# block 1

[src/rtl/serial_tx_pkg.sv]
// serial_tx_pkg: shared FSM state type and default frame width for the serial pattern transmitter
package serial_tx_pkg;
    localparam int DEFAULT_WIDTH = 8;
    typedef enum logic [1:0] {IDLE, SHIFT, PARITY, DONE} state_t;
endpackage

[src/rtl/tx_shift_reg.sv]
// tx_shift_reg: load/shift payload register plus even-parity latch (latch only with SERIAL_TX_PARITY_EN)
module tx_shift_reg
    import serial_tx_pkg::*;
#(
    parameter int WIDTH = DEFAULT_WIDTH
) (
    input  logic             clk,
    input  logic             reset,
    input  logic             load,
    input  logic             shift,
    input  logic [WIDTH-1:0] data_in,
    output logic             msb,
    output logic             parity
);
    logic [WIDTH-1:0] r_sreg;
    // capture payload on accept, then shift left MSB-first filling with zeros
    always_ff @(posedge clk or posedge reset) begin
        if (reset)
            r_sreg <= '0;
        else if (load)
            r_sreg <= data_in;
        else if (shift)
            r_sreg <= {r_sreg[WIDTH-2:0], 1'b0};
    end
    assign msb = r_sreg[WIDTH-1];
`ifdef SERIAL_TX_PARITY_EN
    logic r_par;
    // parity is taken from the payload as captured, so later data_in changes cannot corrupt it
    always_ff @(posedge clk or posedge reset) begin
        if (reset)
            r_par <= 1'b0;
        else if (load)
            r_par <= ^data_in;
    end
    assign parity = r_par;
`else
    assign parity = 1'b0;
`endif
endmodule

[src/rtl/serial_pattern_tx.sv]
// serial_pattern_tx: MSB-first serial frame transmitter; SERIAL_TX_PARITY_EN appends an even-parity bit
module serial_pattern_tx
    import serial_tx_pkg::*;
#(
    parameter int WIDTH = DEFAULT_WIDTH
) (
    input  logic             clk,
    input  logic             reset,
    input  logic             start,
    input  logic [WIDTH-1:0] data_in,
    output logic             out,
    output logic             busy,
    output logic             done
);
    localparam int CW = $clog2(WIDTH);
    state_t        r_state;
    logic [CW-1:0] r_cnt;
    logic          w_last;
    logic          w_msb;
    logic          w_parity;
    assign w_last = r_cnt == CW'(WIDTH - 1);
    tx_shift_reg #(.WIDTH(WIDTH)) u_sr (
        .clk     (clk),
        .reset   (reset),
        .load    (r_state == IDLE && start),
        .shift   (r_state == SHIFT),
        .data_in (data_in),
        .msb     (w_msb),
        .parity  (w_parity)
    );
    // frame sequencing; the counter holds on the last bit so it never wraps inside a frame
    always_ff @(posedge clk or posedge reset) begin
        if (reset) begin
            r_state <= IDLE;
            r_cnt   <= '0;
        end else begin
            case (r_state)
                IDLE: if (start) begin
                    r_state <= SHIFT;
                    r_cnt   <= '0;
                end
                SHIFT: begin
                    r_cnt <= w_last ? r_cnt : r_cnt + 1'b1;
`ifdef SERIAL_TX_PARITY_EN
                    if (w_last) r_state <= PARITY;
`else
                    if (w_last) r_state <= DONE;
`endif
                end
                PARITY:  r_state <= DONE;
                DONE:    r_state <= IDLE;
                default: r_state <= IDLE;
            endcase
        end
    end
    assign out  = r_state == SHIFT ? w_msb : r_state == PARITY ? w_parity : 1'b0;
    assign busy = r_state != IDLE;
    assign done = r_state == DONE;
endmodule

[config.mk]
export PLATFORM = sky130hd
export DESIGN_NAME = serial_pattern_tx
export DESIGN_NICKNAME = d
export VERILOG_FILES = /design/src/rtl/serial_tx_pkg.sv /design/src/rtl/tx_shift_reg.sv /design/src/rtl/serial_pattern_tx.sv
export SDC_FILE = /design/constraint.sdc
export NUM_CORES = 1
export LEC_CHECK = 0
export CAP_MARGIN = 20
export CORE_UTILIZATION = 49
export DETAILED_ROUTE_END_ITERATION = 12
export PLACE_DENSITY_LB_ADDON = 0.08
export SYNTH_ARGS = -nofsm -noshare
export SYNTH_HDL_FRONTEND = slang
export SYNTH_HIERARCHICAL = 1
export SYNTH_SLANG_ARGS = --single-unit
[constraint.sdc]
create_clock -name clk -period 1.75 [get_ports clk]
set_input_delay 0.2625 -clock clk [delete_from_list [all_inputs] [get_ports clk]]
set_output_delay 0.2625 -clock clk [all_outputs]
set_load 0.005 [all_outputs]
==> notes.md <==
run results: CP Capture Point busy, Finished Core Util around 70%, Synth Instances roughly 75, Clk pwr share between 10% and 20%, setup TNS 0 ns, Comb pwr share a little over half, WL met1 about 650 um, hold crit path type in -> async, CORE AREA about 1400 um2, sequential share of cell area around a third, GRT busiest layer met2, CP arrival 1.42 ns, Tapcell Cnt 15, clock tree from TritonCTS built, FP Core Util between 50% and 60%, Clock Path Buffers 2, final worst slack between 0.06 and 0.07 ns, number of setup buffers added after CTS 3, vias per cell around 5.3, worst slack, placed around 0.18 ns, FF-to-FF path depth 5, outcome complete, no violations, Final HPWL DP 934 um, Largest type area fraction 42.7%, Synthesis Warnings 6, tool warnings 30, max FFs per register 8, count of hold-fix buffers inserted at cts 0, PortBufs 13, crit-path cells inv_2 > ha_4 > inv_1 > clkdlybuf4s50_1, Area-dominant class logic gates, I/O pin cnt 14, Area growth, synth to finish 25.0%, die height roughly 41 um, Leakage 0.000452 uW, Simple-Gate Fraction of Synth Area between 10% and 20%, first-pass iteration count of the detailed router 4, flip-flops 13, yosys stat area 762 um2, number of clock sinks 13
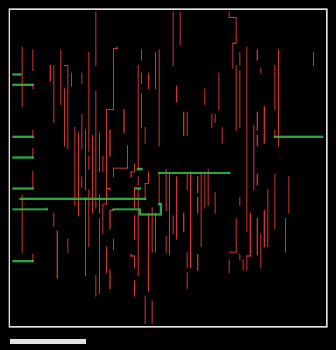
block_1/metal_stack.png
Scale bar: 10 um. Two of the layers only.
[met3] green | wire length: 58.6 um
[met2] red | wire length: 602 um
final WL: 1330 um
via count: 567
Overall Global Routing Usage: 17.4%


# block 2

$ cat config.mk
export PLATFORM = sky130hd
export DESIGN_NAME = axi_stride_read_master
export DESIGN_NICKNAME = d
export VERILOG_FILES = /design/src/rtl/axi_stride_read_master.sv
export SDC_FILE = /design/constraint.sdc
export NUM_CORES = 1
export LEC_CHECK = 0
export ABC_CLOCK_PERIOD_IN_PS = 10200
export CORE_ASPECT_RATIO = 2
export CORE_UTILIZATION = 30
export DETAILED_ROUTE_END_ITERATION = 8
export SYNTH_ARGS = -nofsm -noshare
export SYNTH_HDL_FRONTEND = slang
export SYNTH_SLANG_ARGS = --single-unit
$ cat constraint.sdc
create_clock -name clk -period 10.2 [get_ports clk]
set_clock_uncertainty 0.15 [all_clocks]
set_input_delay 1.53 -clock clk [delete_from_list [all_inputs] [get_ports clk]]
set_output_delay 1.53 -clock clk [all_outputs]
set_load 0.1 [all_outputs]
$ cat src/rtl/axi_stride_read_master.sv
// axi_stride_read_master: issues num_reqs strided AXI read bursts (single ID,
// bounded outstanding count) and consumes/checks the returned R beats.
// Ports: clk/rst; start + config (base_addr, stride, num_reqs, burst_len,
//   trans_id, max_outstanding); AR master channel m_ar_*; R channel m_r_*;
//   status busy, done (1-cycle pulse), error[2:0] (sticky: ID mismatch,
//   early last, missing last), beats_rcvd.
// Optional: define STRIDE_MASTER_CHECKSUM_EN to add output checksum, the
//   running XOR of accepted m_r_data (cleared on start and on reset).
module axi_stride_read_master #(
  parameter int ADDR_BITS            = 16,
  parameter int BURST_LEN_WIDTH      = 8,
  parameter int TID_WIDTH            = 8,
  parameter int LOG_BLOCK_DATA_BYTES = 0,
  parameter int LOG_OUTSTANDING      = 3,
  parameter int REQ_CNT_WIDTH        = 16,
  localparam int DATA_WIDTH          = 8 << LOG_BLOCK_DATA_BYTES,
  localparam int OW                  = LOG_OUTSTANDING + 1,
  localparam int BW                  = REQ_CNT_WIDTH + BURST_LEN_WIDTH
) (
  input  logic                       clk,
  input  logic                       rst,
  input  logic                       start,
  input  logic [ADDR_BITS-1:0]       base_addr,
  input  logic [ADDR_BITS-1:0]       stride,
  input  logic [REQ_CNT_WIDTH-1:0]   num_reqs,
  input  logic [BURST_LEN_WIDTH-1:0] burst_len,
  input  logic [TID_WIDTH-1:0]       trans_id,
  input  logic [OW-1:0]              max_outstanding,
  output logic                       m_ar_valid,
  input  logic                       m_ar_ready,
  output logic [ADDR_BITS-1:0]       m_ar_addr,
  output logic [BURST_LEN_WIDTH-1:0] m_ar_len,
  output logic [TID_WIDTH-1:0]       m_ar_id,
  input  logic                       m_r_valid,
  output logic                       m_r_ready,
  input  logic                       m_r_last,
  input  logic [DATA_WIDTH-1:0]      m_r_data,
  input  logic [TID_WIDTH-1:0]       m_r_id,
  output logic                       busy,
  output logic                       done,
  output logic [2:0]                 error,
`ifdef STRIDE_MASTER_CHECKSUM_EN
  output logic [DATA_WIDTH-1:0]      checksum,
`endif
  output logic [BW-1:0]              beats_rcvd
);

  typedef enum logic [1:0] {IDLE, ISSUE, DRAIN, DONE} state_t;

  state_t                     state_q, state_d;
  logic [ADDR_BITS-1:0]       addr_q, addr_d, stride_q, stride_d;
  logic [REQ_CNT_WIDTH-1:0]   num_q, num_d, issued_q, issued_d;
  logic [BURST_LEN_WIDTH-1:0] len_q, len_d, beat_idx_q, beat_idx_d;
  logic [TID_WIDTH-1:0]       id_q, id_d;
  logic [OW-1:0]              limit_q, limit_d, outst_q, outst_d;
  logic [2:0]                 err_q, err_d;
  logic [BW-1:0]              beats_q, beats_d;
  logic                       zdone_q, zdone_d;
  logic                       ar_hs, r_acc, retire;
`ifdef STRIDE_MASTER_CHECKSUM_EN
  logic [DATA_WIDTH-1:0]      csum_q, csum_d;
`else
  logic                       unused_data;
  assign unused_data = ^m_r_data;
`endif

  // Valid depends only on registered state, so there is no ready->valid path;
  // the limit is compared against the pre-retire outstanding count.
  assign m_ar_valid = (state_q == ISSUE) && (issued_q < num_q) && (outst_q < limit_q);
  assign m_ar_addr  = addr_q;
  assign m_ar_len   = len_q;
  assign m_ar_id    = id_q;
  assign m_r_ready  = (state_q == ISSUE) || (state_q == DRAIN);
  assign busy       = (state_q != IDLE);
  assign done       = (state_q == DONE) || zdone_q;
  assign error      = err_q;
  assign beats_rcvd = beats_q;
  assign ar_hs      = m_ar_valid && m_ar_ready;
  assign r_acc      = m_r_valid && m_r_ready;

  always_comb begin
    state_d    = state_q;
    addr_d     = addr_q;
    stride_d   = stride_q;
    num_d      = num_q;
    issued_d   = issued_q;
    len_d      = len_q;
    beat_idx_d = beat_idx_q;
    id_d       = id_q;
    limit_d    = limit_q;
    outst_d    = outst_q;
    err_d      = err_q;
    beats_d    = beats_q;
    zdone_d    = 1'b0;
    retire     = 1'b0;
`ifdef STRIDE_MASTER_CHECKSUM_EN
    csum_d     = csum_q;
`endif

    // R beat checking; only possible in ISSUE/DRAIN because ready gates it.
    if (r_acc) begin
      beats_d = beats_q + BW'(1);
`ifdef STRIDE_MASTER_CHECKSUM_EN
      csum_d  = csum_q ^ m_r_data;
`endif
      if (m_r_id != id_q) err_d[0] = 1'b1;
      if (m_r_last && (beat_idx_q < len_q)) err_d[1] = 1'b1;
      if (!m_r_last && (beat_idx_q == len_q)) err_d[2] = 1'b1;
      beat_idx_d = m_r_last ? '0 : beat_idx_q + BURST_LEN_WIDTH'(1);
      if (m_r_last) begin
        // A last with nothing outstanding is a slave violation: flag, clamp at 0.
        if (outst_q == '0) err_d[1] = 1'b1;
        else               retire   = 1'b1;
      end
    end

    if (ar_hs) begin
      addr_d   = addr_q + stride_q;
      issued_d = issued_q + REQ_CNT_WIDTH'(1);
    end
    if (ar_hs && !retire)      outst_d = outst_q + OW'(1);
    else if (!ar_hs && retire) outst_d = outst_q - OW'(1);

    unique case (state_q)
      IDLE: begin
        if (start) begin
`ifdef STRIDE_MASTER_CHECKSUM_EN
          csum_d = '0;
`endif
          if (num_reqs != '0) begin
            addr_d     = base_addr;
            stride_d   = stride;
            num_d      = num_reqs;
            len_d      = burst_len;
            id_d       = trans_id;
            limit_d    = (max_outstanding == '0) ? OW'(1) : max_outstanding;
            issued_d   = '0;
            outst_d    = '0;
            beat_idx_d = '0;
            err_d      = '0;
            beats_d    = '0;
            state_d    = ISSUE;
          end else begin
            zdone_d = 1'b1;
          end
        end
      end
      ISSUE:   if (issued_d == num_q) state_d = DRAIN;
      DRAIN:   if (outst_q == '0) state_d = DONE;
      DONE:    state_d = IDLE;
      default: state_d = IDLE;
    endcase
  end

  always_ff @(posedge clk or posedge rst) begin
    if (rst) begin
      state_q    <= IDLE;
      addr_q     <= '0;
      stride_q   <= '0;
      num_q      <= '0;
      issued_q   <= '0;
      len_q      <= '0;
      beat_idx_q <= '0;
      id_q       <= '0;
      limit_q    <= '0;
      outst_q    <= '0;
      err_q      <= '0;
      beats_q    <= '0;
      zdone_q    <= 1'b0;
`ifdef STRIDE_MASTER_CHECKSUM_EN
      csum_q     <= '0;
`endif
    end else begin
      state_q    <= state_d;
      addr_q     <= addr_d;
      stride_q   <= stride_d;
      num_q      <= num_d;
      issued_q   <= issued_d;
      len_q      <= len_d;
      beat_idx_q <= beat_idx_d;
      id_q       <= id_d;
      limit_q    <= limit_d;
      outst_q    <= outst_d;
      err_q      <= err_d;
      beats_q    <= beats_d;
      zdone_q    <= zdone_d;
`ifdef STRIDE_MASTER_CHECKSUM_EN
      csum_q     <= csum_d;
`endif
    end
  end

`ifdef STRIDE_MASTER_CHECKSUM_EN
  assign checksum = csum_q;
`endif

endmodule

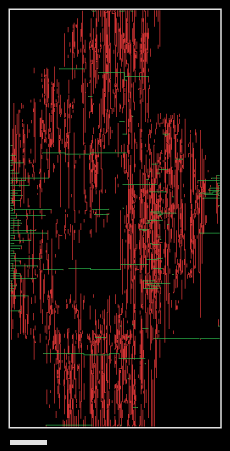
block_2/metal_stack.png
Scale bar: 20 um. Two of the layers only.
[met3] green | wire length: 813 um
[met2] red | wire length: 11300 um
WL/cell: 15.9 um
final WL: 20600 um
Overall Global Routing Usage: 17.0%
via count: 6359

==> notes.md <==
run results: Finished Core Util 40.5%, Comb/total area about two fifths, Top area cell types dfrtp_1 (42%), ha_1 (8.5%), xor2_1 (4.8%), PostCTS Resize Cnt 0, RSZ-0062 raised after global routing no, outcome complete, no violations, Logic Gate Count ~600, register share after synthesis 41.9%, ys flops approximately 130, syn_area_per_cell around 9.3 um2, Worst Path Buf+Inv 1, Compound Share, Synth 14.0%, post-synth top area cell dfrtp_1, number of setup buffers added after CTS 0, vias in the first global route about 6.5k, xor/xnor share under 10%, worst r2r src issued_q[3], Non-Filler Instances around 1.3k, top logic cell by instance count in the layout clkdlybuf4s50_1, WHS ~0.36 ns, ANT cells 3, crit path max fanout 10, first-pass iteration count of the detailed router 5

# block 3

block_3/metal_stack.png
Scale bar: 20 um. Two of the layers only.
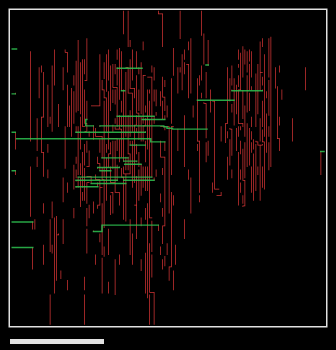
block_3/cell_classes.png
Scale bar: 20 um. Fill, decap, tap and diode cells in gray.
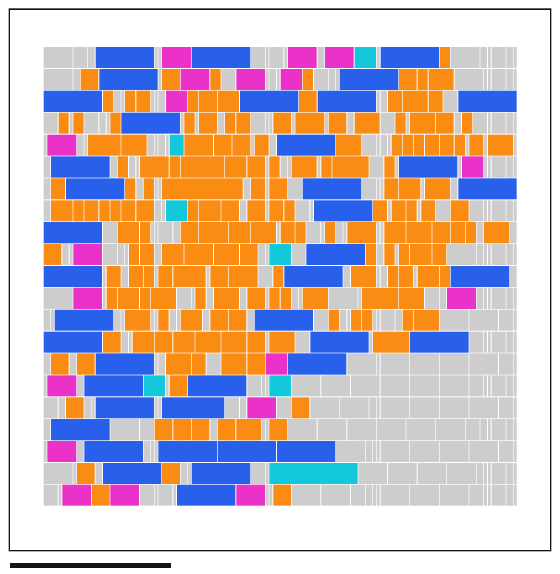
## src/rtl/taillight_pattern_monitor.sv

```systemverilog
// Receive-side checker for the T-Bird tail-light controller: decodes the six lamp lines into
// turn/hazard events and flags illegal codes, illegal transitions and stuck lamp patterns.
module taillight_pattern_monitor #(
  parameter int unsigned HOLD_MAX = 1024
) (
  input  logic       clk,
  input  logic       reset,
  input  logic [5:0] lights,
  output logic       left_done,
  output logic       right_done,
  output logic       haz_flash,
  output logic       error,
  output logic       illegal_code,
  output logic [1:0] mode,
  output logic       timeout
);

  localparam int unsigned CW = $clog2(HOLD_MAX + 1);
  localparam logic [CW-1:0] HoldMax = CW'(HOLD_MAX);

  typedef enum logic [2:0] {StIdle, StL1, StL2, StL3, StR1, StR2, StR3, StLr3} trk_e;

  logic [5:0]    r_s1, r_s2, r_prev;
  trk_e          r_trk, w_trk_d;
  logic          r_seq_ok, w_seq_ok_d;
  logic [CW-1:0] r_cnt, w_cnt_d;
  logic          r_left_done, r_right_done, r_haz_flash, r_error, r_illegal, r_timeout;
  logic          w_left_d, w_right_d, w_haz_d, w_error_d, w_illegal_d, w_timeout_d;
  logic [1:0]    r_mode, w_mode_d;
  logic          w_chg, w_code_ok, w_edge_ok;
  trk_e          w_code;

  always_ff @(posedge clk) begin
    if (reset) begin
      r_s1         <= '0;
      r_s2         <= '0;
      r_prev       <= '0;
      r_trk        <= StIdle;
      r_seq_ok     <= 1'b0;
      r_cnt        <= '0;
      r_left_done  <= 1'b0;
      r_right_done <= 1'b0;
      r_haz_flash  <= 1'b0;
      r_error      <= 1'b0;
      r_illegal    <= 1'b0;
      r_timeout    <= 1'b0;
      r_mode       <= 2'b00;
    end else begin
      r_s1         <= lights;
      r_s2         <= r_s1;
      r_prev       <= r_s2;
      r_trk        <= w_trk_d;
      r_seq_ok     <= w_seq_ok_d;
      r_cnt        <= w_cnt_d;
      r_left_done  <= w_left_d;
      r_right_done <= w_right_d;
      r_haz_flash  <= w_haz_d;
      r_error      <= w_error_d;
      r_illegal    <= w_illegal_d;
      r_timeout    <= w_timeout_d;
      r_mode       <= w_mode_d;
    end
  end

  always_comb begin
    w_code_ok = 1'b1;
    w_code    = StIdle;
    case (r_s2)
      6'b000000: w_code = StIdle;
      6'b001000: w_code = StL1;
      6'b011000: w_code = StL2;
      6'b111000: w_code = StL3;
      6'b000100: w_code = StR1;
      6'b000110: w_code = StR2;
      6'b000111: w_code = StR3;
      6'b111111: w_code = StLr3;
      default:   w_code_ok = 1'b0;
    endcase
  end

  always_comb begin
    w_edge_ok = 1'b0;
    case (r_trk)
      StIdle:  w_edge_ok = (w_code == StL1) || (w_code == StR1) || (w_code == StLr3);
      StL1:    w_edge_ok = (w_code == StL2) || (w_code == StLr3);
      StL2:    w_edge_ok = (w_code == StL3) || (w_code == StLr3);
      StL3:    w_edge_ok = (w_code == StIdle) || (w_code == StLr3);
      StR1:    w_edge_ok = (w_code == StR2) || (w_code == StLr3);
      StR2:    w_edge_ok = (w_code == StR3) || (w_code == StLr3);
      StR3:    w_edge_ok = (w_code == StIdle) || (w_code == StLr3);
      StLr3:   w_edge_ok = (w_code == StIdle);
      default: w_edge_ok = 1'b0;
    endcase
  end

  assign w_chg = (r_s2 != r_prev);

  always_comb begin
    w_trk_d     = r_trk;
    w_seq_ok_d  = r_seq_ok;
    w_left_d    = 1'b0;
    w_right_d   = 1'b0;
    w_haz_d     = 1'b0;
    w_error_d   = r_error;
    w_illegal_d = r_illegal;
    w_timeout_d = r_timeout;
    w_cnt_d     = r_cnt;
    w_mode_d    = 2'b00;

    if (w_chg) begin
      if (!w_code_ok) begin
        w_illegal_d = 1'b1;
        w_error_d   = 1'b1;
        w_trk_d     = StIdle;
        w_seq_ok_d  = 1'b0;
      end else if (w_edge_ok) begin
        w_trk_d = w_code;
        if ((r_trk == StIdle) && ((w_code == StL1) || (w_code == StR1))) w_seq_ok_d = 1'b1;
        if (w_code == StLr3) begin
          w_seq_ok_d = 1'b0;
          w_haz_d    = 1'b1;
        end
        if ((r_trk == StL3) && (w_code == StIdle) && r_seq_ok) w_left_d = 1'b1;
        if ((r_trk == StR3) && (w_code == StIdle) && r_seq_ok) w_right_d = 1'b1;
      end else begin
        // Resynchronise to the observed code so one glitch yields one error, not a cascade
        w_error_d  = 1'b1;
        w_trk_d    = w_code;
        w_seq_ok_d = 1'b0;
      end
    end

    // A change event in the same cycle as the counter hit wins: the count clears instead
    if (w_chg || (r_trk == StIdle)) begin
      w_cnt_d = '0;
    end else begin
      if (r_cnt != HoldMax) w_cnt_d = r_cnt + 1'b1;
      if (w_cnt_d == HoldMax) begin
        w_timeout_d = 1'b1;
        w_error_d   = 1'b1;
      end
    end

    case (w_trk_d)
      StL1, StL2, StL3: w_mode_d = 2'b01;
      StR1, StR2, StR3: w_mode_d = 2'b10;
      StLr3:            w_mode_d = 2'b11;
      default:          w_mode_d = 2'b00;
    endcase
  end

  assign left_done    = r_left_done;
  assign right_done   = r_right_done;
  assign haz_flash    = r_haz_flash;
  assign error        = r_error;
  assign illegal_code = r_illegal;
  assign mode         = r_mode;
  assign timeout      = r_timeout;

endmodule

```

## config.mk

```make
export PLATFORM = sky130hd
export DESIGN_NAME = taillight_pattern_monitor
export DESIGN_NICKNAME = d
export VERILOG_FILES = /design/src/rtl/taillight_pattern_monitor.sv
export SDC_FILE = /design/constraint.sdc
export NUM_CORES = 1
export LEC_CHECK = 0
export ABC_CLOCK_PERIOD_IN_PS = 2300
export CORE_MARGIN = 4
export CORE_UTILIZATION = 57
export CTS_CLUSTER_DIAMETER = 150
export DETAILED_ROUTE_END_ITERATION = 12
export GPL_ROUTABILITY_DRIVEN = 0
export PLACE_DENSITY = 0.89
export SLEW_MARGIN = 20
export SYNTH_ARGS = -nofsm -noshare
export SYNTH_HDL_FRONTEND = slang
export SYNTH_SLANG_ARGS = --single-unit
```

## constraint.sdc

```tcl
create_clock -name clk -period 2.3 [get_ports clk]
set_input_delay 0.46 -clock clk [delete_from_list [all_inputs] [get_ports clk]]
set_output_delay 0.46 -clock clk [all_outputs]
set_load 0.02 [all_outputs]
```

==> notes.md <==
run results: Worst path depth 6, flip-flops 41, PortBufs 15, ANT cells 0, CORE AREA ~3400 um2, WHS approximately 0.45 ns, register area 822 um2, outcome complete, no violations, Logic Gate Count 167, Finished Core Util 66.7%, buffer share of cell area 8.03%, clock tree from TritonCTS built, count of hold-fix buffers inserted at cts 0, dpl cells roughly 280, Post-synth EDFFs 0, worst slack, placed 0.142 ns, FP Core Util around 59%, Seq power around 760 uW, Area-dominant class logic gates, xor/xnor share under 10%, Inverters, non-clock 10, Clock transition at path regs about 0.12 ns, Cell Type Count approximately 53, crit path max fanout 11, Final HPWL DP 2810 um, Worst Hold Endpoint r_s2[0], Final Hold Viols 0, Worst path slowest cell dfxtp_1, Crit. Startpoint r_s2[2], Reg-to-Reg End r_seq_ok, part of the power in registers 55.5%, largest net degree at the start of global routing 17, clock latency on the worst-skew pair 0.35 ns, critical path type reg -> reg, switching pwr between 300 and 400 uW, Die Area about 4500 um2, Simple-Gate Fraction of Synth Area 30.4%, met1 GRT Util about a quarter, Synth mux share about 1.1%, Post-synth top cells dfxtp_1 (41), nor2_1 (29), nor2b_1 (21), nand2_1 (14), xnor2_1 (13), sequential share of cell area 36.6%, final WL about 3900 um, Largest logic family simple AND/OR/NAND/NOR gates, I/O pin cnt 16, fin nets ~250
About block_3/metal_stack.png:
[met2] red | wire length: 1870 um
[met3] green | wire length: 199 um
via count: 1624
Overall Global Routing Usage: 19.3%

About block_3/cell_classes.png:
[other buffers and delay cells] magenta | cells: 19
[all other logic] orange | cells: 177
[clock drivers and dummy loads] cyan | cells: 7
[flip-flops] blue | cells: 41


# block 4

block_4/pins.png
Scale bar: 20 um. Pins as bars across the die edge, other pins in gray.
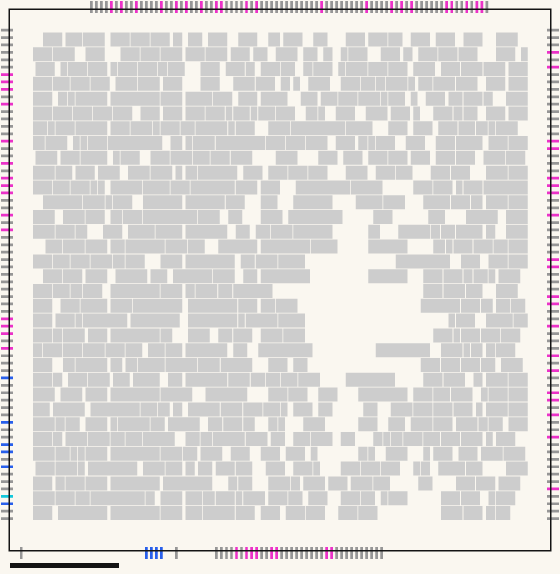
block_4/metal_stack.png
Scale bar: 20 um. Two of the layers only.
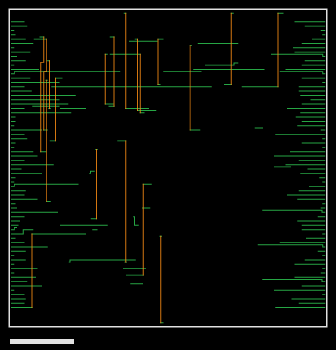
block_4/density.png
The die is cut into 10 by 10 equal tiles; black is low, pale yellow is high, 0 to 100% covered.
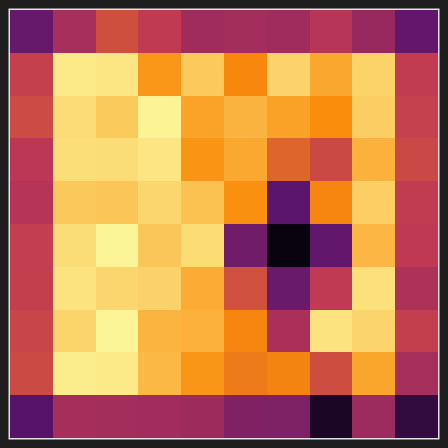
$ cat config.mk
export PLATFORM = sky130hd
export DESIGN_NAME = fwd_hazard_unit
export DESIGN_NICKNAME = d
export VERILOG_FILES = /design/src/rtl/fwd_hazard_unit.sv
export SDC_FILE = /design/constraint.sdc
export NUM_CORES = 1
export LEC_CHECK = 0
export CAP_MARGIN = 20
export CORE_MARGIN = 4
export CORE_UTILIZATION = 31
export CTS_CLUSTER_DIAMETER = 120
export DETAILED_ROUTE_END_ITERATION = 12
export PLACE_DENSITY = 0.84
export SLEW_MARGIN = 0
export SYNTH_ARGS = -nofsm -noshare
export SYNTH_HDL_FRONTEND = slang
export SYNTH_SLANG_ARGS = --single-unit
$ cat constraint.sdc
create_clock -name clk -period 3.15 [get_ports clk]
set_input_delay 0.7875 -clock clk [delete_from_list [all_inputs] [get_ports clk]]
set_output_delay 0.7875 -clock clk [all_outputs]
set_load 0.02 [all_outputs]
$ cat src/rtl/fwd_hazard_unit.sv
// rtl/fwd_hazard_unit.sv - operand forwarding and load-use / multiply stall unit for the 5-stage pipeline
// Optional multicycle-multiply tracking is enabled by defining FWD_MUL_EN.
module fwd_hazard_unit #(
    parameter int DATA_W  = 32,
    parameter int REG_AW  = 5,
    parameter int NSRC    = 2,
    parameter int MUL_LAT = 4
) (
    input  logic                     clk,
    input  logic                     rst,
    input  logic                     id_valid,
    input  logic [NSRC*REG_AW-1:0]   id_rs,
    input  logic [NSRC-1:0]          id_rs_used,
    input  logic [NSRC*DATA_W-1:0]   id_q,
    input  logic                     id_wreg,
    input  logic [REG_AW-1:0]        id_rd,
    input  logic                     id_m2reg,
    input  logic                     id_mul,
    input  logic [DATA_W-1:0]        exe_r,
    input  logic [DATA_W-1:0]        mem_r,
    input  logic [DATA_W-1:0]        mem_mdo,
    output logic [2*NSRC-1:0]        fwd_sel,
    output logic [NSRC*DATA_W-1:0]   fwd_q,
    output logic                     stall,
    output logic                     exe_hold,
    output logic                     mul_busy
);

    logic              exe_v_q, exe_v_d;
    logic              exe_wreg_q, exe_wreg_d;
    logic [REG_AW-1:0] exe_rd_q, exe_rd_d;
    logic              exe_m2reg_q, exe_m2reg_d;
    logic              mem_v_q, mem_v_d;
    logic              mem_wreg_q, mem_wreg_d;
    logic [REG_AW-1:0] mem_rd_q, mem_rd_d;
    logic              mem_m2reg_q, mem_m2reg_d;

`ifdef FWD_MUL_EN
    localparam int CNT_W = (MUL_LAT > 1) ? $clog2(MUL_LAT) : 1;
    logic              exe_mul_q, exe_mul_d;
    logic [CNT_W-1:0]  cnt_q, cnt_d;
`else
    logic              unused_mul;
    assign unused_mul = id_mul & (MUL_LAT > 1);
`endif

    logic              busy;
    logic              exe_mul_pend;
    logic              load_use;
    logic [NSRC-1:0]   exe_hit;
    logic [NSRC-1:0]   mem_hit;

    // A multiply still counting down in EXE has no usable result on exe_r yet.
    always_comb begin
`ifdef FWD_MUL_EN
        exe_mul_pend = exe_mul_q && (cnt_q != '0);
        busy         = exe_v_q && exe_mul_pend;
`else
        exe_mul_pend = 1'b0;
        busy         = 1'b0;
`endif
    end

    genvar g;
    for (g = 0; g < NSRC; g++) begin : g_src
        logic [REG_AW-1:0] rs;
        logic [1:0]        sel;

        assign rs         = id_rs[g*REG_AW +: REG_AW];
        assign exe_hit[g] = id_rs_used[g] && (rs != '0) && exe_v_q && exe_wreg_q && (exe_rd_q == rs);
        assign mem_hit[g] = id_rs_used[g] && (rs != '0) && mem_v_q && mem_wreg_q && (mem_rd_q == rs);

        always_comb begin
            sel = 2'b00;
            if (exe_hit[g] && !exe_m2reg_q && !exe_mul_pend) begin
                sel = 2'b01;
            end else if (mem_hit[g] && mem_m2reg_q) begin
                sel = 2'b11;
            end else if (mem_hit[g]) begin
                sel = 2'b10;
            end
        end

        assign fwd_sel[2*g +: 2]        = sel;
        assign fwd_q[g*DATA_W +: DATA_W] = (sel == 2'b01) ? exe_r   :
                                           (sel == 2'b11) ? mem_mdo :
                                           (sel == 2'b10) ? mem_r   :
                                                            id_q[g*DATA_W +: DATA_W];
    end

    assign load_use = (|exe_hit) && exe_m2reg_q;
    assign stall    = (id_valid && load_use) || busy;
    assign exe_hold = busy;
    assign mul_busy = busy;

    always_comb begin
        exe_v_d     = exe_v_q;
        exe_wreg_d  = exe_wreg_q;
        exe_rd_d    = exe_rd_q;
        exe_m2reg_d = exe_m2reg_q;
        mem_v_d     = mem_v_q;
        mem_wreg_d  = mem_wreg_q;
        mem_rd_d    = mem_rd_q;
        mem_m2reg_d = mem_m2reg_q;
`ifdef FWD_MUL_EN
        exe_mul_d   = exe_mul_q;
        cnt_d       = cnt_q;
`endif
        if (busy) begin
            mem_v_d = 1'b0;
`ifdef FWD_MUL_EN
            cnt_d   = cnt_q - CNT_W'(1);
`endif
        end else if (load_use) begin
            mem_v_d     = exe_v_q;
            mem_wreg_d  = exe_wreg_q;
            mem_rd_d    = exe_rd_q;
            mem_m2reg_d = exe_m2reg_q;
            exe_v_d     = 1'b0;
`ifdef FWD_MUL_EN
            cnt_d       = '0;
`endif
        end else begin
            mem_v_d     = exe_v_q;
            mem_wreg_d  = exe_wreg_q;
            mem_rd_d    = exe_rd_q;
            mem_m2reg_d = exe_m2reg_q;
            exe_v_d     = id_valid;
            exe_wreg_d  = id_wreg;
            exe_rd_d    = id_rd;
            exe_m2reg_d = id_m2reg;
`ifdef FWD_MUL_EN
            exe_mul_d   = id_mul;
            cnt_d       = (id_valid && id_mul) ? CNT_W'(MUL_LAT - 1) : '0;
`endif
        end
    end

    always_ff @(posedge clk or posedge rst) begin
        if (rst) begin
            exe_v_q     <= 1'b0;
            exe_wreg_q  <= 1'b0;
            exe_rd_q    <= '0;
            exe_m2reg_q <= 1'b0;
            mem_v_q     <= 1'b0;
            mem_wreg_q  <= 1'b0;
            mem_rd_q    <= '0;
            mem_m2reg_q <= 1'b0;
`ifdef FWD_MUL_EN
            exe_mul_q   <= 1'b0;
            cnt_q       <= '0;
`endif
        end else begin
            exe_v_q     <= exe_v_d;
            exe_wreg_q  <= exe_wreg_d;
            exe_rd_q    <= exe_rd_d;
            exe_m2reg_q <= exe_m2reg_d;
            mem_v_q     <= mem_v_d;
            mem_wreg_q  <= mem_wreg_d;
            mem_rd_q    <= mem_rd_d;
            mem_m2reg_q <= mem_m2reg_d;
`ifdef FWD_MUL_EN
            exe_mul_q   <= exe_mul_d;
            cnt_q       <= cnt_d;
`endif
        end
    end

endmodule

==> notes.md <==
run results: outcome finished with violations, violated checks setup timing, Synthesis Warnings 0, Final Hold Viols 0, synthesized area approximately 2600 um2, Inverters, non-clock 2, Most used DFF post-synth dfrtp_1, DRC Markers 0, CP Capture Point fwd_q[32], clk cell area share less than 1%, RSZ-0062 raised after global routing yes, Post-synth EDFFs 0, Compound Share, Synth 14.3%, Initial DRC Count around 93, max incr delay on CP ~0.46 ns, Clock transition at path regs about 0.060 ns, final worst slack -0.331 ns, xor/xnor share 6.79%, Largest logic family multiplexers, final non-filler cell area 6640 um2, Tapcell Cnt approximately 110, Worst Skew ~0.0016 ns, Internal around 700 uW, worst r2r src exe_rd_q[1], Simple-Gate Fraction of Synth Area 14.3%, crit-path cells buf_2 > xnor2_1 > nand4_1 > nor4_4 > buf_6 > clkbuf_16 > mux2i_1 > o21ai_1 > buf_4, Non-clk bufs ~330, met1 GRT Util 26.9%, Comb/total area between 30% and 40%, Finish-stage setup viols 67, routability cong. between 0.9 and 1, Tightest Pin Transition 0.597 ns, Cell Type Count 27, GR Util met2 approximately 48%, FF-to-FF path depth 8, first-pass GRT wire length approximately 20000 um, largest net degree at the start of global routing 24, first-pass iteration count of the detailed router 4, critical path type in -> out, ANT cells 0, Clk pwr share approximately 14%
About block_4/pins.png:
[id_q] magenta | pins: 64 | direction: input | edge: 21 top, 20 right, 15 left, 8 bottom
[id_valid] cyan | pins: 1 | direction: input | edge: left
[id_rs] blue | pins: 10 | direction: input | edge: 6 left, 4 bottom

About block_4/metal_stack.png:
[met3] green | wire length: 1200 um
[met4] orange | wire length: 472 um
Overall Global Routing Usage: 25.2%
WL/cell: 22.3 um
via count: 3873

About block_4/density.png:
densest ninth of the die: middle left
mean over tiles: 66%
fullest tile: 98%
tiles over 75% full: 48%
CORE AREA: 8180 um2
Finished Core Util: 81.2%
FP Core Util: 31.6%


# block 5

$ cat config.mk
export PLATFORM = sky130hd
export DESIGN_NAME = udp_line_sched
export DESIGN_NICKNAME = d
export VERILOG_FILES = /design/src/rtl/udp_line_sched.sv
export SDC_FILE = /design/constraint.sdc
export NUM_CORES = 1
export LEC_CHECK = 0
export ABC_CLOCK_PERIOD_IN_PS = 2300
export CORE_ASPECT_RATIO = 0.6
export CORE_MARGIN = 2
export CORE_UTILIZATION = 35
export CTS_CLUSTER_DIAMETER = 200
export DETAILED_ROUTE_END_ITERATION = 8
export GPL_TIMING_DRIVEN = 0
export SYNTH_ARGS = -nofsm -noshare
export SYNTH_HDL_FRONTEND = slang
export SYNTH_SLANG_ARGS = --single-unit
$ cat constraint.sdc
create_clock -name clk -period 2.3 [get_ports clk]
set_input_delay 0.46 -clock clk [delete_from_list [all_inputs] [get_ports clk]]
set_output_delay 0.46 -clock clk [all_outputs]
set_load 0.05 [all_outputs]
$ cat src/rtl/udp_line_sched.sv
// Round-robin scheduler sharing the UDP transmit path between two camera line sources.
// Issues one trig per line and supervises the send for timeout and length errors, then enforces a gap.
module udp_line_sched #(
    parameter int H_ACT      = 1280,
    parameter int ROW_W      = 11,
    parameter int GAP_CYCLES = 64,
    parameter int TIMEOUT    = 4096
) (
    input  logic             clk,
    input  logic             rstn,
    input  logic             enable,
    input  logic             cam1_req,
    input  logic [ROW_W-1:0] cam1_row,
    input  logic             cam2_req,
    input  logic [ROW_W-1:0] cam2_row,
    input  logic             tx_busy,
    input  logic             tx_read_en,
    input  logic             err_clr,
    output logic             cam1_gnt,
    output logic             cam2_gnt,
    output logic             tx_trig,
    output logic [15:0]      tx_index,
    output logic             err_timeout,
    output logic             err_len,
    output logic [15:0]      sent_cnt,
    output logic [2:0]       fsm_state
);
    // Handshake: a camN_req is sampled only in IDLE and must stay high until its one-cycle camN_gnt;
    // tx_trig is a one-cycle start, after which tx_busy high marks the send and each tx_read_en cycle is one byte.

    typedef enum logic [2:0] {
        S_IDLE       = 3'd0,
        S_TRIG       = 3'd1,
        S_WAIT_START = 3'd2,
        S_WAIT_DONE  = 3'd3,
        S_GAP        = 3'd4
    } state_t;

    localparam int CNT_MAX = (TIMEOUT > GAP_CYCLES) ? TIMEOUT : GAP_CYCLES;
    localparam int CW      = $clog2(CNT_MAX + 1);
    localparam int RW      = 11;
    localparam logic [CW-1:0] TO_LAST   = CW'(TIMEOUT - 1);
    localparam logic [CW-1:0] GAP_LAST  = CW'(GAP_CYCLES - 1);
    localparam logic [15:0]   BYTES_EXP = 16'(H_ACT);

    state_t        state, state_nx;
    logic [CW-1:0] cyc_cnt;
    logic [15:0]   byte_cnt;
    logic          last_cam2;
    logic          pick_cam2;
    logic          timeout_hit;
    logic          set_timeout;
    logic          set_len;
    logic          pkt_done;
    logic          count_byte;

    always_comb begin
        state_nx    = state;
        set_timeout = 1'b0;
        pkt_done    = 1'b0;
        count_byte  = 1'b0;
        // On a tie the camera not served last wins; otherwise whoever is asking.
        pick_cam2   = (cam1_req && cam2_req) ? ~last_cam2 : cam2_req;
        timeout_hit = (cyc_cnt == TO_LAST);
        case (state)
            S_IDLE: if (enable && (cam1_req || cam2_req)) state_nx = S_TRIG;
            S_TRIG: state_nx = S_WAIT_START;
            S_WAIT_START: begin
                if (tx_busy) begin
                    state_nx   = S_WAIT_DONE;
                    count_byte = tx_read_en;
                end else if (timeout_hit) begin
                    state_nx    = S_GAP;
                    set_timeout = 1'b1;
                end
            end
            S_WAIT_DONE: begin
                if (!tx_busy) begin
                    state_nx = S_GAP;
                    pkt_done = 1'b1;
                end else if (timeout_hit) begin
                    state_nx    = S_GAP;
                    set_timeout = 1'b1;
                end else begin
                    count_byte = tx_read_en;
                end
            end
            S_GAP: if (cyc_cnt == GAP_LAST) state_nx = S_IDLE;
            default: state_nx = S_IDLE;
        endcase
        set_len   = pkt_done && (byte_cnt != BYTES_EXP);
        tx_trig   = (state == S_TRIG);
        cam1_gnt  = tx_trig && !last_cam2;
        cam2_gnt  = tx_trig && last_cam2;
        fsm_state = state;
    end

    always_ff @(posedge clk or negedge rstn) begin
        if (!rstn) begin
            state       <= S_IDLE;
            cyc_cnt     <= '0;
            byte_cnt    <= '0;
            last_cam2   <= 1'b1;
            tx_index    <= '0;
            err_timeout <= 1'b0;
            err_len     <= 1'b0;
            sent_cnt    <= '0;
        end else begin
            state <= state_nx;
            // One counter serves both the wait timeouts and the gap; it restarts on every state change.
            cyc_cnt <= (state_nx == state) ? cyc_cnt + 1'b1 : '0;
            if (state == S_IDLE && state_nx == S_TRIG) begin
                last_cam2 <= pick_cam2;
                tx_index  <= pick_cam2 ? {5'd2, RW'(cam2_row)} : {5'd1, RW'(cam1_row)};
            end
            if (state == S_TRIG) byte_cnt <= '0;
            else if (count_byte && byte_cnt != 16'hFFFF) byte_cnt <= byte_cnt + 1'b1;
            if (err_clr) err_timeout <= 1'b0;
            else if (set_timeout) err_timeout <= 1'b1;
            if (err_clr) err_len <= 1'b0;
            else if (set_len) err_len <= 1'b1;
            if (pkt_done) sent_cnt <= sent_cnt + 1'b1;
        end
    end
endmodule
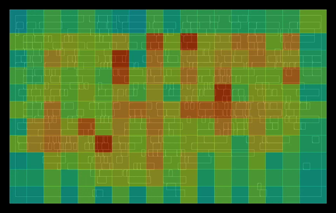
block_5/final_congestion.png
met3 GRT Util: 7.02%
GR Util met2: 23.9%
Finished Core Util: 48.2%

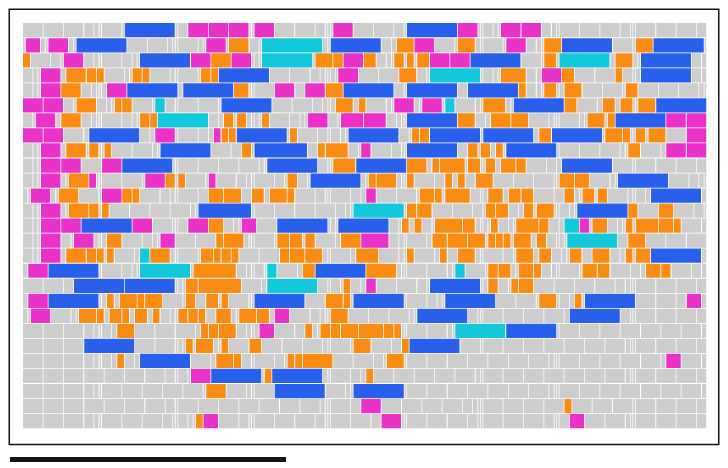
block_5/cell_classes.png
Scale bar: 50 um. Fill, decap, tap and diode cells in gray.
[flip-flops] blue | cells: 64
[clock drivers and dummy loads] cyan | cells: 16
[other buffers and delay cells] magenta | cells: 80
[all other logic] orange | cells: 243
final non-filler cell area: 4380 um2
row count: 27

==> notes.md <==
run results: outcome complete, no violations, Comb pwr share under 10%, initial antenna violation count 0, met3 wire length between 400 and 500 um, Non-clk bufs roughly 80, WL met1 3860 um, switching pwr between 500 and 600 uW, Area-dominant class sequential cells, Worst Skew 0.00519 ns, Final Slew Violations 0, syn_area_per_cell approximately 10 um2, synthesized area 3230 um2, Tightest Pin Transition 0.806 ns, DR top layer met4, Post-synth EDFFs 0, register area about 1600 um2, worst r2r src cyc_cnt[0], die extent in x around 130 um, Final Hold Viols 0, DRC Markers 0, Simple-Gate Fraction of Synth Area 23.9%, hold crit path type in -> async, part of the power in registers approximately 44%, FP Core Util 35.6%, Top area cell types dfrtp_1 (49%), xnor2_1 (4.9%), nor2_1 (4.4%), sequential share of cell area a little over a third, dominant cell by count in the synthesized netlist dfrtp_1, cts bufs inserted 9, post-layout period usage 96.9%, xor/xnor share 7.85%, fin nets approximately 430, clock latency on the worst-skew pair between 0.3 and 0.4 ns, Largest type area fraction roughly half, required time of the critical path 1.84 ns, crit path max fanout 11, top logic cell by instance count in the layout dfrtp_1, Post-synth ARST share 100%, Synth Instances around 320, yosys stat area 3230 um2, startpoint types flip-flop, registers with the most flip-flops byte_cnt: 16 flops, sent_cnt: 16 flops, RSZ-0062 raised after global routing no, CORE AREA a little over 9000 um2, sw frac 21.4%

# block 6

block_6/density.png
The die is cut into 27 by 27 equal tiles; black is low, pale yellow is high, 0 to 100% covered.
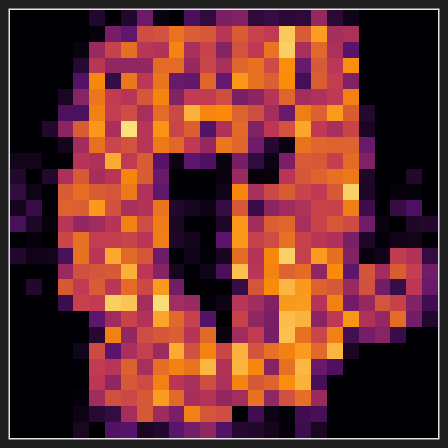
block_6/metal_stack.png
Scale bar: 100 um. Two of the layers only.
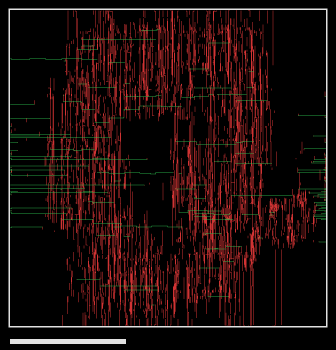
--- config.mk ---
export PLATFORM = sky130hd
export DESIGN_NAME = bcb_tracked
export DESIGN_NICKNAME = d
export VERILOG_FILES = /design/src/rtl/bcb_tracked.sv
export SDC_FILE = /design/constraint.sdc
export NUM_CORES = 1
export LEC_CHECK = 0
export ABC_CLOCK_PERIOD_IN_PS = 10210
export CORE_MARGIN = 1.5
export CORE_UTILIZATION = 28
export CTS_BUF_LIST = sky130_fd_sc_hd__clkbuf_4 sky130_fd_sc_hd__clkbuf_8 sky130_fd_sc_hd__clkbuf_16
export DETAILED_ROUTE_END_ITERATION = 12
export GPL_TIMING_DRIVEN = 0
export HOLD_SLACK_MARGIN = 0.06
export MAX_ROUTING_LAYER = met4
export PLACE_DENSITY = 0.54
export SYNTH_ARGS = -nofsm -noshare
export SYNTH_HDL_FRONTEND = slang
export SYNTH_SLANG_ARGS = --single-unit
--- constraint.sdc ---
create_clock -name CLK -period 10.21 [get_ports CLK]
set_input_delay 3.063 -clock CLK [delete_from_list [all_inputs] [get_ports CLK]]
set_output_delay 3.063 -clock CLK [all_outputs]
set_load 0.01 [all_outputs]
--- src/rtl/bcb_tracked.sv ---
// Branch checkpoint buffer: circular store of checkpoint records with head/tail
// tracking, in-order free at commit, rollback on mispredict restore.

module distram_1rport_1wport #(
  parameter int DEPTH = 8,
  parameter int WIDTH = 64,
  parameter int AW    = 3
) (
  input  logic             CLK,
  input  logic             we,
  input  logic [AW-1:0]    waddr,
  input  logic [WIDTH-1:0] wdata,
  input  logic [AW-1:0]    raddr,
  output logic [WIDTH-1:0] rdata
);
  logic [WIDTH-1:0] mem [DEPTH];

  always_ff @(posedge CLK) begin
    if (we) mem[waddr] <= wdata;
  end

  // Addresses past DEPTH exist only when DEPTH is not a power of two.
  always_comb begin
    rdata = '0;
    if ({1'b0, raddr} < (AW+1)'(DEPTH)) rdata = mem[raddr];
  end
endmodule

module bcb_tracked #(
  parameter  int ENTRIES    = 8,
  parameter  int INFO_WIDTH = 64,
  localparam int IDX_W      = $clog2(ENTRIES),
  localparam int CNT_W      = $clog2(ENTRIES + 1)
) (
  input  logic                  CLK,
  input  logic                  RST,
  input  logic                  save_valid,
  input  logic [INFO_WIDTH-1:0] save_info,
  output logic                  save_ready,
  output logic [IDX_W-1:0]      save_index,
  input  logic                  restore_valid,
  input  logic [IDX_W-1:0]      restore_index,
  output logic [INFO_WIDTH-1:0] restore_info,
  input  logic                  free_valid,
  output logic [IDX_W-1:0]      free_index,
  output logic [CNT_W-1:0]      occupancy,
  output logic                  empty,
  output logic                  full,
  output logic                  error
);
  localparam logic [IDX_W:0] ENT_E = (IDX_W+1)'(ENTRIES);

  logic [IDX_W-1:0] head, tail, head_n, tail_n;
  logic [CNT_W-1:0] occ, occ_n;
  logic             error_r;

  logic             save_acc, free_ok, restore_ok, restore_live, err_set;
  logic [IDX_W:0]   ri_e, head_e, occ_e, offset, rest_cnt;

  function automatic logic [IDX_W-1:0] inc_ptr(input logic [IDX_W-1:0] p);
    if (p == IDX_W'(ENTRIES - 1)) return '0;
    return p + 1'b1;
  endfunction

  assign empty      = (occ == '0);
  assign full       = (occ == CNT_W'(ENTRIES));
  assign occupancy  = occ;
  assign save_index = tail;
  assign free_index = head;
  assign error      = error_r;

  // Handshake: a save transfers when save_valid & save_ready in a cycle with no
  // restore_valid; save_ready is ~full from registered state only, never from
  // same-cycle free_valid or restore_valid. free_valid and restore_valid have
  // no ready and are always consumed (flagged in error when illegal).
  assign save_ready = ~full;

  // Liveness: distance from head to restore_index (mod ENTRIES) below occupancy.
  always_comb begin
    ri_e   = {1'b0, restore_index};
    head_e = {1'b0, head};
    occ_e  = (IDX_W+1)'(occ);
    if (restore_index >= head) offset = ri_e - head_e;
    else                       offset = ri_e + ENT_E - head_e;
    restore_live = (ri_e < ENT_E) && (offset < occ_e);
  end

  always_comb begin
    save_acc   = save_valid & ~full & ~restore_valid;
    free_ok    = free_valid & ~empty;
    restore_ok = restore_valid & restore_live;
    err_set    = (save_valid & full & ~restore_valid)
               | (free_valid & empty)
               | (restore_valid & ~restore_live);

    head_n   = free_ok ? inc_ptr(head) : head;
    tail_n   = tail;
    occ_n    = occ;
    rest_cnt = offset + 1'b1 - (IDX_W+1)'(free_ok);

    if (restore_ok) begin
      // Everything younger than restore_index is dropped; a free the same
      // cycle still retires the head, possibly leaving the buffer empty.
      tail_n = inc_ptr(restore_index);
      occ_n  = CNT_W'(rest_cnt);
    end else begin
      if (save_acc) tail_n = inc_ptr(tail);
      occ_n = occ + CNT_W'(save_acc) - CNT_W'(free_ok);
    end
  end

  always_ff @(posedge CLK) begin
    if (RST) begin
      head    <= '0;
      tail    <= '0;
      occ     <= '0;
      error_r <= 1'b0;
    end else begin
      head    <= head_n;
      tail    <= tail_n;
      occ     <= occ_n;
      error_r <= error_r | err_set;
    end
  end

  distram_1rport_1wport #(
    .DEPTH (ENTRIES),
    .WIDTH (INFO_WIDTH),
    .AW    (IDX_W)
  ) u_store (
    .CLK   (CLK),
    .we    (save_acc & ~RST),
    .waddr (tail),
    .wdata (save_info),
    .raddr (restore_index),
    .rdata (restore_info)
  );
endmodule

==> notes.md <==
run results: Top area cell types edfxtp_1 (76%), mux4_2 (14%), nand2_1 (3.7%), Most used DFF post-synth edfxtp_1, Seq power approximately 2500 uW, Logic area about 4500 um2, Reg-to-Reg End save_index[1], tool warnings 27, CORE AREA ~72000 um2, Tmin final 9.35 ns, DP Area between 20000 and 25000 um2, WHS approximately 0.51 ns, sequential share of cell area a little over 60%, dominant cell by count in the synthesized netlist edfxtp_1, DR top layer met4, Logic Gate Count around 420, Internal between 3000 and 4000 uW, required time of the critical path a little over 7 ns, initial antenna violation count 10, Max power group sequential cells, WL/cell ~21 um, buffer share of cell area under 10%, max FFs per register between 500 and 600, combinational power a little under 600 uW, Worst path depth 7, Synth Area in Adders between 1.5 and 2%, syn_area_per_cell 20.1 um2, worst slack, placed roughly 0.74 ns, layout cells sized above 1 a little over a fifth, largest net degree at the start of global routing 24, flip-flops 523, Synthesis Warnings 0, critical path type in -> out, Synth Instances just over 1k, vias in the first global route roughly 11k, Final Hold Viols 0, Comb/total area 17.6%, fin nets around 1.3k, post-synth top area cell edfxtp_1, dpl cells approximately 2.1k, Die Area 74000 um2, Tapcell Cnt between 900 and 1k, Final Slew Violations 0, outcome complete, no violations, die extent in x ~270 um, Clock transition at path regs roughly 0.060 ns, Area growth, synth to finish 25.1%, Top Layout Cells edfxtp_1 (512), nand2_1 (202), clkdlybuf4s50_1 (149), row count roughly 100, Non-Filler Instances approximately 2.3k, # clk buffers 66, PostCTS Resize Cnt 0, max incr delay on CP about 0.72 ns
About block_6/density.png:
nearly empty tiles: 29%
fullest tile: 93%
mean over tiles: 33%
tiles over 75% full: 6.2%
Finished Core Util: 35.4%
FP Core Util: 28.3%

About block_6/metal_stack.png:
[met3] green | wire length: 2650 um
[met2] red | wire length: 23.6 mm
via count: 10.0k
final WL: 47500 um


# block 7

[config.mk]
export PLATFORM = sky130hd
export DESIGN_NAME = trace_serialiser
export DESIGN_NICKNAME = d
export VERILOG_FILES = /design/src/rtl/trace_serialiser.sv
export SDC_FILE = /design/constraint.sdc
export NUM_CORES = 1
export LEC_CHECK = 0
export CAP_MARGIN = 5
export CORE_ASPECT_RATIO = 0.6
export CORE_MARGIN = 3
export CORE_UTILIZATION = 50
export CTS_BUF_LIST = sky130_fd_sc_hd__clkbuf_16
export DETAILED_ROUTE_END_ITERATION = 16
export PLACE_DENSITY = 0.75
export REMOVE_ABC_BUFFERS = 1
export SYNTH_ARGS = -nofsm -noshare
export SYNTH_HDL_FRONTEND = slang
export SYNTH_SLANG_ARGS = --single-unit
[constraint.sdc]
create_clock -name clk -period 5.64 [get_ports clk]
set_clock_uncertainty 0.05 [all_clocks]
set_input_delay 1.128 -clock clk [delete_from_list [all_inputs] [get_ports clk]]
set_output_delay 1.128 -clock clk [all_outputs]
set_load 0.01 [all_outputs]
[src/rtl/trace_serialiser.sv]
// Trace record serialiser: buffers packed trace records in a small FIFO and emits each one as
// OUT_WIDTH-bit beats (LSB slice first) on a valid/ready stream. Optional header beat: GOURAM_TRACE_HEADER_EN.
`timescale 1ns/1ps

module trace_serialiser #(
  parameter int TRACE_WIDTH = 96,
  parameter int OUT_WIDTH   = 32,
  parameter int FIFO_DEPTH  = 4
) (
  input  logic                             clk,
  input  logic                             rst_n,
  input  logic                             trace_valid_i,
  input  logic [TRACE_WIDTH-1:0]           trace_data_i,
  output logic                             out_valid_o,
  output logic [OUT_WIDTH-1:0]             out_data_o,
  output logic                             out_last_o,
  input  logic                             out_ready_i,
  output logic [$clog2(FIFO_DEPTH+1)-1:0]  fifo_level_o,
  output logic [15:0]                      overflow_count_o
);

  localparam int BEATS = (TRACE_WIDTH + OUT_WIDTH - 1) / OUT_WIDTH;
  localparam int PAD_W = BEATS * OUT_WIDTH;
  localparam int PTR_W = (FIFO_DEPTH > 1) ? $clog2(FIFO_DEPTH) : 1;
  localparam int LVL_W = $clog2(FIFO_DEPTH + 1);
  localparam int CNT_W = (BEATS > 1) ? $clog2(BEATS) : 1;

  localparam logic [CNT_W-1:0] LAST_BEAT  = CNT_W'(BEATS - 1);
  localparam logic [LVL_W-1:0] FULL_LEVEL = LVL_W'(FIFO_DEPTH);
  localparam logic             ONE_BEAT   = (BEATS == 1);

  typedef enum logic [1:0] {
    IDLE,
    HDR,
    SEND
  } state_t;

  logic [TRACE_WIDTH-1:0] mem [FIFO_DEPTH];
  logic [PTR_W-1:0]       wr_ptr;
  logic [PTR_W-1:0]       rd_ptr;
  state_t                 state;
  logic [PAD_W-1:0]       shreg;
  logic [CNT_W-1:0]       beat_cnt;

  logic                   handshake;
  logic                   fifo_empty;
  logic                   fifo_full;
  logic                   final_hs;
  logic                   pop;
  logic                   push;
  logic                   drop;
  logic [PAD_W-1:0]       head_rec;
  logic [PAD_W-1:0]       shifted;

`ifdef GOURAM_TRACE_HEADER_EN
  logic [15:0]            seq;
  logic [15:0]            seq_next;
  logic                   drop_flag;
  logic                   flag_next;
  logic [OUT_WIDTH-1:0]   header_word;
`endif

  // NOTE: every always_comb output gets a default first so no path can infer a latch.
  always_comb begin
    handshake  = out_valid_o && out_ready_i;
    fifo_empty = (fifo_level_o == '0);
    fifo_full  = (fifo_level_o == FULL_LEVEL);
    final_hs   = (state == SEND) && handshake && out_last_o;
    // A full FIFO still accepts when the head leaves at the same edge.
    pop        = !fifo_empty && ((state == IDLE) || final_hs);
    push       = trace_valid_i && (!fifo_full || pop);
    drop       = trace_valid_i && !push;
    head_rec   = PAD_W'(mem[rd_ptr]);
    shifted    = shreg >> OUT_WIDTH;
  end

`ifdef GOURAM_TRACE_HEADER_EN
  // Header is captured at load time, so it sees the count and drops up to that edge.
  always_comb begin
    seq_next               = seq + 16'(final_hs);
    flag_next              = drop_flag || drop;
    header_word            = '0;
    header_word[15:0]      = seq_next;
    header_word[OUT_WIDTH-1] = flag_next;
  end

  always_ff @(posedge clk) begin
    if (!rst_n) begin
      seq       <= '0;
      drop_flag <= 1'b0;
    end else begin
      seq <= seq_next;
      if ((state == HDR) && handshake) drop_flag <= drop;
      else                             drop_flag <= flag_next;
    end
  end
`endif

  // NOTE: record storage is deliberately not reset; pointers and level alone define what is valid.
  always_ff @(posedge clk) begin
    if (push) mem[wr_ptr] <= trace_data_i;
  end

  always_ff @(posedge clk) begin
    if (!rst_n) begin
      wr_ptr           <= '0;
      rd_ptr           <= '0;
      fifo_level_o     <= '0;
      overflow_count_o <= '0;
    end else begin
      if (push) wr_ptr <= wr_ptr + PTR_W'(1);
      if (pop)  rd_ptr <= rd_ptr + PTR_W'(1);
      fifo_level_o <= fifo_level_o + LVL_W'(push) - LVL_W'(pop);
      if (drop && (overflow_count_o != 16'hFFFF))
        overflow_count_o <= overflow_count_o + 16'd1;
    end
  end

  always_ff @(posedge clk) begin
    if (!rst_n) begin
      state       <= IDLE;
      out_valid_o <= 1'b0;
      out_data_o  <= '0;
      out_last_o  <= 1'b0;
      shreg       <= '0;
      beat_cnt    <= '0;
    end else if (pop) begin
      shreg       <= head_rec;
      beat_cnt    <= '0;
      out_valid_o <= 1'b1;
`ifdef GOURAM_TRACE_HEADER_EN
      state       <= HDR;
      out_data_o  <= header_word;
      out_last_o  <= 1'b0;
`else
      state       <= SEND;
      out_data_o  <= head_rec[OUT_WIDTH-1:0];
      out_last_o  <= ONE_BEAT;
`endif
    end else begin
      case (state)
        IDLE: begin
          out_valid_o <= 1'b0;
        end
        HDR: begin
          if (handshake) begin
            state      <= SEND;
            out_data_o <= shreg[OUT_WIDTH-1:0];
            out_last_o <= ONE_BEAT;
          end
        end
        SEND: begin
          if (handshake) begin
            if (out_last_o) begin
              state       <= IDLE;
              out_valid_o <= 1'b0;
              out_last_o  <= 1'b0;
            end else begin
              shreg      <= shifted;
              out_data_o <= shifted[OUT_WIDTH-1:0];
              beat_cnt   <= beat_cnt + CNT_W'(1);
              out_last_o <= ((beat_cnt + CNT_W'(1)) == LAST_BEAT);
            end
          end
        end
        default: begin
          state       <= IDLE;
          out_valid_o <= 1'b0;
          out_last_o  <= 1'b0;
        end
      endcase
    end
  end

endmodule

==> notes.md <==
run results: DP Area around 21000 um2, cts bufs inserted 44, overall power around 10000 uW, Comb/total area 20.6%, Tapcell Cnt roughly 500, row count about 54, yosys stat area 19000 um2, initial antenna violation count 1, GR Util met2 ~32%, FF-to-FF path depth 4, flop2flop setup slack about 2.8 ns, Simple-Gate Fraction of Synth Area under 10%, die height between 150 and 200 um, vias in the first global route ~11k, Area-dominant class sequential cells, outcome complete, no violations, post-synth top area cell edfxtp_1, register area 14100 um2, Tmin final 3.40 ns, Compound Share, Synth under 10%, CTS Root Cell clkbuf_16, WL met1 ~18000 um, Crit. Startpoint out_ready_i
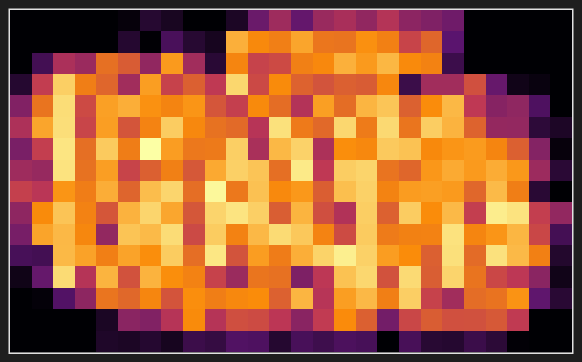
block_7/density.png
The die is cut into 26 by 16 equal tiles; black is low, pale yellow is high, 0 to 100% covered.
fullest tile: 100%
tiles over 75% full: 30%
mean over tiles: 54%
emptiest ninth of the die: upper right
Finished Core Util: 60.7%
FP Core Util: 51.5%
CORE AREA: 36900 um2

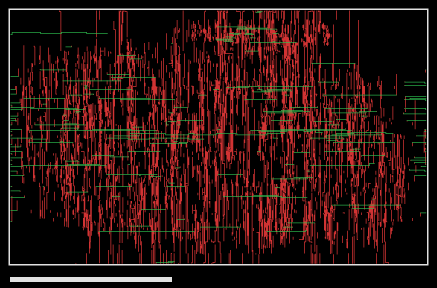
block_7/metal_stack.png
Scale bar: 100 um. Two of the layers only.
[met2] red | wire length: 19200 um
[met3] green | wire length: 2610 um
via count: 10.3k
WL/cell: 23.0 um
final WL: 40800 um

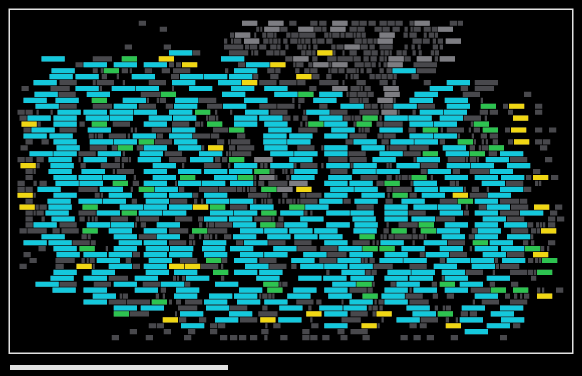
block_7/registers.png
Scale bar: 100 um. Other sequential cells in the stronger gray, the rest of the logic in the fainter gray.
[mem] cyan | flops: 384
[out_data_o] yellow | flops: 32 | where: widely spread
[shreg] green | flops: 64
not colored: 30


# block 8

File: src/rtl/ram_arbiter.sv
// ram_arbiter: shares one 16x8 RAM between two requesters.
// Round-robin arbitration with a 3-state access sequencer (IDLE/ACCESS/RESP).
// Optional build macro ARB_FIXED_PRIO_EN: requester 0 always wins on contention.
module ram_arbiter #(
  parameter int unsigned WIDTH = 8,
  parameter int unsigned DEPTH = 4
) (
  input  logic             clk,
  input  logic             rstn,
  input  logic             req0,
  input  logic             req1,
  input  logic             we0,
  input  logic             we1,
  input  logic [DEPTH-1:0] addr0,
  input  logic [DEPTH-1:0] addr1,
  input  logic [WIDTH-1:0] wdata0,
  input  logic [WIDTH-1:0] wdata1,
  output logic             gnt0,
  output logic             gnt1,
  output logic             rvalid0,
  output logic             rvalid1,
  output logic [WIDTH-1:0] rdata0,
  output logic [WIDTH-1:0] rdata1,
  output logic [DEPTH-1:0] ram_addr,
  output logic [WIDTH-1:0] ram_din,
  output logic             ram_wr_en,
  output logic             ram_rd_en,
  input  logic [WIDTH-1:0] ram_dout
);

  typedef enum logic [1:0] {IDLE, ACCESS, RESP} state_t;

  state_t           state_q, state_d;
  logic             id_q, id_d;
  logic             we_q, we_d;
  logic [DEPTH-1:0] addr_q, addr_d;
  logic [WIDTH-1:0] wdata_q, wdata_d;
  logic             gnt0_q, gnt0_d, gnt1_q, gnt1_d;
  logic             rvalid0_q, rvalid0_d, rvalid1_q, rvalid1_d;
  logic [WIDTH-1:0] rdata0_q, rdata0_d, rdata1_q, rdata1_d;
  logic [DEPTH-1:0] ram_addr_q, ram_addr_d;
  logic [WIDTH-1:0] ram_din_q, ram_din_d;
  logic             ram_wr_en_q, ram_wr_en_d, ram_rd_en_q, ram_rd_en_d;
  logic             win_c;
`ifndef ARB_FIXED_PRIO_EN
  logic             rr_q, rr_d;
`endif

  // Winner selection when at least one request is pending
  always_comb begin
`ifdef ARB_FIXED_PRIO_EN
    win_c = ~req0;
`else
    win_c = (req0 & req1) ? rr_q : req1;
`endif
  end

  // Next-state and registered-output logic
  always_comb begin
    state_d     = state_q;
    id_d        = id_q;
    we_d        = we_q;
    addr_d      = addr_q;
    wdata_d     = wdata_q;
    gnt0_d      = 1'b0;
    gnt1_d      = 1'b0;
    rvalid0_d   = 1'b0;
    rvalid1_d   = 1'b0;
    rdata0_d    = rdata0_q;
    rdata1_d    = rdata1_q;
    ram_addr_d  = ram_addr_q;
    ram_din_d   = ram_din_q;
    ram_wr_en_d = 1'b0;
    ram_rd_en_d = 1'b0;
`ifndef ARB_FIXED_PRIO_EN
    rr_d        = rr_q;
`endif
    case (state_q)
      IDLE: begin
        if (req0 | req1) begin
          id_d    = win_c;
          we_d    = win_c ? we1 : we0;
          addr_d  = win_c ? addr1 : addr0;
          wdata_d = win_c ? wdata1 : wdata0;
          gnt0_d  = ~win_c;
          gnt1_d  = win_c;
`ifndef ARB_FIXED_PRIO_EN
          rr_d    = ~win_c;
`endif
          state_d = ACCESS;
        end
      end
      ACCESS: begin
        ram_addr_d  = addr_q;
        ram_din_d   = wdata_q;
        ram_wr_en_d = we_q;
        ram_rd_en_d = ~we_q;
        state_d     = we_q ? IDLE : RESP;
      end
      RESP: begin
        if (id_q) begin
          rdata1_d  = ram_dout;
          rvalid1_d = 1'b1;
        end else begin
          rdata0_d  = ram_dout;
          rvalid0_d = 1'b1;
        end
        state_d = IDLE;
      end
      default: state_d = IDLE;
    endcase
  end

  // State and output registers with synchronous active-low reset
  always_ff @(posedge clk) begin
    if (!rstn) begin
      state_q     <= IDLE;
      id_q        <= 1'b0;
      we_q        <= 1'b0;
      addr_q      <= '0;
      wdata_q     <= '0;
      gnt0_q      <= 1'b0;
      gnt1_q      <= 1'b0;
      rvalid0_q   <= 1'b0;
      rvalid1_q   <= 1'b0;
      rdata0_q    <= '0;
      rdata1_q    <= '0;
      ram_addr_q  <= '0;
      ram_din_q   <= '0;
      ram_wr_en_q <= 1'b0;
      ram_rd_en_q <= 1'b0;
`ifndef ARB_FIXED_PRIO_EN
      rr_q        <= 1'b0;
`endif
    end else begin
      state_q     <= state_d;
      id_q        <= id_d;
      we_q        <= we_d;
      addr_q      <= addr_d;
      wdata_q     <= wdata_d;
      gnt0_q      <= gnt0_d;
      gnt1_q      <= gnt1_d;
      rvalid0_q   <= rvalid0_d;
      rvalid1_q   <= rvalid1_d;
      rdata0_q    <= rdata0_d;
      rdata1_q    <= rdata1_d;
      ram_addr_q  <= ram_addr_d;
      ram_din_q   <= ram_din_d;
      ram_wr_en_q <= ram_wr_en_d;
      ram_rd_en_q <= ram_rd_en_d;
`ifndef ARB_FIXED_PRIO_EN
      rr_q        <= rr_d;
`endif
    end
  end

  assign gnt0      = gnt0_q;
  assign gnt1      = gnt1_q;
  assign rvalid0   = rvalid0_q;
  assign rvalid1   = rvalid1_q;
  assign rdata0    = rdata0_q;
  assign rdata1    = rdata1_q;
  assign ram_addr  = ram_addr_q;
  assign ram_din   = ram_din_q;
  assign ram_wr_en = ram_wr_en_q;
  assign ram_rd_en = ram_rd_en_q;

endmodule

File: config.mk
export PLATFORM = sky130hd
export DESIGN_NAME = ram_arbiter
export DESIGN_NICKNAME = d
export VERILOG_FILES = /design/src/rtl/ram_arbiter.sv
export SDC_FILE = /design/constraint.sdc
export NUM_CORES = 1
export LEC_CHECK = 0
export CAP_MARGIN = 5
export CORE_MARGIN = 8
export CORE_UTILIZATION = 44
export DETAILED_ROUTE_END_ITERATION = 8
export GPL_ROUTABILITY_DRIVEN = 1
export GPL_TIMING_DRIVEN = 0
export PLACE_DENSITY_LB_ADDON = 0.08
export RECOVER_POWER = 50
export SLEW_MARGIN = 10
export SYNTH_ARGS = -nofsm -noshare
export SYNTH_HDL_FRONTEND = slang
export SYNTH_SLANG_ARGS = --single-unit
File: constraint.sdc
create_clock -name clk -period 1.65 [get_ports clk]
set_input_delay 0.33 -clock clk [delete_from_list [all_inputs] [get_ports clk]]
set_output_delay 0.33 -clock clk [all_outputs]
set_load 0.02 [all_outputs]
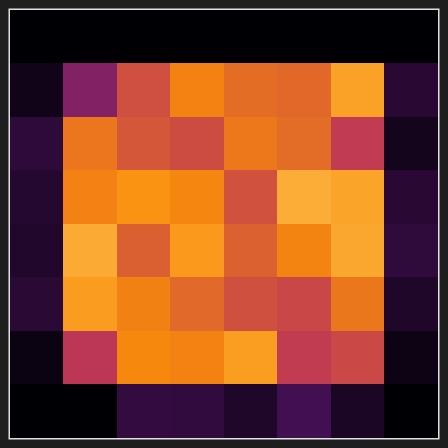
block_8/density.png
The die is cut into 8 by 8 equal tiles; black is low, pale yellow is high, 0 to 100% covered.
fullest tile: 82%
emptiest ninth of the die: upper left
nearly empty tiles: 17%

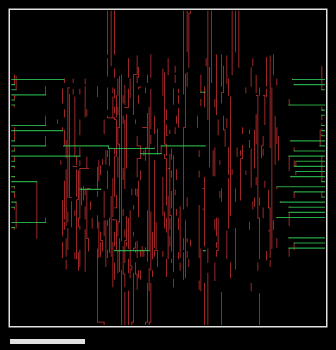
block_8/metal_stack.png
Scale bar: 20 um. Two of the layers only.
[met2] red | wire length: 2260 um
[met3] green | wire length: 339 um

==> notes.md <==
run results: CP arrival ~1.3 ns, PostCTS Resize Cnt 0, Setup crit end kind primary output, CP Capture Point ram_din[4], Synth mux share ~7.8%, Worst Path Buf+Inv 1, buffer share of cell area between 20% and 30%, CORE AREA around 4400 um2, family with the most delay on the worst path buffers and inverters, ANT cells 0, Clock Path Buffers 2, register share after synthesis between 50% and 60%, Compound Share, Synth roughly a fifth, Internal roughly 2000 uW, Rel. slew slack ~68%, Final ANT Viol Nets 0, Top Layout Cells clkdlybuf4s50_1 (69), dfxtp_1 (51), nand2_1 (25), Max power group sequential cells, Worst Skew roughly 0.0076 ns, HP Start ram_addr[1], # clk buffers 8, Hold Path Depth 2, Synth Instances about 210, vias in the first global route about 1.9k, Non-Filler Instances between 300 and 400, met3 wire length approximately 340 um, first-pass iteration count of the detailed router 4, Largest logic family AND-OR/OR-AND gates, PortBufs ~70, CTS Root Cell clkbuf_8, post-synth top area cell dfxtp_1, power density over cell area about 900 nW/um2, outcome complete, no violations, final WL 5130 um, met2 wire len 2260 um, Clock transition at path regs about 0.080 ns, critical path type reg -> out, top logic cell by instance count in the layout clkdlybuf4s50_1, switching pwr around 660 uW, register area 1020 um2, max incr delay on CP 0.63 ns, routability cong. roughly 0.73, initial antenna violation count 0, Congestion Overflow GR 0, tool warnings 26, sw frac 25.4%, cts bufs inserted 5

# block 9

### src/rtl/pipe_gap_gen.sv
// Pipe gap generator: keeps eight packed gap-centre Y lanes and shifts in a fresh
// LFSR-derived value on every column scroll. Optional slew limit: PIPE_GAP_SLEW_LIMIT_EN.
module pipe_gap_gen #(
  parameter int unsigned GAP_MIN    = 40,
  parameter int unsigned GAP_MAX    = 200,
  parameter int unsigned SCROLL_DIV = 64,
  parameter int unsigned MAX_STEP   = 32
) (
  input  logic        clk,
  input  logic        rst,
  input  logic        run,
  input  logic        frame_tick,
  input  logic        seed_load,
  input  logic [15:0] seed,
  output logic [63:0] data_out,
  output logic        ena_out,
  output logic        overrun
);

  localparam int unsigned RANGE     = GAP_MAX - GAP_MIN + 1;
  localparam int unsigned CNT_W     = (SCROLL_DIV > 1) ? $clog2(SCROLL_DIV) : 1;
  localparam logic [8:0]  RANGE9    = 9'(RANGE);
  localparam logic [7:0]  GAP_MIN8  = 8'(GAP_MIN);
  localparam logic [7:0]  MID8      = 8'((GAP_MIN + GAP_MAX) / 2);
  localparam logic [15:0] LFSR_INIT = 16'hACE1;
  localparam logic [CNT_W-1:0] CNT_LAST = CNT_W'(SCROLL_DIV - 1);

  if ((GAP_MAX < GAP_MIN) || (GAP_MAX > 255) || (RANGE > 256) ||
      (SCROLL_DIV < 1) || (MAX_STEP > 255)) begin : g_bad_params
    $error("pipe_gap_gen: parameter set out of range");
  end

  typedef enum logic [2:0] {
    S_IDLE,
    S_RUN,
    S_GEN,
    S_REDUCE,
    S_PUSH
  } state_t;

  state_t           state;
  logic [15:0]      lfsr;
  logic             lfsr_fb;
  logic [CNT_W-1:0] frame_cnt;
  logic             pending;
  logic [8:0]       cand;
  logic             scroll_evt;
  logic             busy;
  logic [7:0]       raw_lane;
  logic [7:0]       push_lane;

  // x^16+x^14+x^13+x^11+1, right-shifting Fibonacci form
  assign lfsr_fb    = lfsr[0] ^ lfsr[2] ^ lfsr[3] ^ lfsr[5];
  assign scroll_evt = run && frame_tick && (frame_cnt == CNT_LAST);
  assign busy       = (state == S_GEN) || (state == S_REDUCE) || (state == S_PUSH);
  assign raw_lane   = GAP_MIN8 + cand[7:0];

`ifdef PIPE_GAP_SLEW_LIMIT_EN
  localparam logic [9:0] STEP10 = 10'(MAX_STEP);
  localparam logic [9:0] MIN10  = 10'(GAP_MIN);
  localparam logic [9:0] MAX10  = 10'(GAP_MAX);

  logic [9:0] prev10;
  logic [9:0] raw10;
  logic [9:0] lo10;
  logic [9:0] hi10;

  // Window around the previous newest lane, intersected with the legal gap range
  always_comb begin
    prev10 = {2'b00, data_out[7:0]};
    raw10  = {2'b00, raw_lane};
    lo10   = (prev10 > STEP10) ? (prev10 - STEP10) : '0;
    if (lo10 < MIN10) lo10 = MIN10;
    hi10 = prev10 + STEP10;
    if (hi10 > MAX10) hi10 = MAX10;
    if (raw10 < lo10) begin
      push_lane = lo10[7:0];
    end else if (raw10 > hi10) begin
      push_lane = hi10[7:0];
    end else begin
      push_lane = raw_lane;
    end
  end
`else
  assign push_lane = raw_lane;
`endif

  always_ff @(posedge clk or posedge rst) begin
    if (rst) begin
      state     <= S_IDLE;
      data_out  <= {8{MID8}};
      ena_out   <= 1'b0;
      overrun   <= 1'b0;
      lfsr      <= LFSR_INIT;
      frame_cnt <= '0;
      pending   <= 1'b0;
      cand      <= '0;
    end else begin
      ena_out <= 1'b0;

      if (run && frame_tick) begin
        frame_cnt <= scroll_evt ? '0 : frame_cnt + CNT_W'(1);
      end

      if (scroll_evt && busy) begin
        pending <= 1'b1;
        if (pending) overrun <= 1'b1;
      end

      if (seed_load) begin
        lfsr <= (seed == 16'h0000) ? LFSR_INIT : seed;
      end else if (state == S_PUSH) begin
        lfsr <= {lfsr_fb, lfsr[15:1]};
      end

      // Entering IDLE always drops a queued scroll; later assignments override the set above
      case (state)
        S_IDLE: begin
          if (run) state <= S_RUN;
        end
        S_RUN: begin
          if (!run) begin
            state   <= S_IDLE;
            pending <= 1'b0;
          end else if (scroll_evt || pending) begin
            state   <= S_GEN;
            pending <= 1'b0;
          end
        end
        S_GEN: begin
          if (!run) begin
            state   <= S_IDLE;
            pending <= 1'b0;
          end else begin
            cand  <= {1'b0, lfsr[7:0]};
            state <= S_REDUCE;
          end
        end
        S_REDUCE: begin
          if (!run) begin
            state   <= S_IDLE;
            pending <= 1'b0;
          end else if (cand >= RANGE9) begin
            cand <= cand - RANGE9;
          end else begin
            state <= S_PUSH;
          end
        end
        S_PUSH: begin
          data_out <= {data_out[55:0], push_lane};
          ena_out  <= 1'b1;
          if (run) begin
            state <= S_RUN;
          end else begin
            state   <= S_IDLE;
            pending <= 1'b0;
          end
        end
        default: state <= S_IDLE;
      endcase
    end
  end

endmodule

### config.mk
export PLATFORM = sky130hd
export DESIGN_NAME = pipe_gap_gen
export DESIGN_NICKNAME = d
export VERILOG_FILES = /design/src/rtl/pipe_gap_gen.sv
export SDC_FILE = /design/constraint.sdc
export NUM_CORES = 1
export LEC_CHECK = 0
export CAP_MARGIN = 40
export CORE_AREA = 2 2 110 112
export CTS_CLUSTER_SIZE = 14
export DETAILED_ROUTE_END_ITERATION = 8
export DIE_AREA = 0 0 112 114
export GPL_ROUTABILITY_DRIVEN = 0
export GPL_TIMING_DRIVEN = 0
export PLACE_DENSITY = 0.64
export SYNTH_ARGS = -nofsm -noshare
export SYNTH_HDL_FRONTEND = slang
export SYNTH_SLANG_ARGS = --single-unit
export TNS_END_PERCENT = 10
### constraint.sdc
create_clock -name clk -period 3.57 [get_ports clk]
set_clock_uncertainty 0.05 [all_clocks]
set_input_delay 0.357 -clock clk [delete_from_list [all_inputs] [get_ports clk]]
set_output_delay 0.357 -clock clk [all_outputs]
set_load 0.03 [all_outputs]
==> notes.md <==
run results: outcome complete, no violations, layout cells sized above 1 14.7%, Synth Area in Adders between 1.5 and 2%, combinational power about 240 uW, Worst Hold Endpoint state[2], Clk pwr share approximately two fifths, Overall Global Routing Usage approximately 18%, startpoint types flip-flop, FF-to-FF path depth 8, Worst path slowest cell dfrtp_1, first-pass GRT wire length 18200 um, buffer share of cell area between 15 and 20%, syn_area_per_cell 9.55 um2, ANT cells 0, DR top layer met4, top logic cell by instance count in the layout nand2_1, vias per cell 5.00, Worst Path Buf+Inv 4, cts bufs inserted 9, Logic area ~1800 um2, P_clk between 900 and 1000 uW, Final HPWL DP 7900 um, dominant cell by count in the synthesized netlist nand2_1, maximum vdd drop 200 uV, Cell Type Count roughly 48, Setup crit end kind flip-flop, met3 GRT Util under 10%, Compound Share, Synth just under 10%, DP Area about 5600 um2, CTS Root Cell clkbuf_16
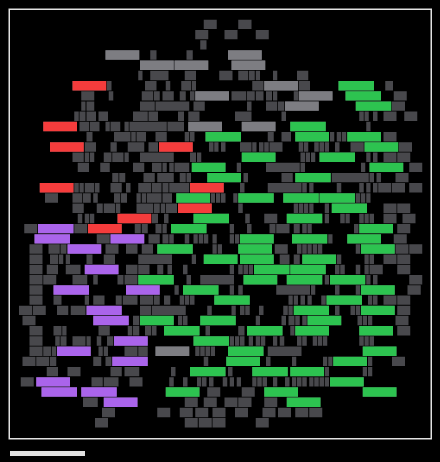
block_9/registers.png
Scale bar: 20 um. Other sequential cells in the stronger gray, the rest of the logic in the fainter gray.
[lfsr] purple | flops: 16
[data_out] green | flops: 64
[cand] red | flops: 9 | where: middle left
not colored: 12
Seq power: 1260 uW
sequential share of cell area: 43.7%
register area: 2580 um2
Finished Core Util: 50.4%

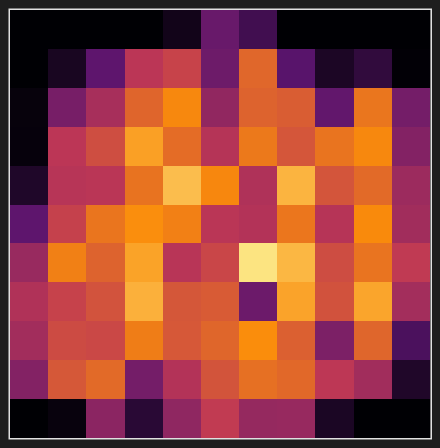
block_9/density.png
The die is cut into 11 by 11 equal tiles; black is low, pale yellow is high, 0 to 100% covered.
tiles over 75% full: 9.1%
nearly empty tiles: 12%
mean over tiles: 45%


# block 10

===== src/rtl/pe_seq_if.sv =====
// pe_seq_if: bundles the command handshake, the beat handshake and the registered PE drive.
// Ports: cmd_* (command + valid/ready), in_* (beat data + valid/ready), pe_* and done (to the PE).
// master = command/beat source and PE sink; slave = the pe_seq sequencer.
interface pe_seq_if #(
    parameter int PRECISION = 16,
    parameter int REG_SIZE  = 4,
    parameter int LEN_W     = 8
);
    logic                 cmd_valid;
    logic                 cmd_ready;
    logic [LEN_W-1:0]     cmd_len;
    logic                 cmd_store;
    logic                 cmd_reuse;
    logic [REG_SIZE-1:0]  cmd_addr;

    logic                 in_valid;
    logic                 in_ready;
    logic [PRECISION-1:0] in_act;
    logic [PRECISION-1:0] in_wgt;

    logic [PRECISION-1:0] pe_act;
    logic [PRECISION-1:0] pe_wgt;
    logic                 pe_store;
    logic                 pe_reuse;
    logic                 pe_finish;
    logic [REG_SIZE-1:0]  pe_addr;
    logic                 done;

    modport master (
        output cmd_valid, cmd_len, cmd_store, cmd_reuse, cmd_addr,
        output in_valid, in_act, in_wgt,
        input  cmd_ready, in_ready,
        input  pe_act, pe_wgt, pe_store, pe_reuse, pe_finish, pe_addr, done
    );

    modport slave (
        input  cmd_valid, cmd_len, cmd_store, cmd_reuse, cmd_addr,
        input  in_valid, in_act, in_wgt,
        output cmd_ready, in_ready,
        output pe_act, pe_wgt, pe_store, pe_reuse, pe_finish, pe_addr, done
    );
endinterface


===== src/rtl/pe_seq.sv =====
// pe_seq: sequences one dot-product command (len beats of act/wgt) into a PE with registered drive.
// Latency: beat shows on pe_act/pe_wgt one cycle after acceptance; pe_finish/done two cycles after the last beat.
// Backpressure: cmd_ready only in IDLE, in_ready only in STREAM; clk/rst are sync active-high.
// Optional: define PE_SEQ_ADDR_CHECK_EN to add the err output, which flags store/reuse to address 0
// and strips the store/reuse mode from that command.
module pe_seq #(
    parameter int PRECISION = 16,
    parameter int REG_SIZE  = 4,
    parameter int LEN_W     = 8
) (
    input  logic    clk,
    input  logic    rst,
    pe_seq_if.slave bus
`ifdef PE_SEQ_ADDR_CHECK_EN
    ,
    output logic    err
`endif
);

    typedef enum logic [1:0] {
        IDLE   = 2'd0,
        STREAM = 2'd1,
        DRAIN  = 2'd2,
        FINISH = 2'd3
    } state_t;

    state_t              state;
    logic [LEN_W-1:0]    count;
    logic                lat_store;
    logic                lat_reuse;
    logic [REG_SIZE-1:0] lat_addr;
    logic                first;
    logic                bad_addr;

    // Handshake readies are pure decodes of the state register.
    assign bus.cmd_ready = (state == IDLE);
    assign bus.in_ready  = (state == STREAM);
    assign bus.pe_addr   = lat_addr;

`ifdef PE_SEQ_ADDR_CHECK_EN
    // Address 0 is reserved in the PE regfile; a store/reuse there is refused.
    assign bad_addr = (bus.cmd_addr == '0) && (bus.cmd_store || bus.cmd_reuse);
`else
    assign bad_addr = 1'b0;
`endif

    always_ff @(posedge clk) begin
        if (rst) begin
            state         <= IDLE;
            count         <= '0;
            lat_store     <= 1'b0;
            lat_reuse     <= 1'b0;
            lat_addr      <= '0;
            first         <= 1'b0;
            bus.pe_act    <= '0;
            bus.pe_wgt    <= '0;
            bus.pe_store  <= 1'b0;
            bus.pe_reuse  <= 1'b0;
            bus.pe_finish <= 1'b0;
            bus.done      <= 1'b0;
`ifdef PE_SEQ_ADDR_CHECK_EN
            err           <= 1'b0;
`endif
        end else begin
            // Default drive is all-zero so the PE's unconditional MAC adds nothing.
            bus.pe_act    <= '0;
            bus.pe_wgt    <= '0;
            bus.pe_store  <= 1'b0;
            bus.pe_reuse  <= 1'b0;
            bus.pe_finish <= 1'b0;
            bus.done      <= 1'b0;
`ifdef PE_SEQ_ADDR_CHECK_EN
            err           <= 1'b0;
`endif
            case (state)
                IDLE: begin
                    if (bus.cmd_valid) begin
                        count     <= bus.cmd_len;
                        lat_addr  <= bus.cmd_addr;
                        lat_store <= bus.cmd_store && !bad_addr;
                        lat_reuse <= bus.cmd_reuse && !bad_addr;
                        first     <= 1'b1;
`ifdef PE_SEQ_ADDR_CHECK_EN
                        err       <= bad_addr;
`endif
                        if (bus.cmd_len == '0) begin
                            state         <= FINISH;
                            bus.pe_finish <= 1'b1;
                            bus.done      <= 1'b1;
                        end else begin
                            state <= STREAM;
                        end
                    end
                end
                STREAM: begin
                    if (bus.in_valid) begin
                        bus.pe_act   <= bus.in_act;
                        bus.pe_wgt   <= bus.in_wgt;
                        // With store+reuse the first beat writes the weight and uses it
                        // directly; only later beats read it back.
                        bus.pe_store <= lat_store && first;
                        bus.pe_reuse <= lat_reuse && !(lat_store && first);
                        first        <= 1'b0;
                        count        <= count - LEN_W'(1);
                        if (count == LEN_W'(1)) begin
                            state <= DRAIN;
                        end
                    end
                end
                DRAIN: begin
                    state         <= FINISH;
                    bus.pe_finish <= 1'b1;
                    bus.done      <= 1'b1;
                end
                FINISH: begin
                    state <= IDLE;
                end
                default: begin
                    state <= IDLE;
                end
            endcase
        end
    end

endmodule


===== src/flat_wrapper.sv =====
// flat-port wrapper written by rule: the top's interface ports become plain ports
module pe_seq_flat 
#(
    parameter int PRECISION = 16,
    parameter int REG_SIZE  = 4,
    parameter int LEN_W     = 8
)
  (clk, rst, bus_cmd_valid, bus_cmd_len, bus_cmd_store, bus_cmd_reuse, bus_cmd_addr, bus_in_valid, bus_in_act, bus_in_wgt, bus_cmd_ready, bus_in_ready, bus_pe_act, bus_pe_wgt, bus_pe_store, bus_pe_reuse, bus_pe_finish, bus_pe_addr, bus_done);
  pe_seq_if #(.PRECISION(PRECISION), .REG_SIZE(REG_SIZE), .LEN_W(LEN_W)) bus_i ();
  input  logic clk;
  input  logic rst;
  input wire logic [$bits(bus_i.cmd_valid)-1:0] bus_cmd_valid;
  input wire logic [$bits(bus_i.cmd_len)-1:0] bus_cmd_len;
  input wire logic [$bits(bus_i.cmd_store)-1:0] bus_cmd_store;
  input wire logic [$bits(bus_i.cmd_reuse)-1:0] bus_cmd_reuse;
  input wire logic [$bits(bus_i.cmd_addr)-1:0] bus_cmd_addr;
  input wire logic [$bits(bus_i.in_valid)-1:0] bus_in_valid;
  input wire logic [$bits(bus_i.in_act)-1:0] bus_in_act;
  input wire logic [$bits(bus_i.in_wgt)-1:0] bus_in_wgt;
  output wire logic [$bits(bus_i.cmd_ready)-1:0] bus_cmd_ready;
  output wire logic [$bits(bus_i.in_ready)-1:0] bus_in_ready;
  output wire logic [$bits(bus_i.pe_act)-1:0] bus_pe_act;
  output wire logic [$bits(bus_i.pe_wgt)-1:0] bus_pe_wgt;
  output wire logic [$bits(bus_i.pe_store)-1:0] bus_pe_store;
  output wire logic [$bits(bus_i.pe_reuse)-1:0] bus_pe_reuse;
  output wire logic [$bits(bus_i.pe_finish)-1:0] bus_pe_finish;
  output wire logic [$bits(bus_i.pe_addr)-1:0] bus_pe_addr;
  output wire logic [$bits(bus_i.done)-1:0] bus_done;
  assign bus_i.cmd_valid = bus_cmd_valid;
  assign bus_i.cmd_len = bus_cmd_len;
  assign bus_i.cmd_store = bus_cmd_store;
  assign bus_i.cmd_reuse = bus_cmd_reuse;
  assign bus_i.cmd_addr = bus_cmd_addr;
  assign bus_i.in_valid = bus_in_valid;
  assign bus_i.in_act = bus_in_act;
  assign bus_i.in_wgt = bus_in_wgt;
  assign bus_cmd_ready = bus_i.cmd_ready;
  assign bus_in_ready = bus_i.in_ready;
  assign bus_pe_act = bus_i.pe_act;
  assign bus_pe_wgt = bus_i.pe_wgt;
  assign bus_pe_store = bus_i.pe_store;
  assign bus_pe_reuse = bus_i.pe_reuse;
  assign bus_pe_finish = bus_i.pe_finish;
  assign bus_pe_addr = bus_i.pe_addr;
  assign bus_done = bus_i.done;
  pe_seq #(.PRECISION(PRECISION), .REG_SIZE(REG_SIZE), .LEN_W(LEN_W)) u_core (.clk(clk), .rst(rst), .bus(bus_i));
endmodule

===== config.mk =====
export PLATFORM = sky130hd
export DESIGN_NAME = pe_seq_flat
export DESIGN_NICKNAME = d
export VERILOG_FILES = /design/src/rtl/pe_seq_if.sv /design/src/rtl/pe_seq.sv /design/src/flat_wrapper.sv
export SDC_FILE = /design/constraint.sdc
export NUM_CORES = 1
export LEC_CHECK = 0
export CAP_MARGIN = 20
export CORE_MARGIN = 1.5
export CORE_UTILIZATION = 43
export DETAILED_ROUTE_END_ITERATION = 10
export PLACE_DENSITY = 0.84
export REMOVE_ABC_BUFFERS = 1
export SETUP_SLACK_MARGIN = 0.1
export SLEW_MARGIN = 20
export SYNTH_ARGS = -nofsm -noshare
export SYNTH_HDL_FRONTEND = slang
export SYNTH_SLANG_ARGS = --single-unit

===== constraint.sdc =====
create_clock -name clk -period 5.6 [get_ports clk]
set_clock_uncertainty 0.2 [all_clocks]
set_input_delay 1.4 -clock clk [delete_from_list [all_inputs] [get_ports clk]]
set_output_delay 1.4 -clock clk [all_outputs]
set_load 0.01 [all_outputs]

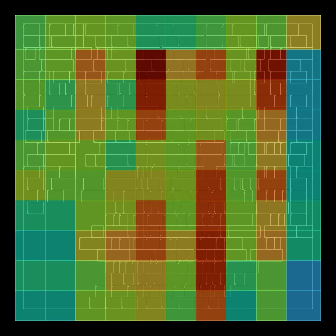
block_10/final_congestion.png
Finished Core Util: 68.7%
Overall Global Routing Usage: 18.9%
GRT busiest layer: met2
met1 GRT Util: 22.3%

==> notes.md <==
run results: required time of the critical path 4.00 ns, buffer share of cell area 30.9%, layout cells sized above 1 under 10%, Most used DFF post-synth dfxtp_1, clock latency on the worst-skew pair ~0.3 ns, first-pass iteration count of the detailed router 6, register area between 1000 and 1500 um2, worst slack, placed about 2.2 ns, Worst Hold Endpoint u_core.bus.pe_addr[1], yosys stat area between 1500 and 2000 um2, number of clock sinks about 52, Post-synth ARST share 0%, synthesized area just under 2000 um2, max incr delay on CP 0.73 ns, Worst path depth 3, Finish-stage setup viols 0, Clock Path Buffers 2, setup TNS 0 ns, met2 wire len approximately 2500 um, Synth Area in Adders between 3 and 4%, initial antenna violation count 0, Max power group sequential cells, register share after synthesis a little over half, part of the power in registers about two fifths, ys flops about 52, Leakage around 0.0011 uW, Logic area 813 um2, number of setup buffers added after CTS 0, post-synth top area cell dfxtp_1, switching pwr 387 uW, via count 1692, dominant cell by count in the synthesized netlist dfxtp_1, outcome complete, no violations, Rel. slew slack approximately two fifths, tool warnings 28, die extent in x approximately 70 um, Tapcell Cnt 52, FP Core Util 44.6%, met3 wire length 230 um, registers with the most flip-flops u_core.bus.pe_act: 16 flops, u_core.bus.pe_wgt: 16 flops, u_core.count: 8 flops, Final Slew Violations 0, routability cong. approximately 0.84, vias in the first global route 1587
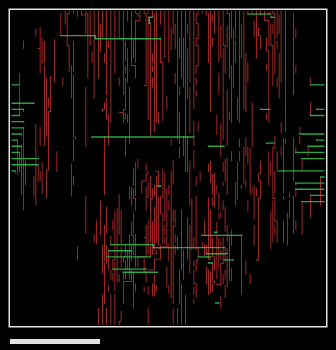
block_10/metal_stack.png
Scale bar: 20 um. Two of the layers only.
[met3] green | wire length: 231 um
[met2] red | wire length: 2470 um


# block 11

`src/rtl/axis_stream_pkg.sv`:
```
// Shared types and helpers for the AXI-stream packet checker.
package axis_stream_pkg;

   typedef enum logic [1:0] {IDLE, RECV, HALT} chk_state_t;

   localparam int MASK_W = 8;

   // Increments v, holding at the all-ones value of a w-bit counter.
   function automatic logic [63:0] sat_inc(input logic [63:0] v, input int unsigned w);
      logic [63:0] lim;
      lim = (64'd1 << w) - 64'd1;
      return (v >= lim) ? lim : v + 64'd1;
   endfunction

endpackage

```
`src/rtl/axis_sat_counter.sv`:
```
// Saturating up-counter with synchronous clear and asynchronous active-low reset.
module axis_sat_counter
   import axis_stream_pkg::*;
#(
   parameter int unsigned Width = 16
) (
   input  logic             clk,
   input  logic             reset_n,
   input  logic             clear,
   input  logic             inc,
   output logic [Width-1:0] count
);

   always_ff @(posedge clk or negedge reset_n) begin
      if (!reset_n) begin
         count <= '0;
      end else if (clear) begin
         count <= '0;
      end else if (inc) begin
         count <= Width'(sat_inc(64'(count), Width));
      end
   end

endmodule

```
`config.mk`:
```
export PLATFORM = sky130hd
export DESIGN_NAME = axis_sat_counter
export DESIGN_NICKNAME = d
export VERILOG_FILES = /design/src/rtl/axis_stream_pkg.sv /design/src/rtl/axis_sat_counter.sv
export SDC_FILE = /design/constraint.sdc
export NUM_CORES = 1
export LEC_CHECK = 0
export ABC_CLOCK_PERIOD_IN_PS = 1600
export CAP_MARGIN = 25
export CORE_MARGIN = 2
export CORE_UTILIZATION = 44
export CTS_CLUSTER_DIAMETER = 30
export CTS_CLUSTER_SIZE = 14
export DETAILED_ROUTE_END_ITERATION = 12
export PLACE_DENSITY = 0.74
export SETUP_SLACK_MARGIN = 0.3
export SLEW_MARGIN = 20
export SYNTH_ARGS = -nofsm -noshare
export SYNTH_HDL_FRONTEND = slang
export SYNTH_SLANG_ARGS = --single-unit
```
`constraint.sdc`:
```
create_clock -name clk -period 1.6 [get_ports clk]
set_clock_uncertainty 0.05 [all_clocks]
set_input_delay 0.24 -clock clk [delete_from_list [all_inputs] [get_ports clk]]
set_output_delay 0.24 -clock clk [all_outputs]
set_load 0.005 [all_outputs]
```
==> notes.md <==
run results: PortBufs 19, Tmin final 1.62 ns, Fillers 55, registers with the most flip-flops count: 16 flops, hold crit path type in -> async, top logic cell by instance count in the layout buf_4, Top Layout Cells buf_4 (36), buf_6 (28), dfrtp_1 (15), clock latency on the worst-skew pair around 0.30 ns, largest net degree at the start of global routing 17, layout cells sized above 1 approximately two thirds, die height about 50 um, max incr delay on CP around 0.43 ns, GRT busiest layer met2, Clock Path Buffers 2, WHS about 0.20 ns, final WL 4220 um, critical path type reg -> reg, final worst slack -0.0182 ns, number of clock sinks 16, Logic area about 700 um2, clock tree from TritonCTS built, ANT cells 0, startpoint types flip-flop, Crit. Startpoint count[1], violated checks setup timing, Seq power about 420 uW, Max power group sequential cells, outcome finished with violations, Finish-stage setup viols 1, CTS H-Tree Depth 1, max FFs per register 16, syn_area_per_cell slightly below 10 um2, Worst path depth 7, Clock transition at path regs ~0.10 ns, Largest Register count, post-layout period usage 101%
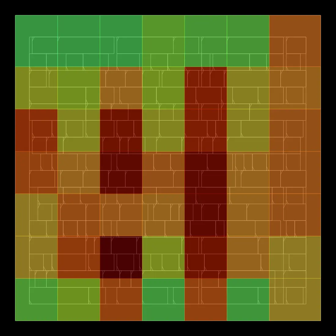
block_11/final_congestion.png
Finished Core Util: 94.3%
met1 GRT Util: 36.8%
WL/cell: 21.2 um
GR Util met2: 53.1%

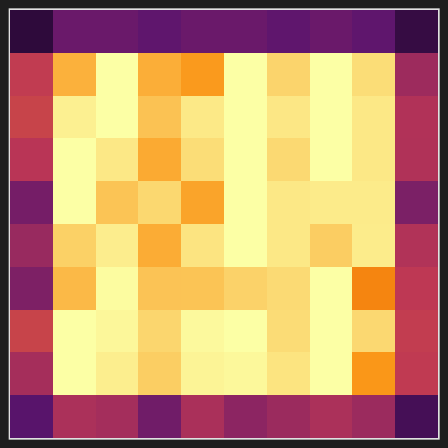
block_11/density.png
The die is cut into 10 by 10 equal tiles; black is low, pale yellow is high, 0 to 100% covered.
fullest tile: 100%
mean over tiles: 73%
densest ninth of the die: center
tiles over 75% full: 63%
FP Core Util: 47.0%
CORE AREA: 1960 um2

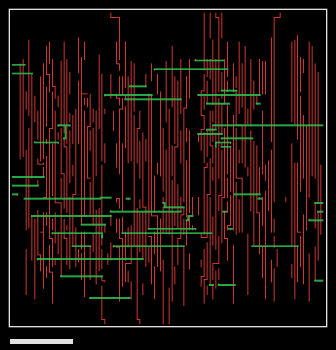
block_11/metal_stack.png
Scale bar: 10 um. Two of the layers only.
[met2] red | wire length: 2180 um
[met3] green | wire length: 243 um


# block 12

block_12/registers.png
Scale bar: 50 um. Other sequential cells in the stronger gray, the rest of the logic in the fainter gray.
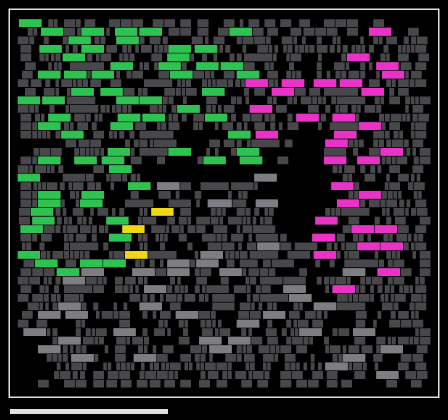
block_12/metal_stack.png
Scale bar: 50 um. Two of the layers only.
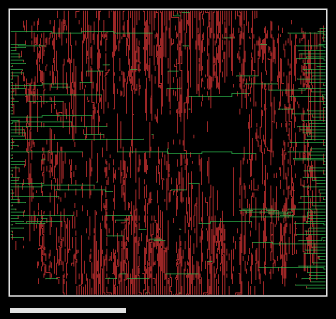
**src/rtl/mem_arbiter.sv**
```systemverilog
// mem_arbiter -- two-requester round-robin arbiter in front of a single
// shared memory port with a fixed, parameterised read latency.
//
// Ports
//   clk, resetn            single clock, synchronous active-low reset
//   mN_req/we/addr/wdata   requester N command (held until mN_ack)
//   mN_rdata               registered read data, updated only by N's reads
//   mN_ack                 one-cycle completion pulse
//   mem_address/data_out/we  shared memory command, non-zero only in ISSUE/WAIT
//   mem_data_in            memory read data, READ_LATENCY clocks after sampling
//
// One transaction in flight: IDLE -> ISSUE -> (WAIT ->) DONE -> IDLE.
// All memory-side and ack outputs are registered.

// Per-requester read-data holding register.
module mem_arbiter_port #(
  parameter int unsigned DW = 32
) (
  input  logic          clk,
  input  logic          resetn,
  input  logic          ld_i,
  input  logic [DW-1:0] d_i,
  output logic [DW-1:0] q_o
);
  logic [DW-1:0] q_q;

  always_ff @(posedge clk) begin
    if (!resetn)   q_q <= '0;
    else if (ld_i) q_q <= d_i;
  end

  assign q_o = q_q;
endmodule

module mem_arbiter #(
  parameter int unsigned READ_LATENCY = 1
) (
  input  logic        clk,
  input  logic        resetn,
  input  logic        m0_req,
  input  logic        m0_we,
  input  logic [31:0] m0_addr,
  input  logic [31:0] m0_wdata,
  output logic [31:0] m0_rdata,
  output logic        m0_ack,
  input  logic        m1_req,
  input  logic        m1_we,
  input  logic [31:0] m1_addr,
  input  logic [31:0] m1_wdata,
  output logic [31:0] m1_rdata,
  output logic        m1_ack,
  output logic [31:0] mem_address,
  output logic [31:0] mem_data_out,
  output logic        mem_we,
  input  logic [31:0] mem_data_in
);
  localparam int NUM_REQ = 2;
  localparam int DW      = 32;
  localparam int CW      = 3;

  if (READ_LATENCY < 1 || READ_LATENCY > 8) begin : g_bad_latency
    $error("mem_arbiter: READ_LATENCY must be in 1..8");
  end

  typedef enum logic [1:0] {IDLE, ISSUE, WAIT, DONE} state_e;

  // Requester inputs gathered into packed arrays indexed by requester id.
  logic [NUM_REQ-1:0]         req_vec, we_vec;
  logic [NUM_REQ-1:0][DW-1:0] addr_vec, wdata_vec, rdata_vec;

  assign req_vec   = {m1_req, m0_req};
  assign we_vec    = {m1_we, m0_we};
  assign addr_vec  = {m1_addr, m0_addr};
  assign wdata_vec = {m1_wdata, m0_wdata};

  state_e             state_q;
  logic               gnt_q;       // requester owning the current transaction
  logic               we_q;
  logic               prio_q;      // requester that wins the next tie
  logic [CW-1:0]      cnt_q;
  logic [DW-1:0]      mem_address_q, mem_data_out_q;
  logic               mem_we_q;
  logic [NUM_REQ-1:0] ack_q;

  // Round-robin pick: a lone requester always wins, a tie goes to prio_q.
  logic gnt_d;
  always_comb begin
    gnt_d = prio_q;
    if (req_vec == 2'b01)      gnt_d = 1'b0;
    else if (req_vec == 2'b10) gnt_d = 1'b1;
  end

  always_ff @(posedge clk) begin
    if (!resetn) begin
      state_q        <= IDLE;
      gnt_q          <= 1'b0;
      we_q           <= 1'b0;
      prio_q         <= 1'b0;
      cnt_q          <= '0;
      mem_address_q  <= '0;
      mem_data_out_q <= '0;
      mem_we_q       <= 1'b0;
      ack_q          <= '0;
    end else begin
      ack_q <= '0;
      case (state_q)
        IDLE: begin
          if (|req_vec) begin
            // The command is captured here; later input changes are ignored.
            gnt_q          <= gnt_d;
            we_q           <= we_vec[gnt_d];
            mem_address_q  <= addr_vec[gnt_d];
            mem_we_q       <= we_vec[gnt_d];
            mem_data_out_q <= we_vec[gnt_d] ? wdata_vec[gnt_d] : '0;
            state_q        <= ISSUE;
          end
        end
        ISSUE: begin
          mem_we_q       <= 1'b0;
          mem_data_out_q <= '0;
          if (we_q) begin
            mem_address_q <= '0;
            ack_q[gnt_q]  <= 1'b1;
            state_q       <= DONE;
          end else begin
            // Address stays on the bus for the whole read wait.
            cnt_q   <= CW'(READ_LATENCY - 1);
            state_q <= WAIT;
          end
        end
        WAIT: begin
          if (cnt_q == '0) begin
            mem_address_q <= '0;
            ack_q[gnt_q]  <= 1'b1;
            state_q       <= DONE;
          end else begin
            cnt_q <= cnt_q - 1'b1;
          end
        end
        DONE: begin
          prio_q  <= ~gnt_q;
          state_q <= IDLE;
        end
        default: state_q <= IDLE;
      endcase
    end
  end

  // Read data is captured on the edge that leaves WAIT; reset in WAIT
  // suppresses the load because reset has priority in the port register.
  for (genvar n = 0; n < NUM_REQ; n++) begin : g_port
    logic ld;
    assign ld = (state_q == WAIT) && (cnt_q == '0) && (gnt_q == 1'(n));
    mem_arbiter_port #(.DW(DW)) u_port (
      .clk    (clk),
      .resetn (resetn),
      .ld_i   (ld),
      .d_i    (mem_data_in),
      .q_o    (rdata_vec[n])
    );
  end

  assign m0_rdata     = rdata_vec[0];
  assign m1_rdata     = rdata_vec[1];
  assign m0_ack       = ack_q[0];
  assign m1_ack       = ack_q[1];
  assign mem_address  = mem_address_q;
  assign mem_data_out = mem_data_out_q;
  assign mem_we       = mem_we_q;
endmodule

```
**config.mk**
```make
export PLATFORM = sky130hd
export DESIGN_NAME = mem_arbiter
export DESIGN_NICKNAME = d
export VERILOG_FILES = /design/src/rtl/mem_arbiter.sv
export SDC_FILE = /design/constraint.sdc
export NUM_CORES = 1
export LEC_CHECK = 0
export ABC_AREA = 1
export ABC_CLOCK_PERIOD_IN_PS = 1800
export CAP_MARGIN = 15
export CORE_ASPECT_RATIO = 0.9
export CORE_MARGIN = 2
export CORE_UTILIZATION = 40
export DETAILED_ROUTE_END_ITERATION = 16
export MAX_ROUTING_LAYER = met4
export PLACE_DENSITY_LB_ADDON = 0.12
export SYNTH_ARGS = -nofsm -noshare
export SYNTH_HDL_FRONTEND = slang
export SYNTH_SLANG_ARGS = --single-unit
```
**constraint.sdc**
```tcl
create_clock -name clk -period 1.8 [get_ports clk]
set_input_delay 0.36 -clock clk [delete_from_list [all_inputs] [get_ports clk]]
set_output_delay 0.36 -clock clk [all_outputs]
set_load 0.01 [all_outputs]
```
==> notes.md <==
run results: outcome complete, no violations, Post-synth ARST share 0%, Post-synth EDFFs 0, Worst Hold Endpoint state_q[1], layout cells sized above 1 a little under a tenth, met3 wire length around 1700 um, PostCTS Resize Cnt 1, CTS H-Tree Depth 4, hold crit path type in -> reg, Crit. Startpoint g_port[0].u_port.q_o[3], Floorplan Nets ~1.0k, sw frac a little over a third, FF-to-FF path depth 10, WHS between 0.4 and 0.5 ns, number of setup buffers added after CTS 0, met1 GRT Util roughly 30%, Worst path depth 1
Notes on block_12/registers.png above:
[mem_address] magenta | flops: 32
[g_port.u_port.q_o] green | flops: 64
[cnt_q] yellow | flops: 3
not colored: 40

Notes on block_12/metal_stack.png above:
[met3] green | wire length: 1710 um
[met2] red | wire length: 9130 um


# block 13

block_13/density.png
The die is cut into 6 by 6 equal tiles; black is low, pale yellow is high, 0 to 100% covered.
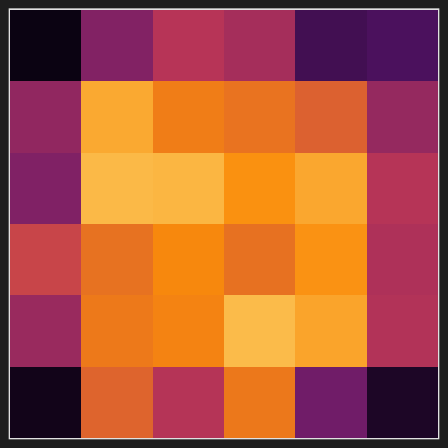
block_13/registers.png
Scale bar: 20 um. Other sequential cells in the stronger gray, the rest of the logic in the fainter gray.
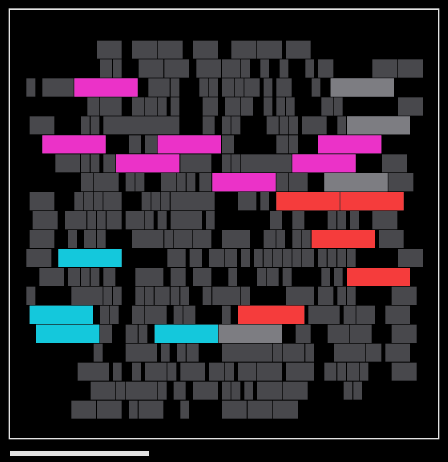
==> src/rtl/calendar_date_counter.sv <==
// Day/month/year calendar advanced by day_tick, with validated
// parallel load and registered rollover strobes.
module calendar_date_counter #(
  parameter int YEAR_W    = 7,
  parameter int LEAP_MODE = 1
) (
  input  logic              clk,
  input  logic              rst_n,
  input  logic              day_tick,
  input  logic              load,
  input  logic [3:0]        load_month,
  input  logic [4:0]        load_day,
  input  logic [YEAR_W-1:0] load_year,
  output logic [3:0]        month,
  output logic [4:0]        day,
  output logic [YEAR_W-1:0] year,
  output logic [4:0]        numdays,
  output logic              month_wrap,
  output logic              year_wrap,
  output logic              year_ovf,
  output logic              load_err
);

  logic [3:0]        month_q, month_d;
  logic [4:0]        day_q, day_d;
  logic [YEAR_W-1:0] year_q, year_d;
  logic              month_wrap_q, month_wrap_d;
  logic              year_wrap_q, year_wrap_d;
  logic              year_ovf_q, year_ovf_d;
  logic              load_err_q, load_err_d;
  logic [4:0]        cur_len;
  logic [4:0]        ld_len;
  logic              ld_ok;

  function automatic logic [4:0] month_len(
    input logic [3:0]        m,
    input logic [YEAR_W-1:0] y
  );
    logic leap;
    leap = (LEAP_MODE == 1) && (y[1:0] == 2'b00);
    case (m)
      4'd1:    month_len = leap ? 5'd29 : 5'd28;
      4'd3,
      4'd5,
      4'd8,
      4'd10:   month_len = 5'd30;
      default: month_len = 5'd31;
    endcase
  endfunction

  assign cur_len = month_len(month_q, year_q);
  assign ld_len  = month_len(load_month, load_year);
  assign ld_ok   = (load_month <= 4'd11)
                && (load_day != 5'd0)
                && (load_day <= ld_len);

  always_comb begin
    month_d      = month_q;
    day_d        = day_q;
    year_d       = year_q;
    month_wrap_d = 1'b0;
    year_wrap_d  = 1'b0;
    year_ovf_d   = 1'b0;
    load_err_d   = 1'b0;
    // a load of either kind swallows a coincident tick
    if (load) begin
      if (ld_ok) begin
        month_d = load_month;
        day_d   = load_day;
        year_d  = load_year;
      end else begin
        load_err_d = 1'b1;
      end
    end else if (day_tick) begin
      if (day_q < cur_len) begin
        day_d = day_q + 5'd1;
      end else begin
        day_d        = 5'd1;
        month_wrap_d = 1'b1;
        if (month_q == 4'd11) begin
          month_d     = 4'd0;
          year_d      = year_q + 1'b1;
          year_wrap_d = 1'b1;
          year_ovf_d  = &year_q;
        end else begin
          month_d = month_q + 4'd1;
        end
      end
    end
  end

  always_ff @(posedge clk or negedge rst_n) begin
    if (!rst_n) begin
      month_q      <= 4'd0;
      day_q        <= 5'd1;
      year_q       <= '0;
      month_wrap_q <= 1'b0;
      year_wrap_q  <= 1'b0;
      year_ovf_q   <= 1'b0;
      load_err_q   <= 1'b0;
    end else begin
      month_q      <= month_d;
      day_q        <= day_d;
      year_q       <= year_d;
      month_wrap_q <= month_wrap_d;
      year_wrap_q  <= year_wrap_d;
      year_ovf_q   <= year_ovf_d;
      load_err_q   <= load_err_d;
    end
  end

  assign month      = month_q;
  assign day        = day_q;
  assign year       = year_q;
  assign numdays    = cur_len;
  assign month_wrap = month_wrap_q;
  assign year_wrap  = year_wrap_q;
  assign year_ovf   = year_ovf_q;
  assign load_err   = load_err_q;

endmodule

==> config.mk <==
export PLATFORM = sky130hd
export DESIGN_NAME = calendar_date_counter
export DESIGN_NICKNAME = d
export VERILOG_FILES = /design/src/rtl/calendar_date_counter.sv
export SDC_FILE = /design/constraint.sdc
export NUM_CORES = 1
export LEC_CHECK = 0
export ABC_AREA = 1
export CAP_MARGIN = 25
export CORE_MARGIN = 2
export CORE_UTILIZATION = 48
export DETAILED_ROUTE_END_ITERATION = 16
export PLACE_DENSITY = 0.8
export SYNTH_ARGS = -nofsm -noshare
export SYNTH_HDL_FRONTEND = slang
export SYNTH_SLANG_ARGS = --single-unit
export TNS_END_PERCENT = 100
==> constraint.sdc <==
create_clock -name clk -period 2.65 [get_ports clk]
set_clock_uncertainty 0.05 [all_clocks]
set_input_delay 0.265 -clock clk [delete_from_list [all_inputs] [get_ports clk]]
set_output_delay 0.265 -clock clk [all_outputs]
set_load 0.005 [all_outputs]
==> notes.md <==
run results: Setup crit end kind primary output, worst slack, placed 0.0626 ns, GR Util met2 31.0%, CTS H-Tree Depth 1, number of setup buffers added after CTS 0, Most used DFF post-synth dfrtp_1, clock tree from TritonCTS built, die height slightly above 60 um, Final HPWL DP about 2800 um, Initial DRC Count 91, max incr delay on CP 0.49 ns, PostCTS Resize Cnt 0, Non-clk bufs roughly 44, Seq power ~450 uW, CP Capture Point numdays[0], Largest logic family simple AND/OR/NAND/NOR gates, sw frac about 35%, Worst path depth 9, Worst path slowest cell dfrtp_1, cell count in the Yosys report approximately 220, top logic cell by instance count in the layout nand2_1, power density over cell area ~570 nW/um2, outcome complete, no violations, row count 20, Reg-to-Reg End year[0], Post-synth top cells nand2_1 (63), inv_1 (26), nand3_1 (23), dfrtp_1 (19), nor2_1 (12), flip-flops 20, first-pass GRT wire length roughly 6000 um, first-pass iteration count of the detailed router 4, DP Area slightly above 2000 um2, final non-filler cell area roughly 2100 um2, Post-synth EDFFs 0, Tapcell Cnt roughly 44, RSZ-0062 raised after global routing no, Final Slew Violations 0
## Picture notes: block_13/density.png
fullest tile: 85%
densest ninth of the die: center
tiles over 75% full: 22%
mean over tiles: 54%
CORE AREA: 3100 um2
FP Core Util: 51.0%
Finished Core Util: 67.4%

## Picture notes: block_13/registers.png
[month] cyan | flops: 4 | where: lower left
[year] magenta | flops: 7
[day] red | flops: 5 | where: middle right
register area: 502 um2
sequential share of cell area: 24.0%


# block 14

block_14/density.png
The die is cut into 10 by 10 equal tiles; black is low, pale yellow is high, 0 to 100% covered.
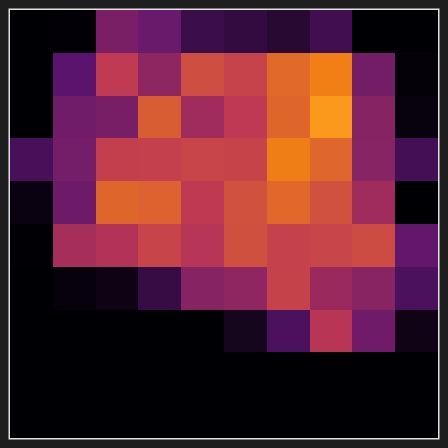
block_14/final_congestion.png
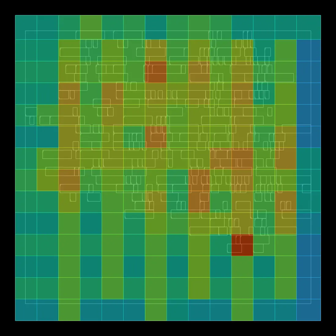
block_14/metal_stack.png
Scale bar: 20 um. Two of the layers only.
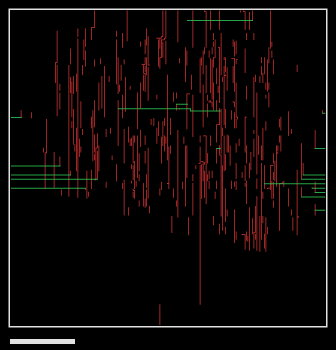
[config.mk]
export PLATFORM = sky130hd
export DESIGN_NAME = spi_master_xfer
export DESIGN_NICKNAME = d
export VERILOG_FILES = /design/src/rtl/spi_pkg.sv /design/src/rtl/spi_clk_gen.sv /design/src/rtl/spi_master_xfer.sv
export SDC_FILE = /design/constraint.sdc
export NUM_CORES = 1
export LEC_CHECK = 0
export ABC_AREA = 1
export CORE_MARGIN = 3
export CORE_UTILIZATION = 25
export CTS_CLUSTER_SIZE = 25
export DETAILED_ROUTE_END_ITERATION = 8
export DONT_BUFFER_PORTS = 1
export GPL_TIMING_DRIVEN = 0
export PLACE_DENSITY = 0.49
export SLEW_MARGIN = 10
export SYNTH_ARGS = -nofsm -noshare
export SYNTH_HDL_FRONTEND = slang
export SYNTH_HIERARCHICAL = 1
export SYNTH_SLANG_ARGS = --single-unit
[constraint.sdc]
create_clock -name clk -period 1.7 [get_ports clk]
set_input_delay 0.17 -clock clk [delete_from_list [all_inputs] [get_ports clk]]
set_output_delay 0.17 -clock clk [all_outputs]
set_load 0.005 [all_outputs]
[src/rtl/spi_pkg.sv]
// Shared SPI definitions: transfer FSM states and mode bit positions.
package spi_pkg;

  // mode[CPOL_BIT] is the idle sclk level. mode[CPHA_BIT]=0 samples on the leading edge and
  // shifts on the trailing edge; mode[CPHA_BIT]=1 shifts on the leading edge and samples on the
  // trailing edge. Modes 0..3 map to {CPOL,CPHA} = 00, 01, 10, 11.
  localparam int unsigned CPOL_BIT = 1;
  localparam int unsigned CPHA_BIT = 0;

  typedef enum logic [1:0] {
    StIdle,
    StSetup,
    StShift,
    StHold
  } spi_state_e;

endpackage

[src/rtl/spi_clk_gen.sv]
// sclk edge timer: a half-period divider plus an edge counter, cleared whenever disabled.
module spi_clk_gen #(
  parameter int unsigned CLK_DIV = 2,
  parameter int unsigned DATA_W  = 8
) (
  input  logic clk,
  input  logic rst_n,
  input  logic en,
  output logic lead_stb,
  output logic trail_stb,
  output logic last_edge,
  output logic hold_done
);

  localparam int unsigned NumEdges = 2 * DATA_W;
  localparam int unsigned DivW     = $clog2(CLK_DIV + 1);
  localparam int unsigned EdgeW    = $clog2(2 * DATA_W + 1);

  logic [DivW-1:0]  div_q;
  logic [EdgeW-1:0] edge_q;
  logic             tick;
  logic             in_shift;

  // The first tick ends SETUP; ticks 1..NumEdges are sclk edges, the next one ends HOLD.
  assign tick      = en && (div_q == DivW'(CLK_DIV - 1));
  assign in_shift  = edge_q < EdgeW'(NumEdges);
  assign lead_stb  = tick && in_shift && !edge_q[0];
  assign trail_stb = tick && in_shift && edge_q[0];
  assign last_edge = tick && (edge_q == EdgeW'(NumEdges - 1));
  assign hold_done = tick && (edge_q == EdgeW'(NumEdges));

  always_ff @(posedge clk or negedge rst_n) begin
    if (!rst_n) begin
      div_q  <= '0;
      edge_q <= '0;
    end else if (!en) begin
      div_q  <= '0;
      edge_q <= '0;
    end else begin
      div_q <= tick ? '0 : div_q + 1'b1;
      if (tick) begin
        edge_q <= edge_q + 1'b1;
      end
    end
  end

endmodule

[src/rtl/spi_master_xfer.sv]
// SPI master transfer engine: one word per handshake, all four CPOL/CPHA modes, MSB first.
module spi_master_xfer
  import spi_pkg::*;
#(
  parameter int unsigned CLK_DIV = 2,
  parameter int unsigned DATA_W  = 8
) (
  input  logic              clk,
  input  logic              rst_n,
  input  logic [1:0]        mode,
  input  logic [DATA_W-1:0] tx_data,
  input  logic              tx_valid,
  output logic              tx_ready,
  output logic [DATA_W-1:0] rx_data,
  output logic              rx_valid,
  output logic              busy,
  output logic              sclk,
  output logic              ss_n,
  output logic              mosi,
  input  logic              miso
);

  spi_state_e        state_q;
  logic [1:0]        mode_q;
  logic [DATA_W-1:0] tx_sh;
  logic [DATA_W-1:0] rx_sh;
  logic              lead_stb;
  logic              trail_stb;
  logic              last_edge;
  logic              hold_done;

  spi_clk_gen #(
    .CLK_DIV(CLK_DIV),
    .DATA_W (DATA_W)
  ) u_clk_gen (
    .clk      (clk),
    .rst_n    (rst_n),
    .en       (state_q != StIdle),
    .lead_stb (lead_stb),
    .trail_stb(trail_stb),
    .last_edge(last_edge),
    .hold_done(hold_done)
  );

  always_ff @(posedge clk or negedge rst_n) begin
    if (!rst_n) begin
      state_q  <= StIdle;
      mode_q   <= '0;
      tx_sh    <= '0;
      rx_sh    <= '0;
      rx_data  <= '0;
      rx_valid <= 1'b0;
      tx_ready <= 1'b1;
      busy     <= 1'b0;
      sclk     <= 1'b0;
      ss_n     <= 1'b1;
      mosi     <= 1'b0;
    end else begin
      rx_valid <= 1'b0;
      unique case (state_q)
        StIdle: begin
          sclk <= mode[CPOL_BIT];
          if (tx_valid && tx_ready) begin
            tx_sh    <= tx_data;
            rx_sh    <= '0;
            mode_q   <= mode;
            ss_n     <= 1'b0;
            tx_ready <= 1'b0;
            busy     <= 1'b1;
            state_q  <= StSetup;
            // CPHA=0 must present the MSB a full half-period before the first sample edge.
            if (!mode[CPHA_BIT]) begin
              mosi <= tx_data[DATA_W-1];
            end
          end
        end
        StSetup: if (lead_stb) state_q <= StShift;
        StShift: if (last_edge) state_q <= StHold;
        StHold: begin
          if (hold_done) begin
            state_q  <= StIdle;
            sclk     <= mode_q[CPOL_BIT];
            ss_n     <= 1'b1;
            rx_data  <= rx_sh;
            rx_valid <= 1'b1;
            tx_ready <= 1'b1;
            busy     <= 1'b0;
          end
        end
        default: state_q <= StIdle;
      endcase

      if (lead_stb || trail_stb) begin
        sclk <= ~sclk;
      end
      if (mode_q[CPHA_BIT]) begin
        if (lead_stb) begin
          mosi  <= tx_sh[DATA_W-1];
          tx_sh <= tx_sh << 1;
        end
        if (trail_stb) begin
          rx_sh <= {rx_sh[DATA_W-2:0], miso};
        end
      end else begin
        if (lead_stb) begin
          rx_sh <= {rx_sh[DATA_W-2:0], miso};
        end
        // The MSB went out at SETUP, so the final trailing edge has nothing left to shift.
        if (trail_stb && !last_edge) begin
          mosi  <= tx_sh[DATA_W-2];
          tx_sh <= tx_sh << 1;
        end
      end
    end
  end

endmodule
==> notes.md <==
run results: setup TNS 0 ns, Synthesis Warnings 6, Congestion Overflow GR 0, Worst Skew 0.00729 ns, Max power group sequential cells, Leakage approximately 0.0013 uW, yosys stat area ~2100 um2, Reg-to-Reg End rx_sh[3], critical path type reg -> reg, top logic cell by instance count in the layout nand2_1, flop2flop setup slack approximately 0.025 ns, vias per cell roughly 4.2, Clock transition at path regs approximately 0.080 ns, part of the power in registers approximately 52%, outcome complete, no violations, Floorplan Nets around 270, Cell Type Count 31, Crit. Startpoint state_q[0], family with the most delay on the worst path buffers and inverters, PostCTS Resize Cnt 16, Fillers about 860, number of clock sinks around 40, vias in the first global route 1611, power density over cell area slightly above 700 nW/um2, Finish-stage setup viols 0
About block_14/density.png:
densest ninth of the die: center
tiles over 75% full: 1.0%
mean over tiles: 26%
FP Core Util: 26.4%
CORE AREA: 7930 um2
Finished Core Util: 32.7%

About block_14/final_congestion.png:
WL/cell: 11.9 um
met1 GRT Util: 12.6%
Overall Global Routing Usage: 9.64%

About block_14/metal_stack.png:
[met2] red | wire length: 2020 um
[met3] green | wire length: 195 um
final WL: 4440 um
via count: 1578



==> layout pictures side by side <==
Local utilization.
image #1
The die is cut into 13 by 8 equal tiles; black is low, pale yellow is high, 0 to 100% covered.
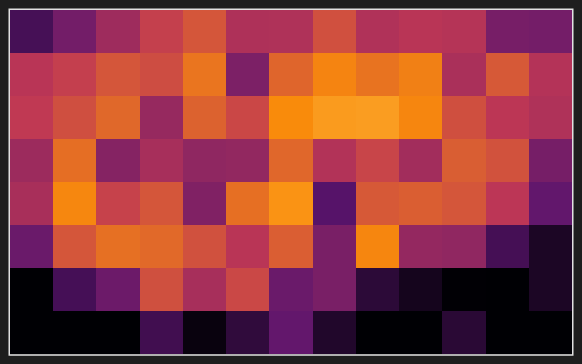
image #2
The die is cut into 7 by 7 equal tiles; black is low, pale yellow is high, 0 to 100% covered.
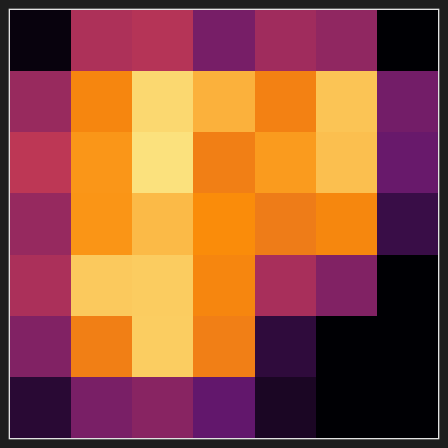
image #3
The die is cut into 14 by 12 equal tiles; black is low, pale yellow is high, 0 to 100% covered.
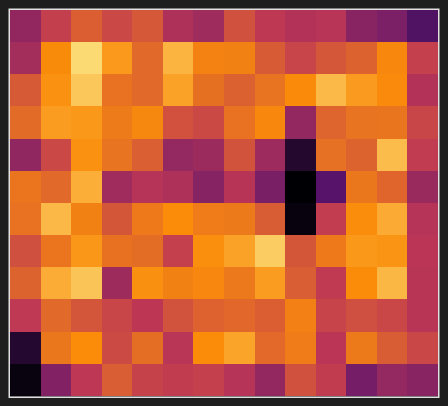
image #4
The die is cut into 7 by 7 equal tiles; black is low, pale yellow is high, 0 to 100% covered.
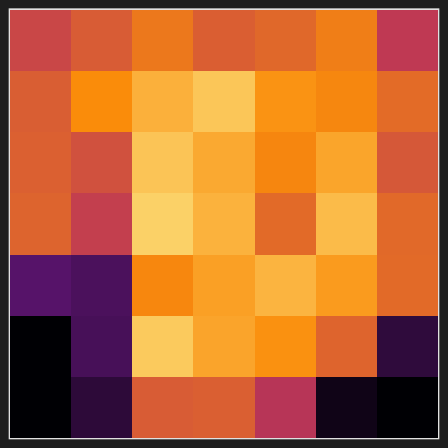
image #5
The die is cut into 11 by 23 equal tiles; black is low, pale yellow is high, 0 to 100% covered.
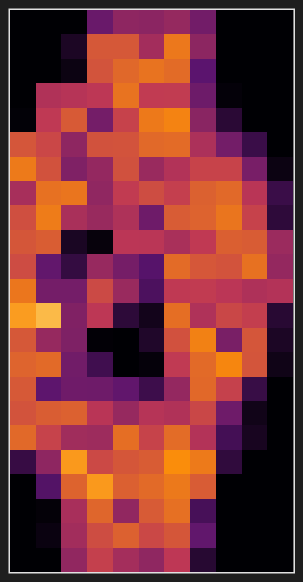
image #6
The die is cut into 8 by 8 equal tiles; black is low, pale yellow is high, 0 to 100% covered.
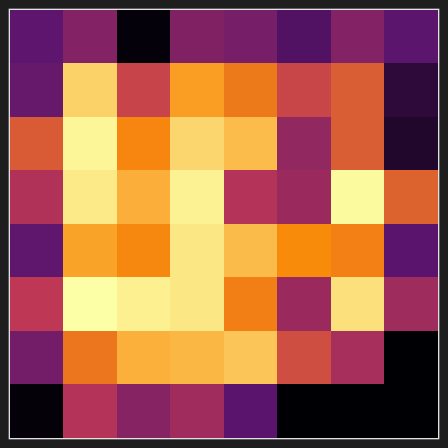
block 10: image #4
block 2: image #5
block 3: image #2
block 5: image #1
block 12: image #3
block 1: image #6
The one with the lowest utilization is image #5.


## Gallery

Sequential cells grouped by signal name.
picture 1
Scale bar: 10 um. Other cells in gray.
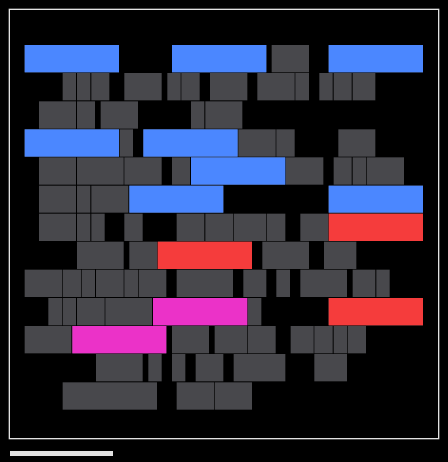
picture 2
Scale bar: 100 um. Other sequential cells in the stronger gray, the rest of the logic in the fainter gray.
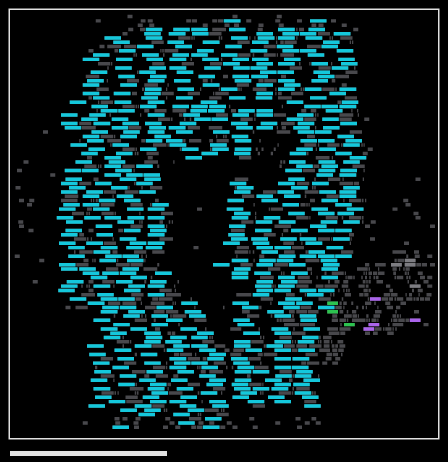
picture 3
Scale bar: 20 um. Other sequential cells in the stronger gray, the rest of the logic in the fainter gray.
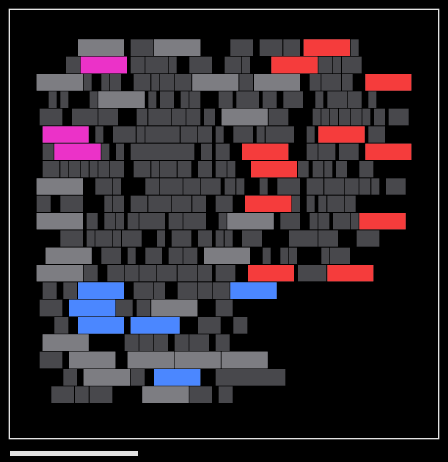
picture 4
Scale bar: 20 um. Other sequential cells in the stronger gray, the rest of the logic in the fainter gray.
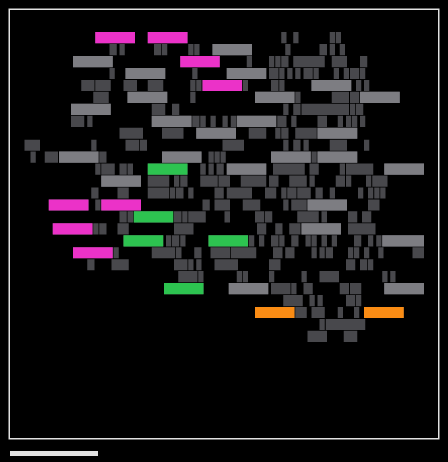
picture 5
Scale bar: 20 um. Other sequential cells in the stronger gray, the rest of the logic in the fainter gray.
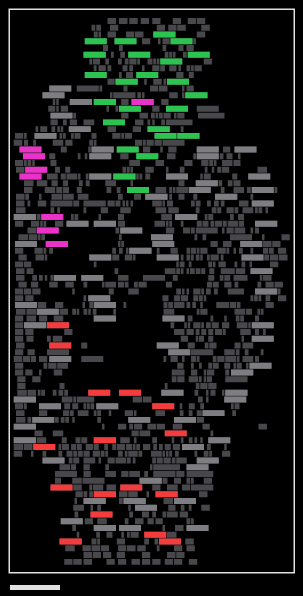
picture 6
Scale bar: 20 um. Other sequential cells in the stronger gray, the rest of the logic in the fainter gray.
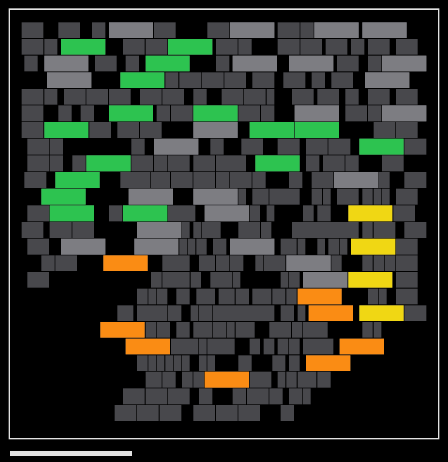
- picture 3 = block 3
- picture 2 = block 6
- picture 4 = block 14
- picture 6 = block 10
- picture 1 = block 1
- picture 5 = block 2
Of these, smallest die: picture 1
Of these, most sequential cells: picture 2

Key to picture 1:
[u_sr/r_sreg] blue | flops: 8
[r_cnt] red | flops: 3
[r_state] magenta | flops: 2

Power figures rest on the tool's default switching activity, not on a simulated workload.
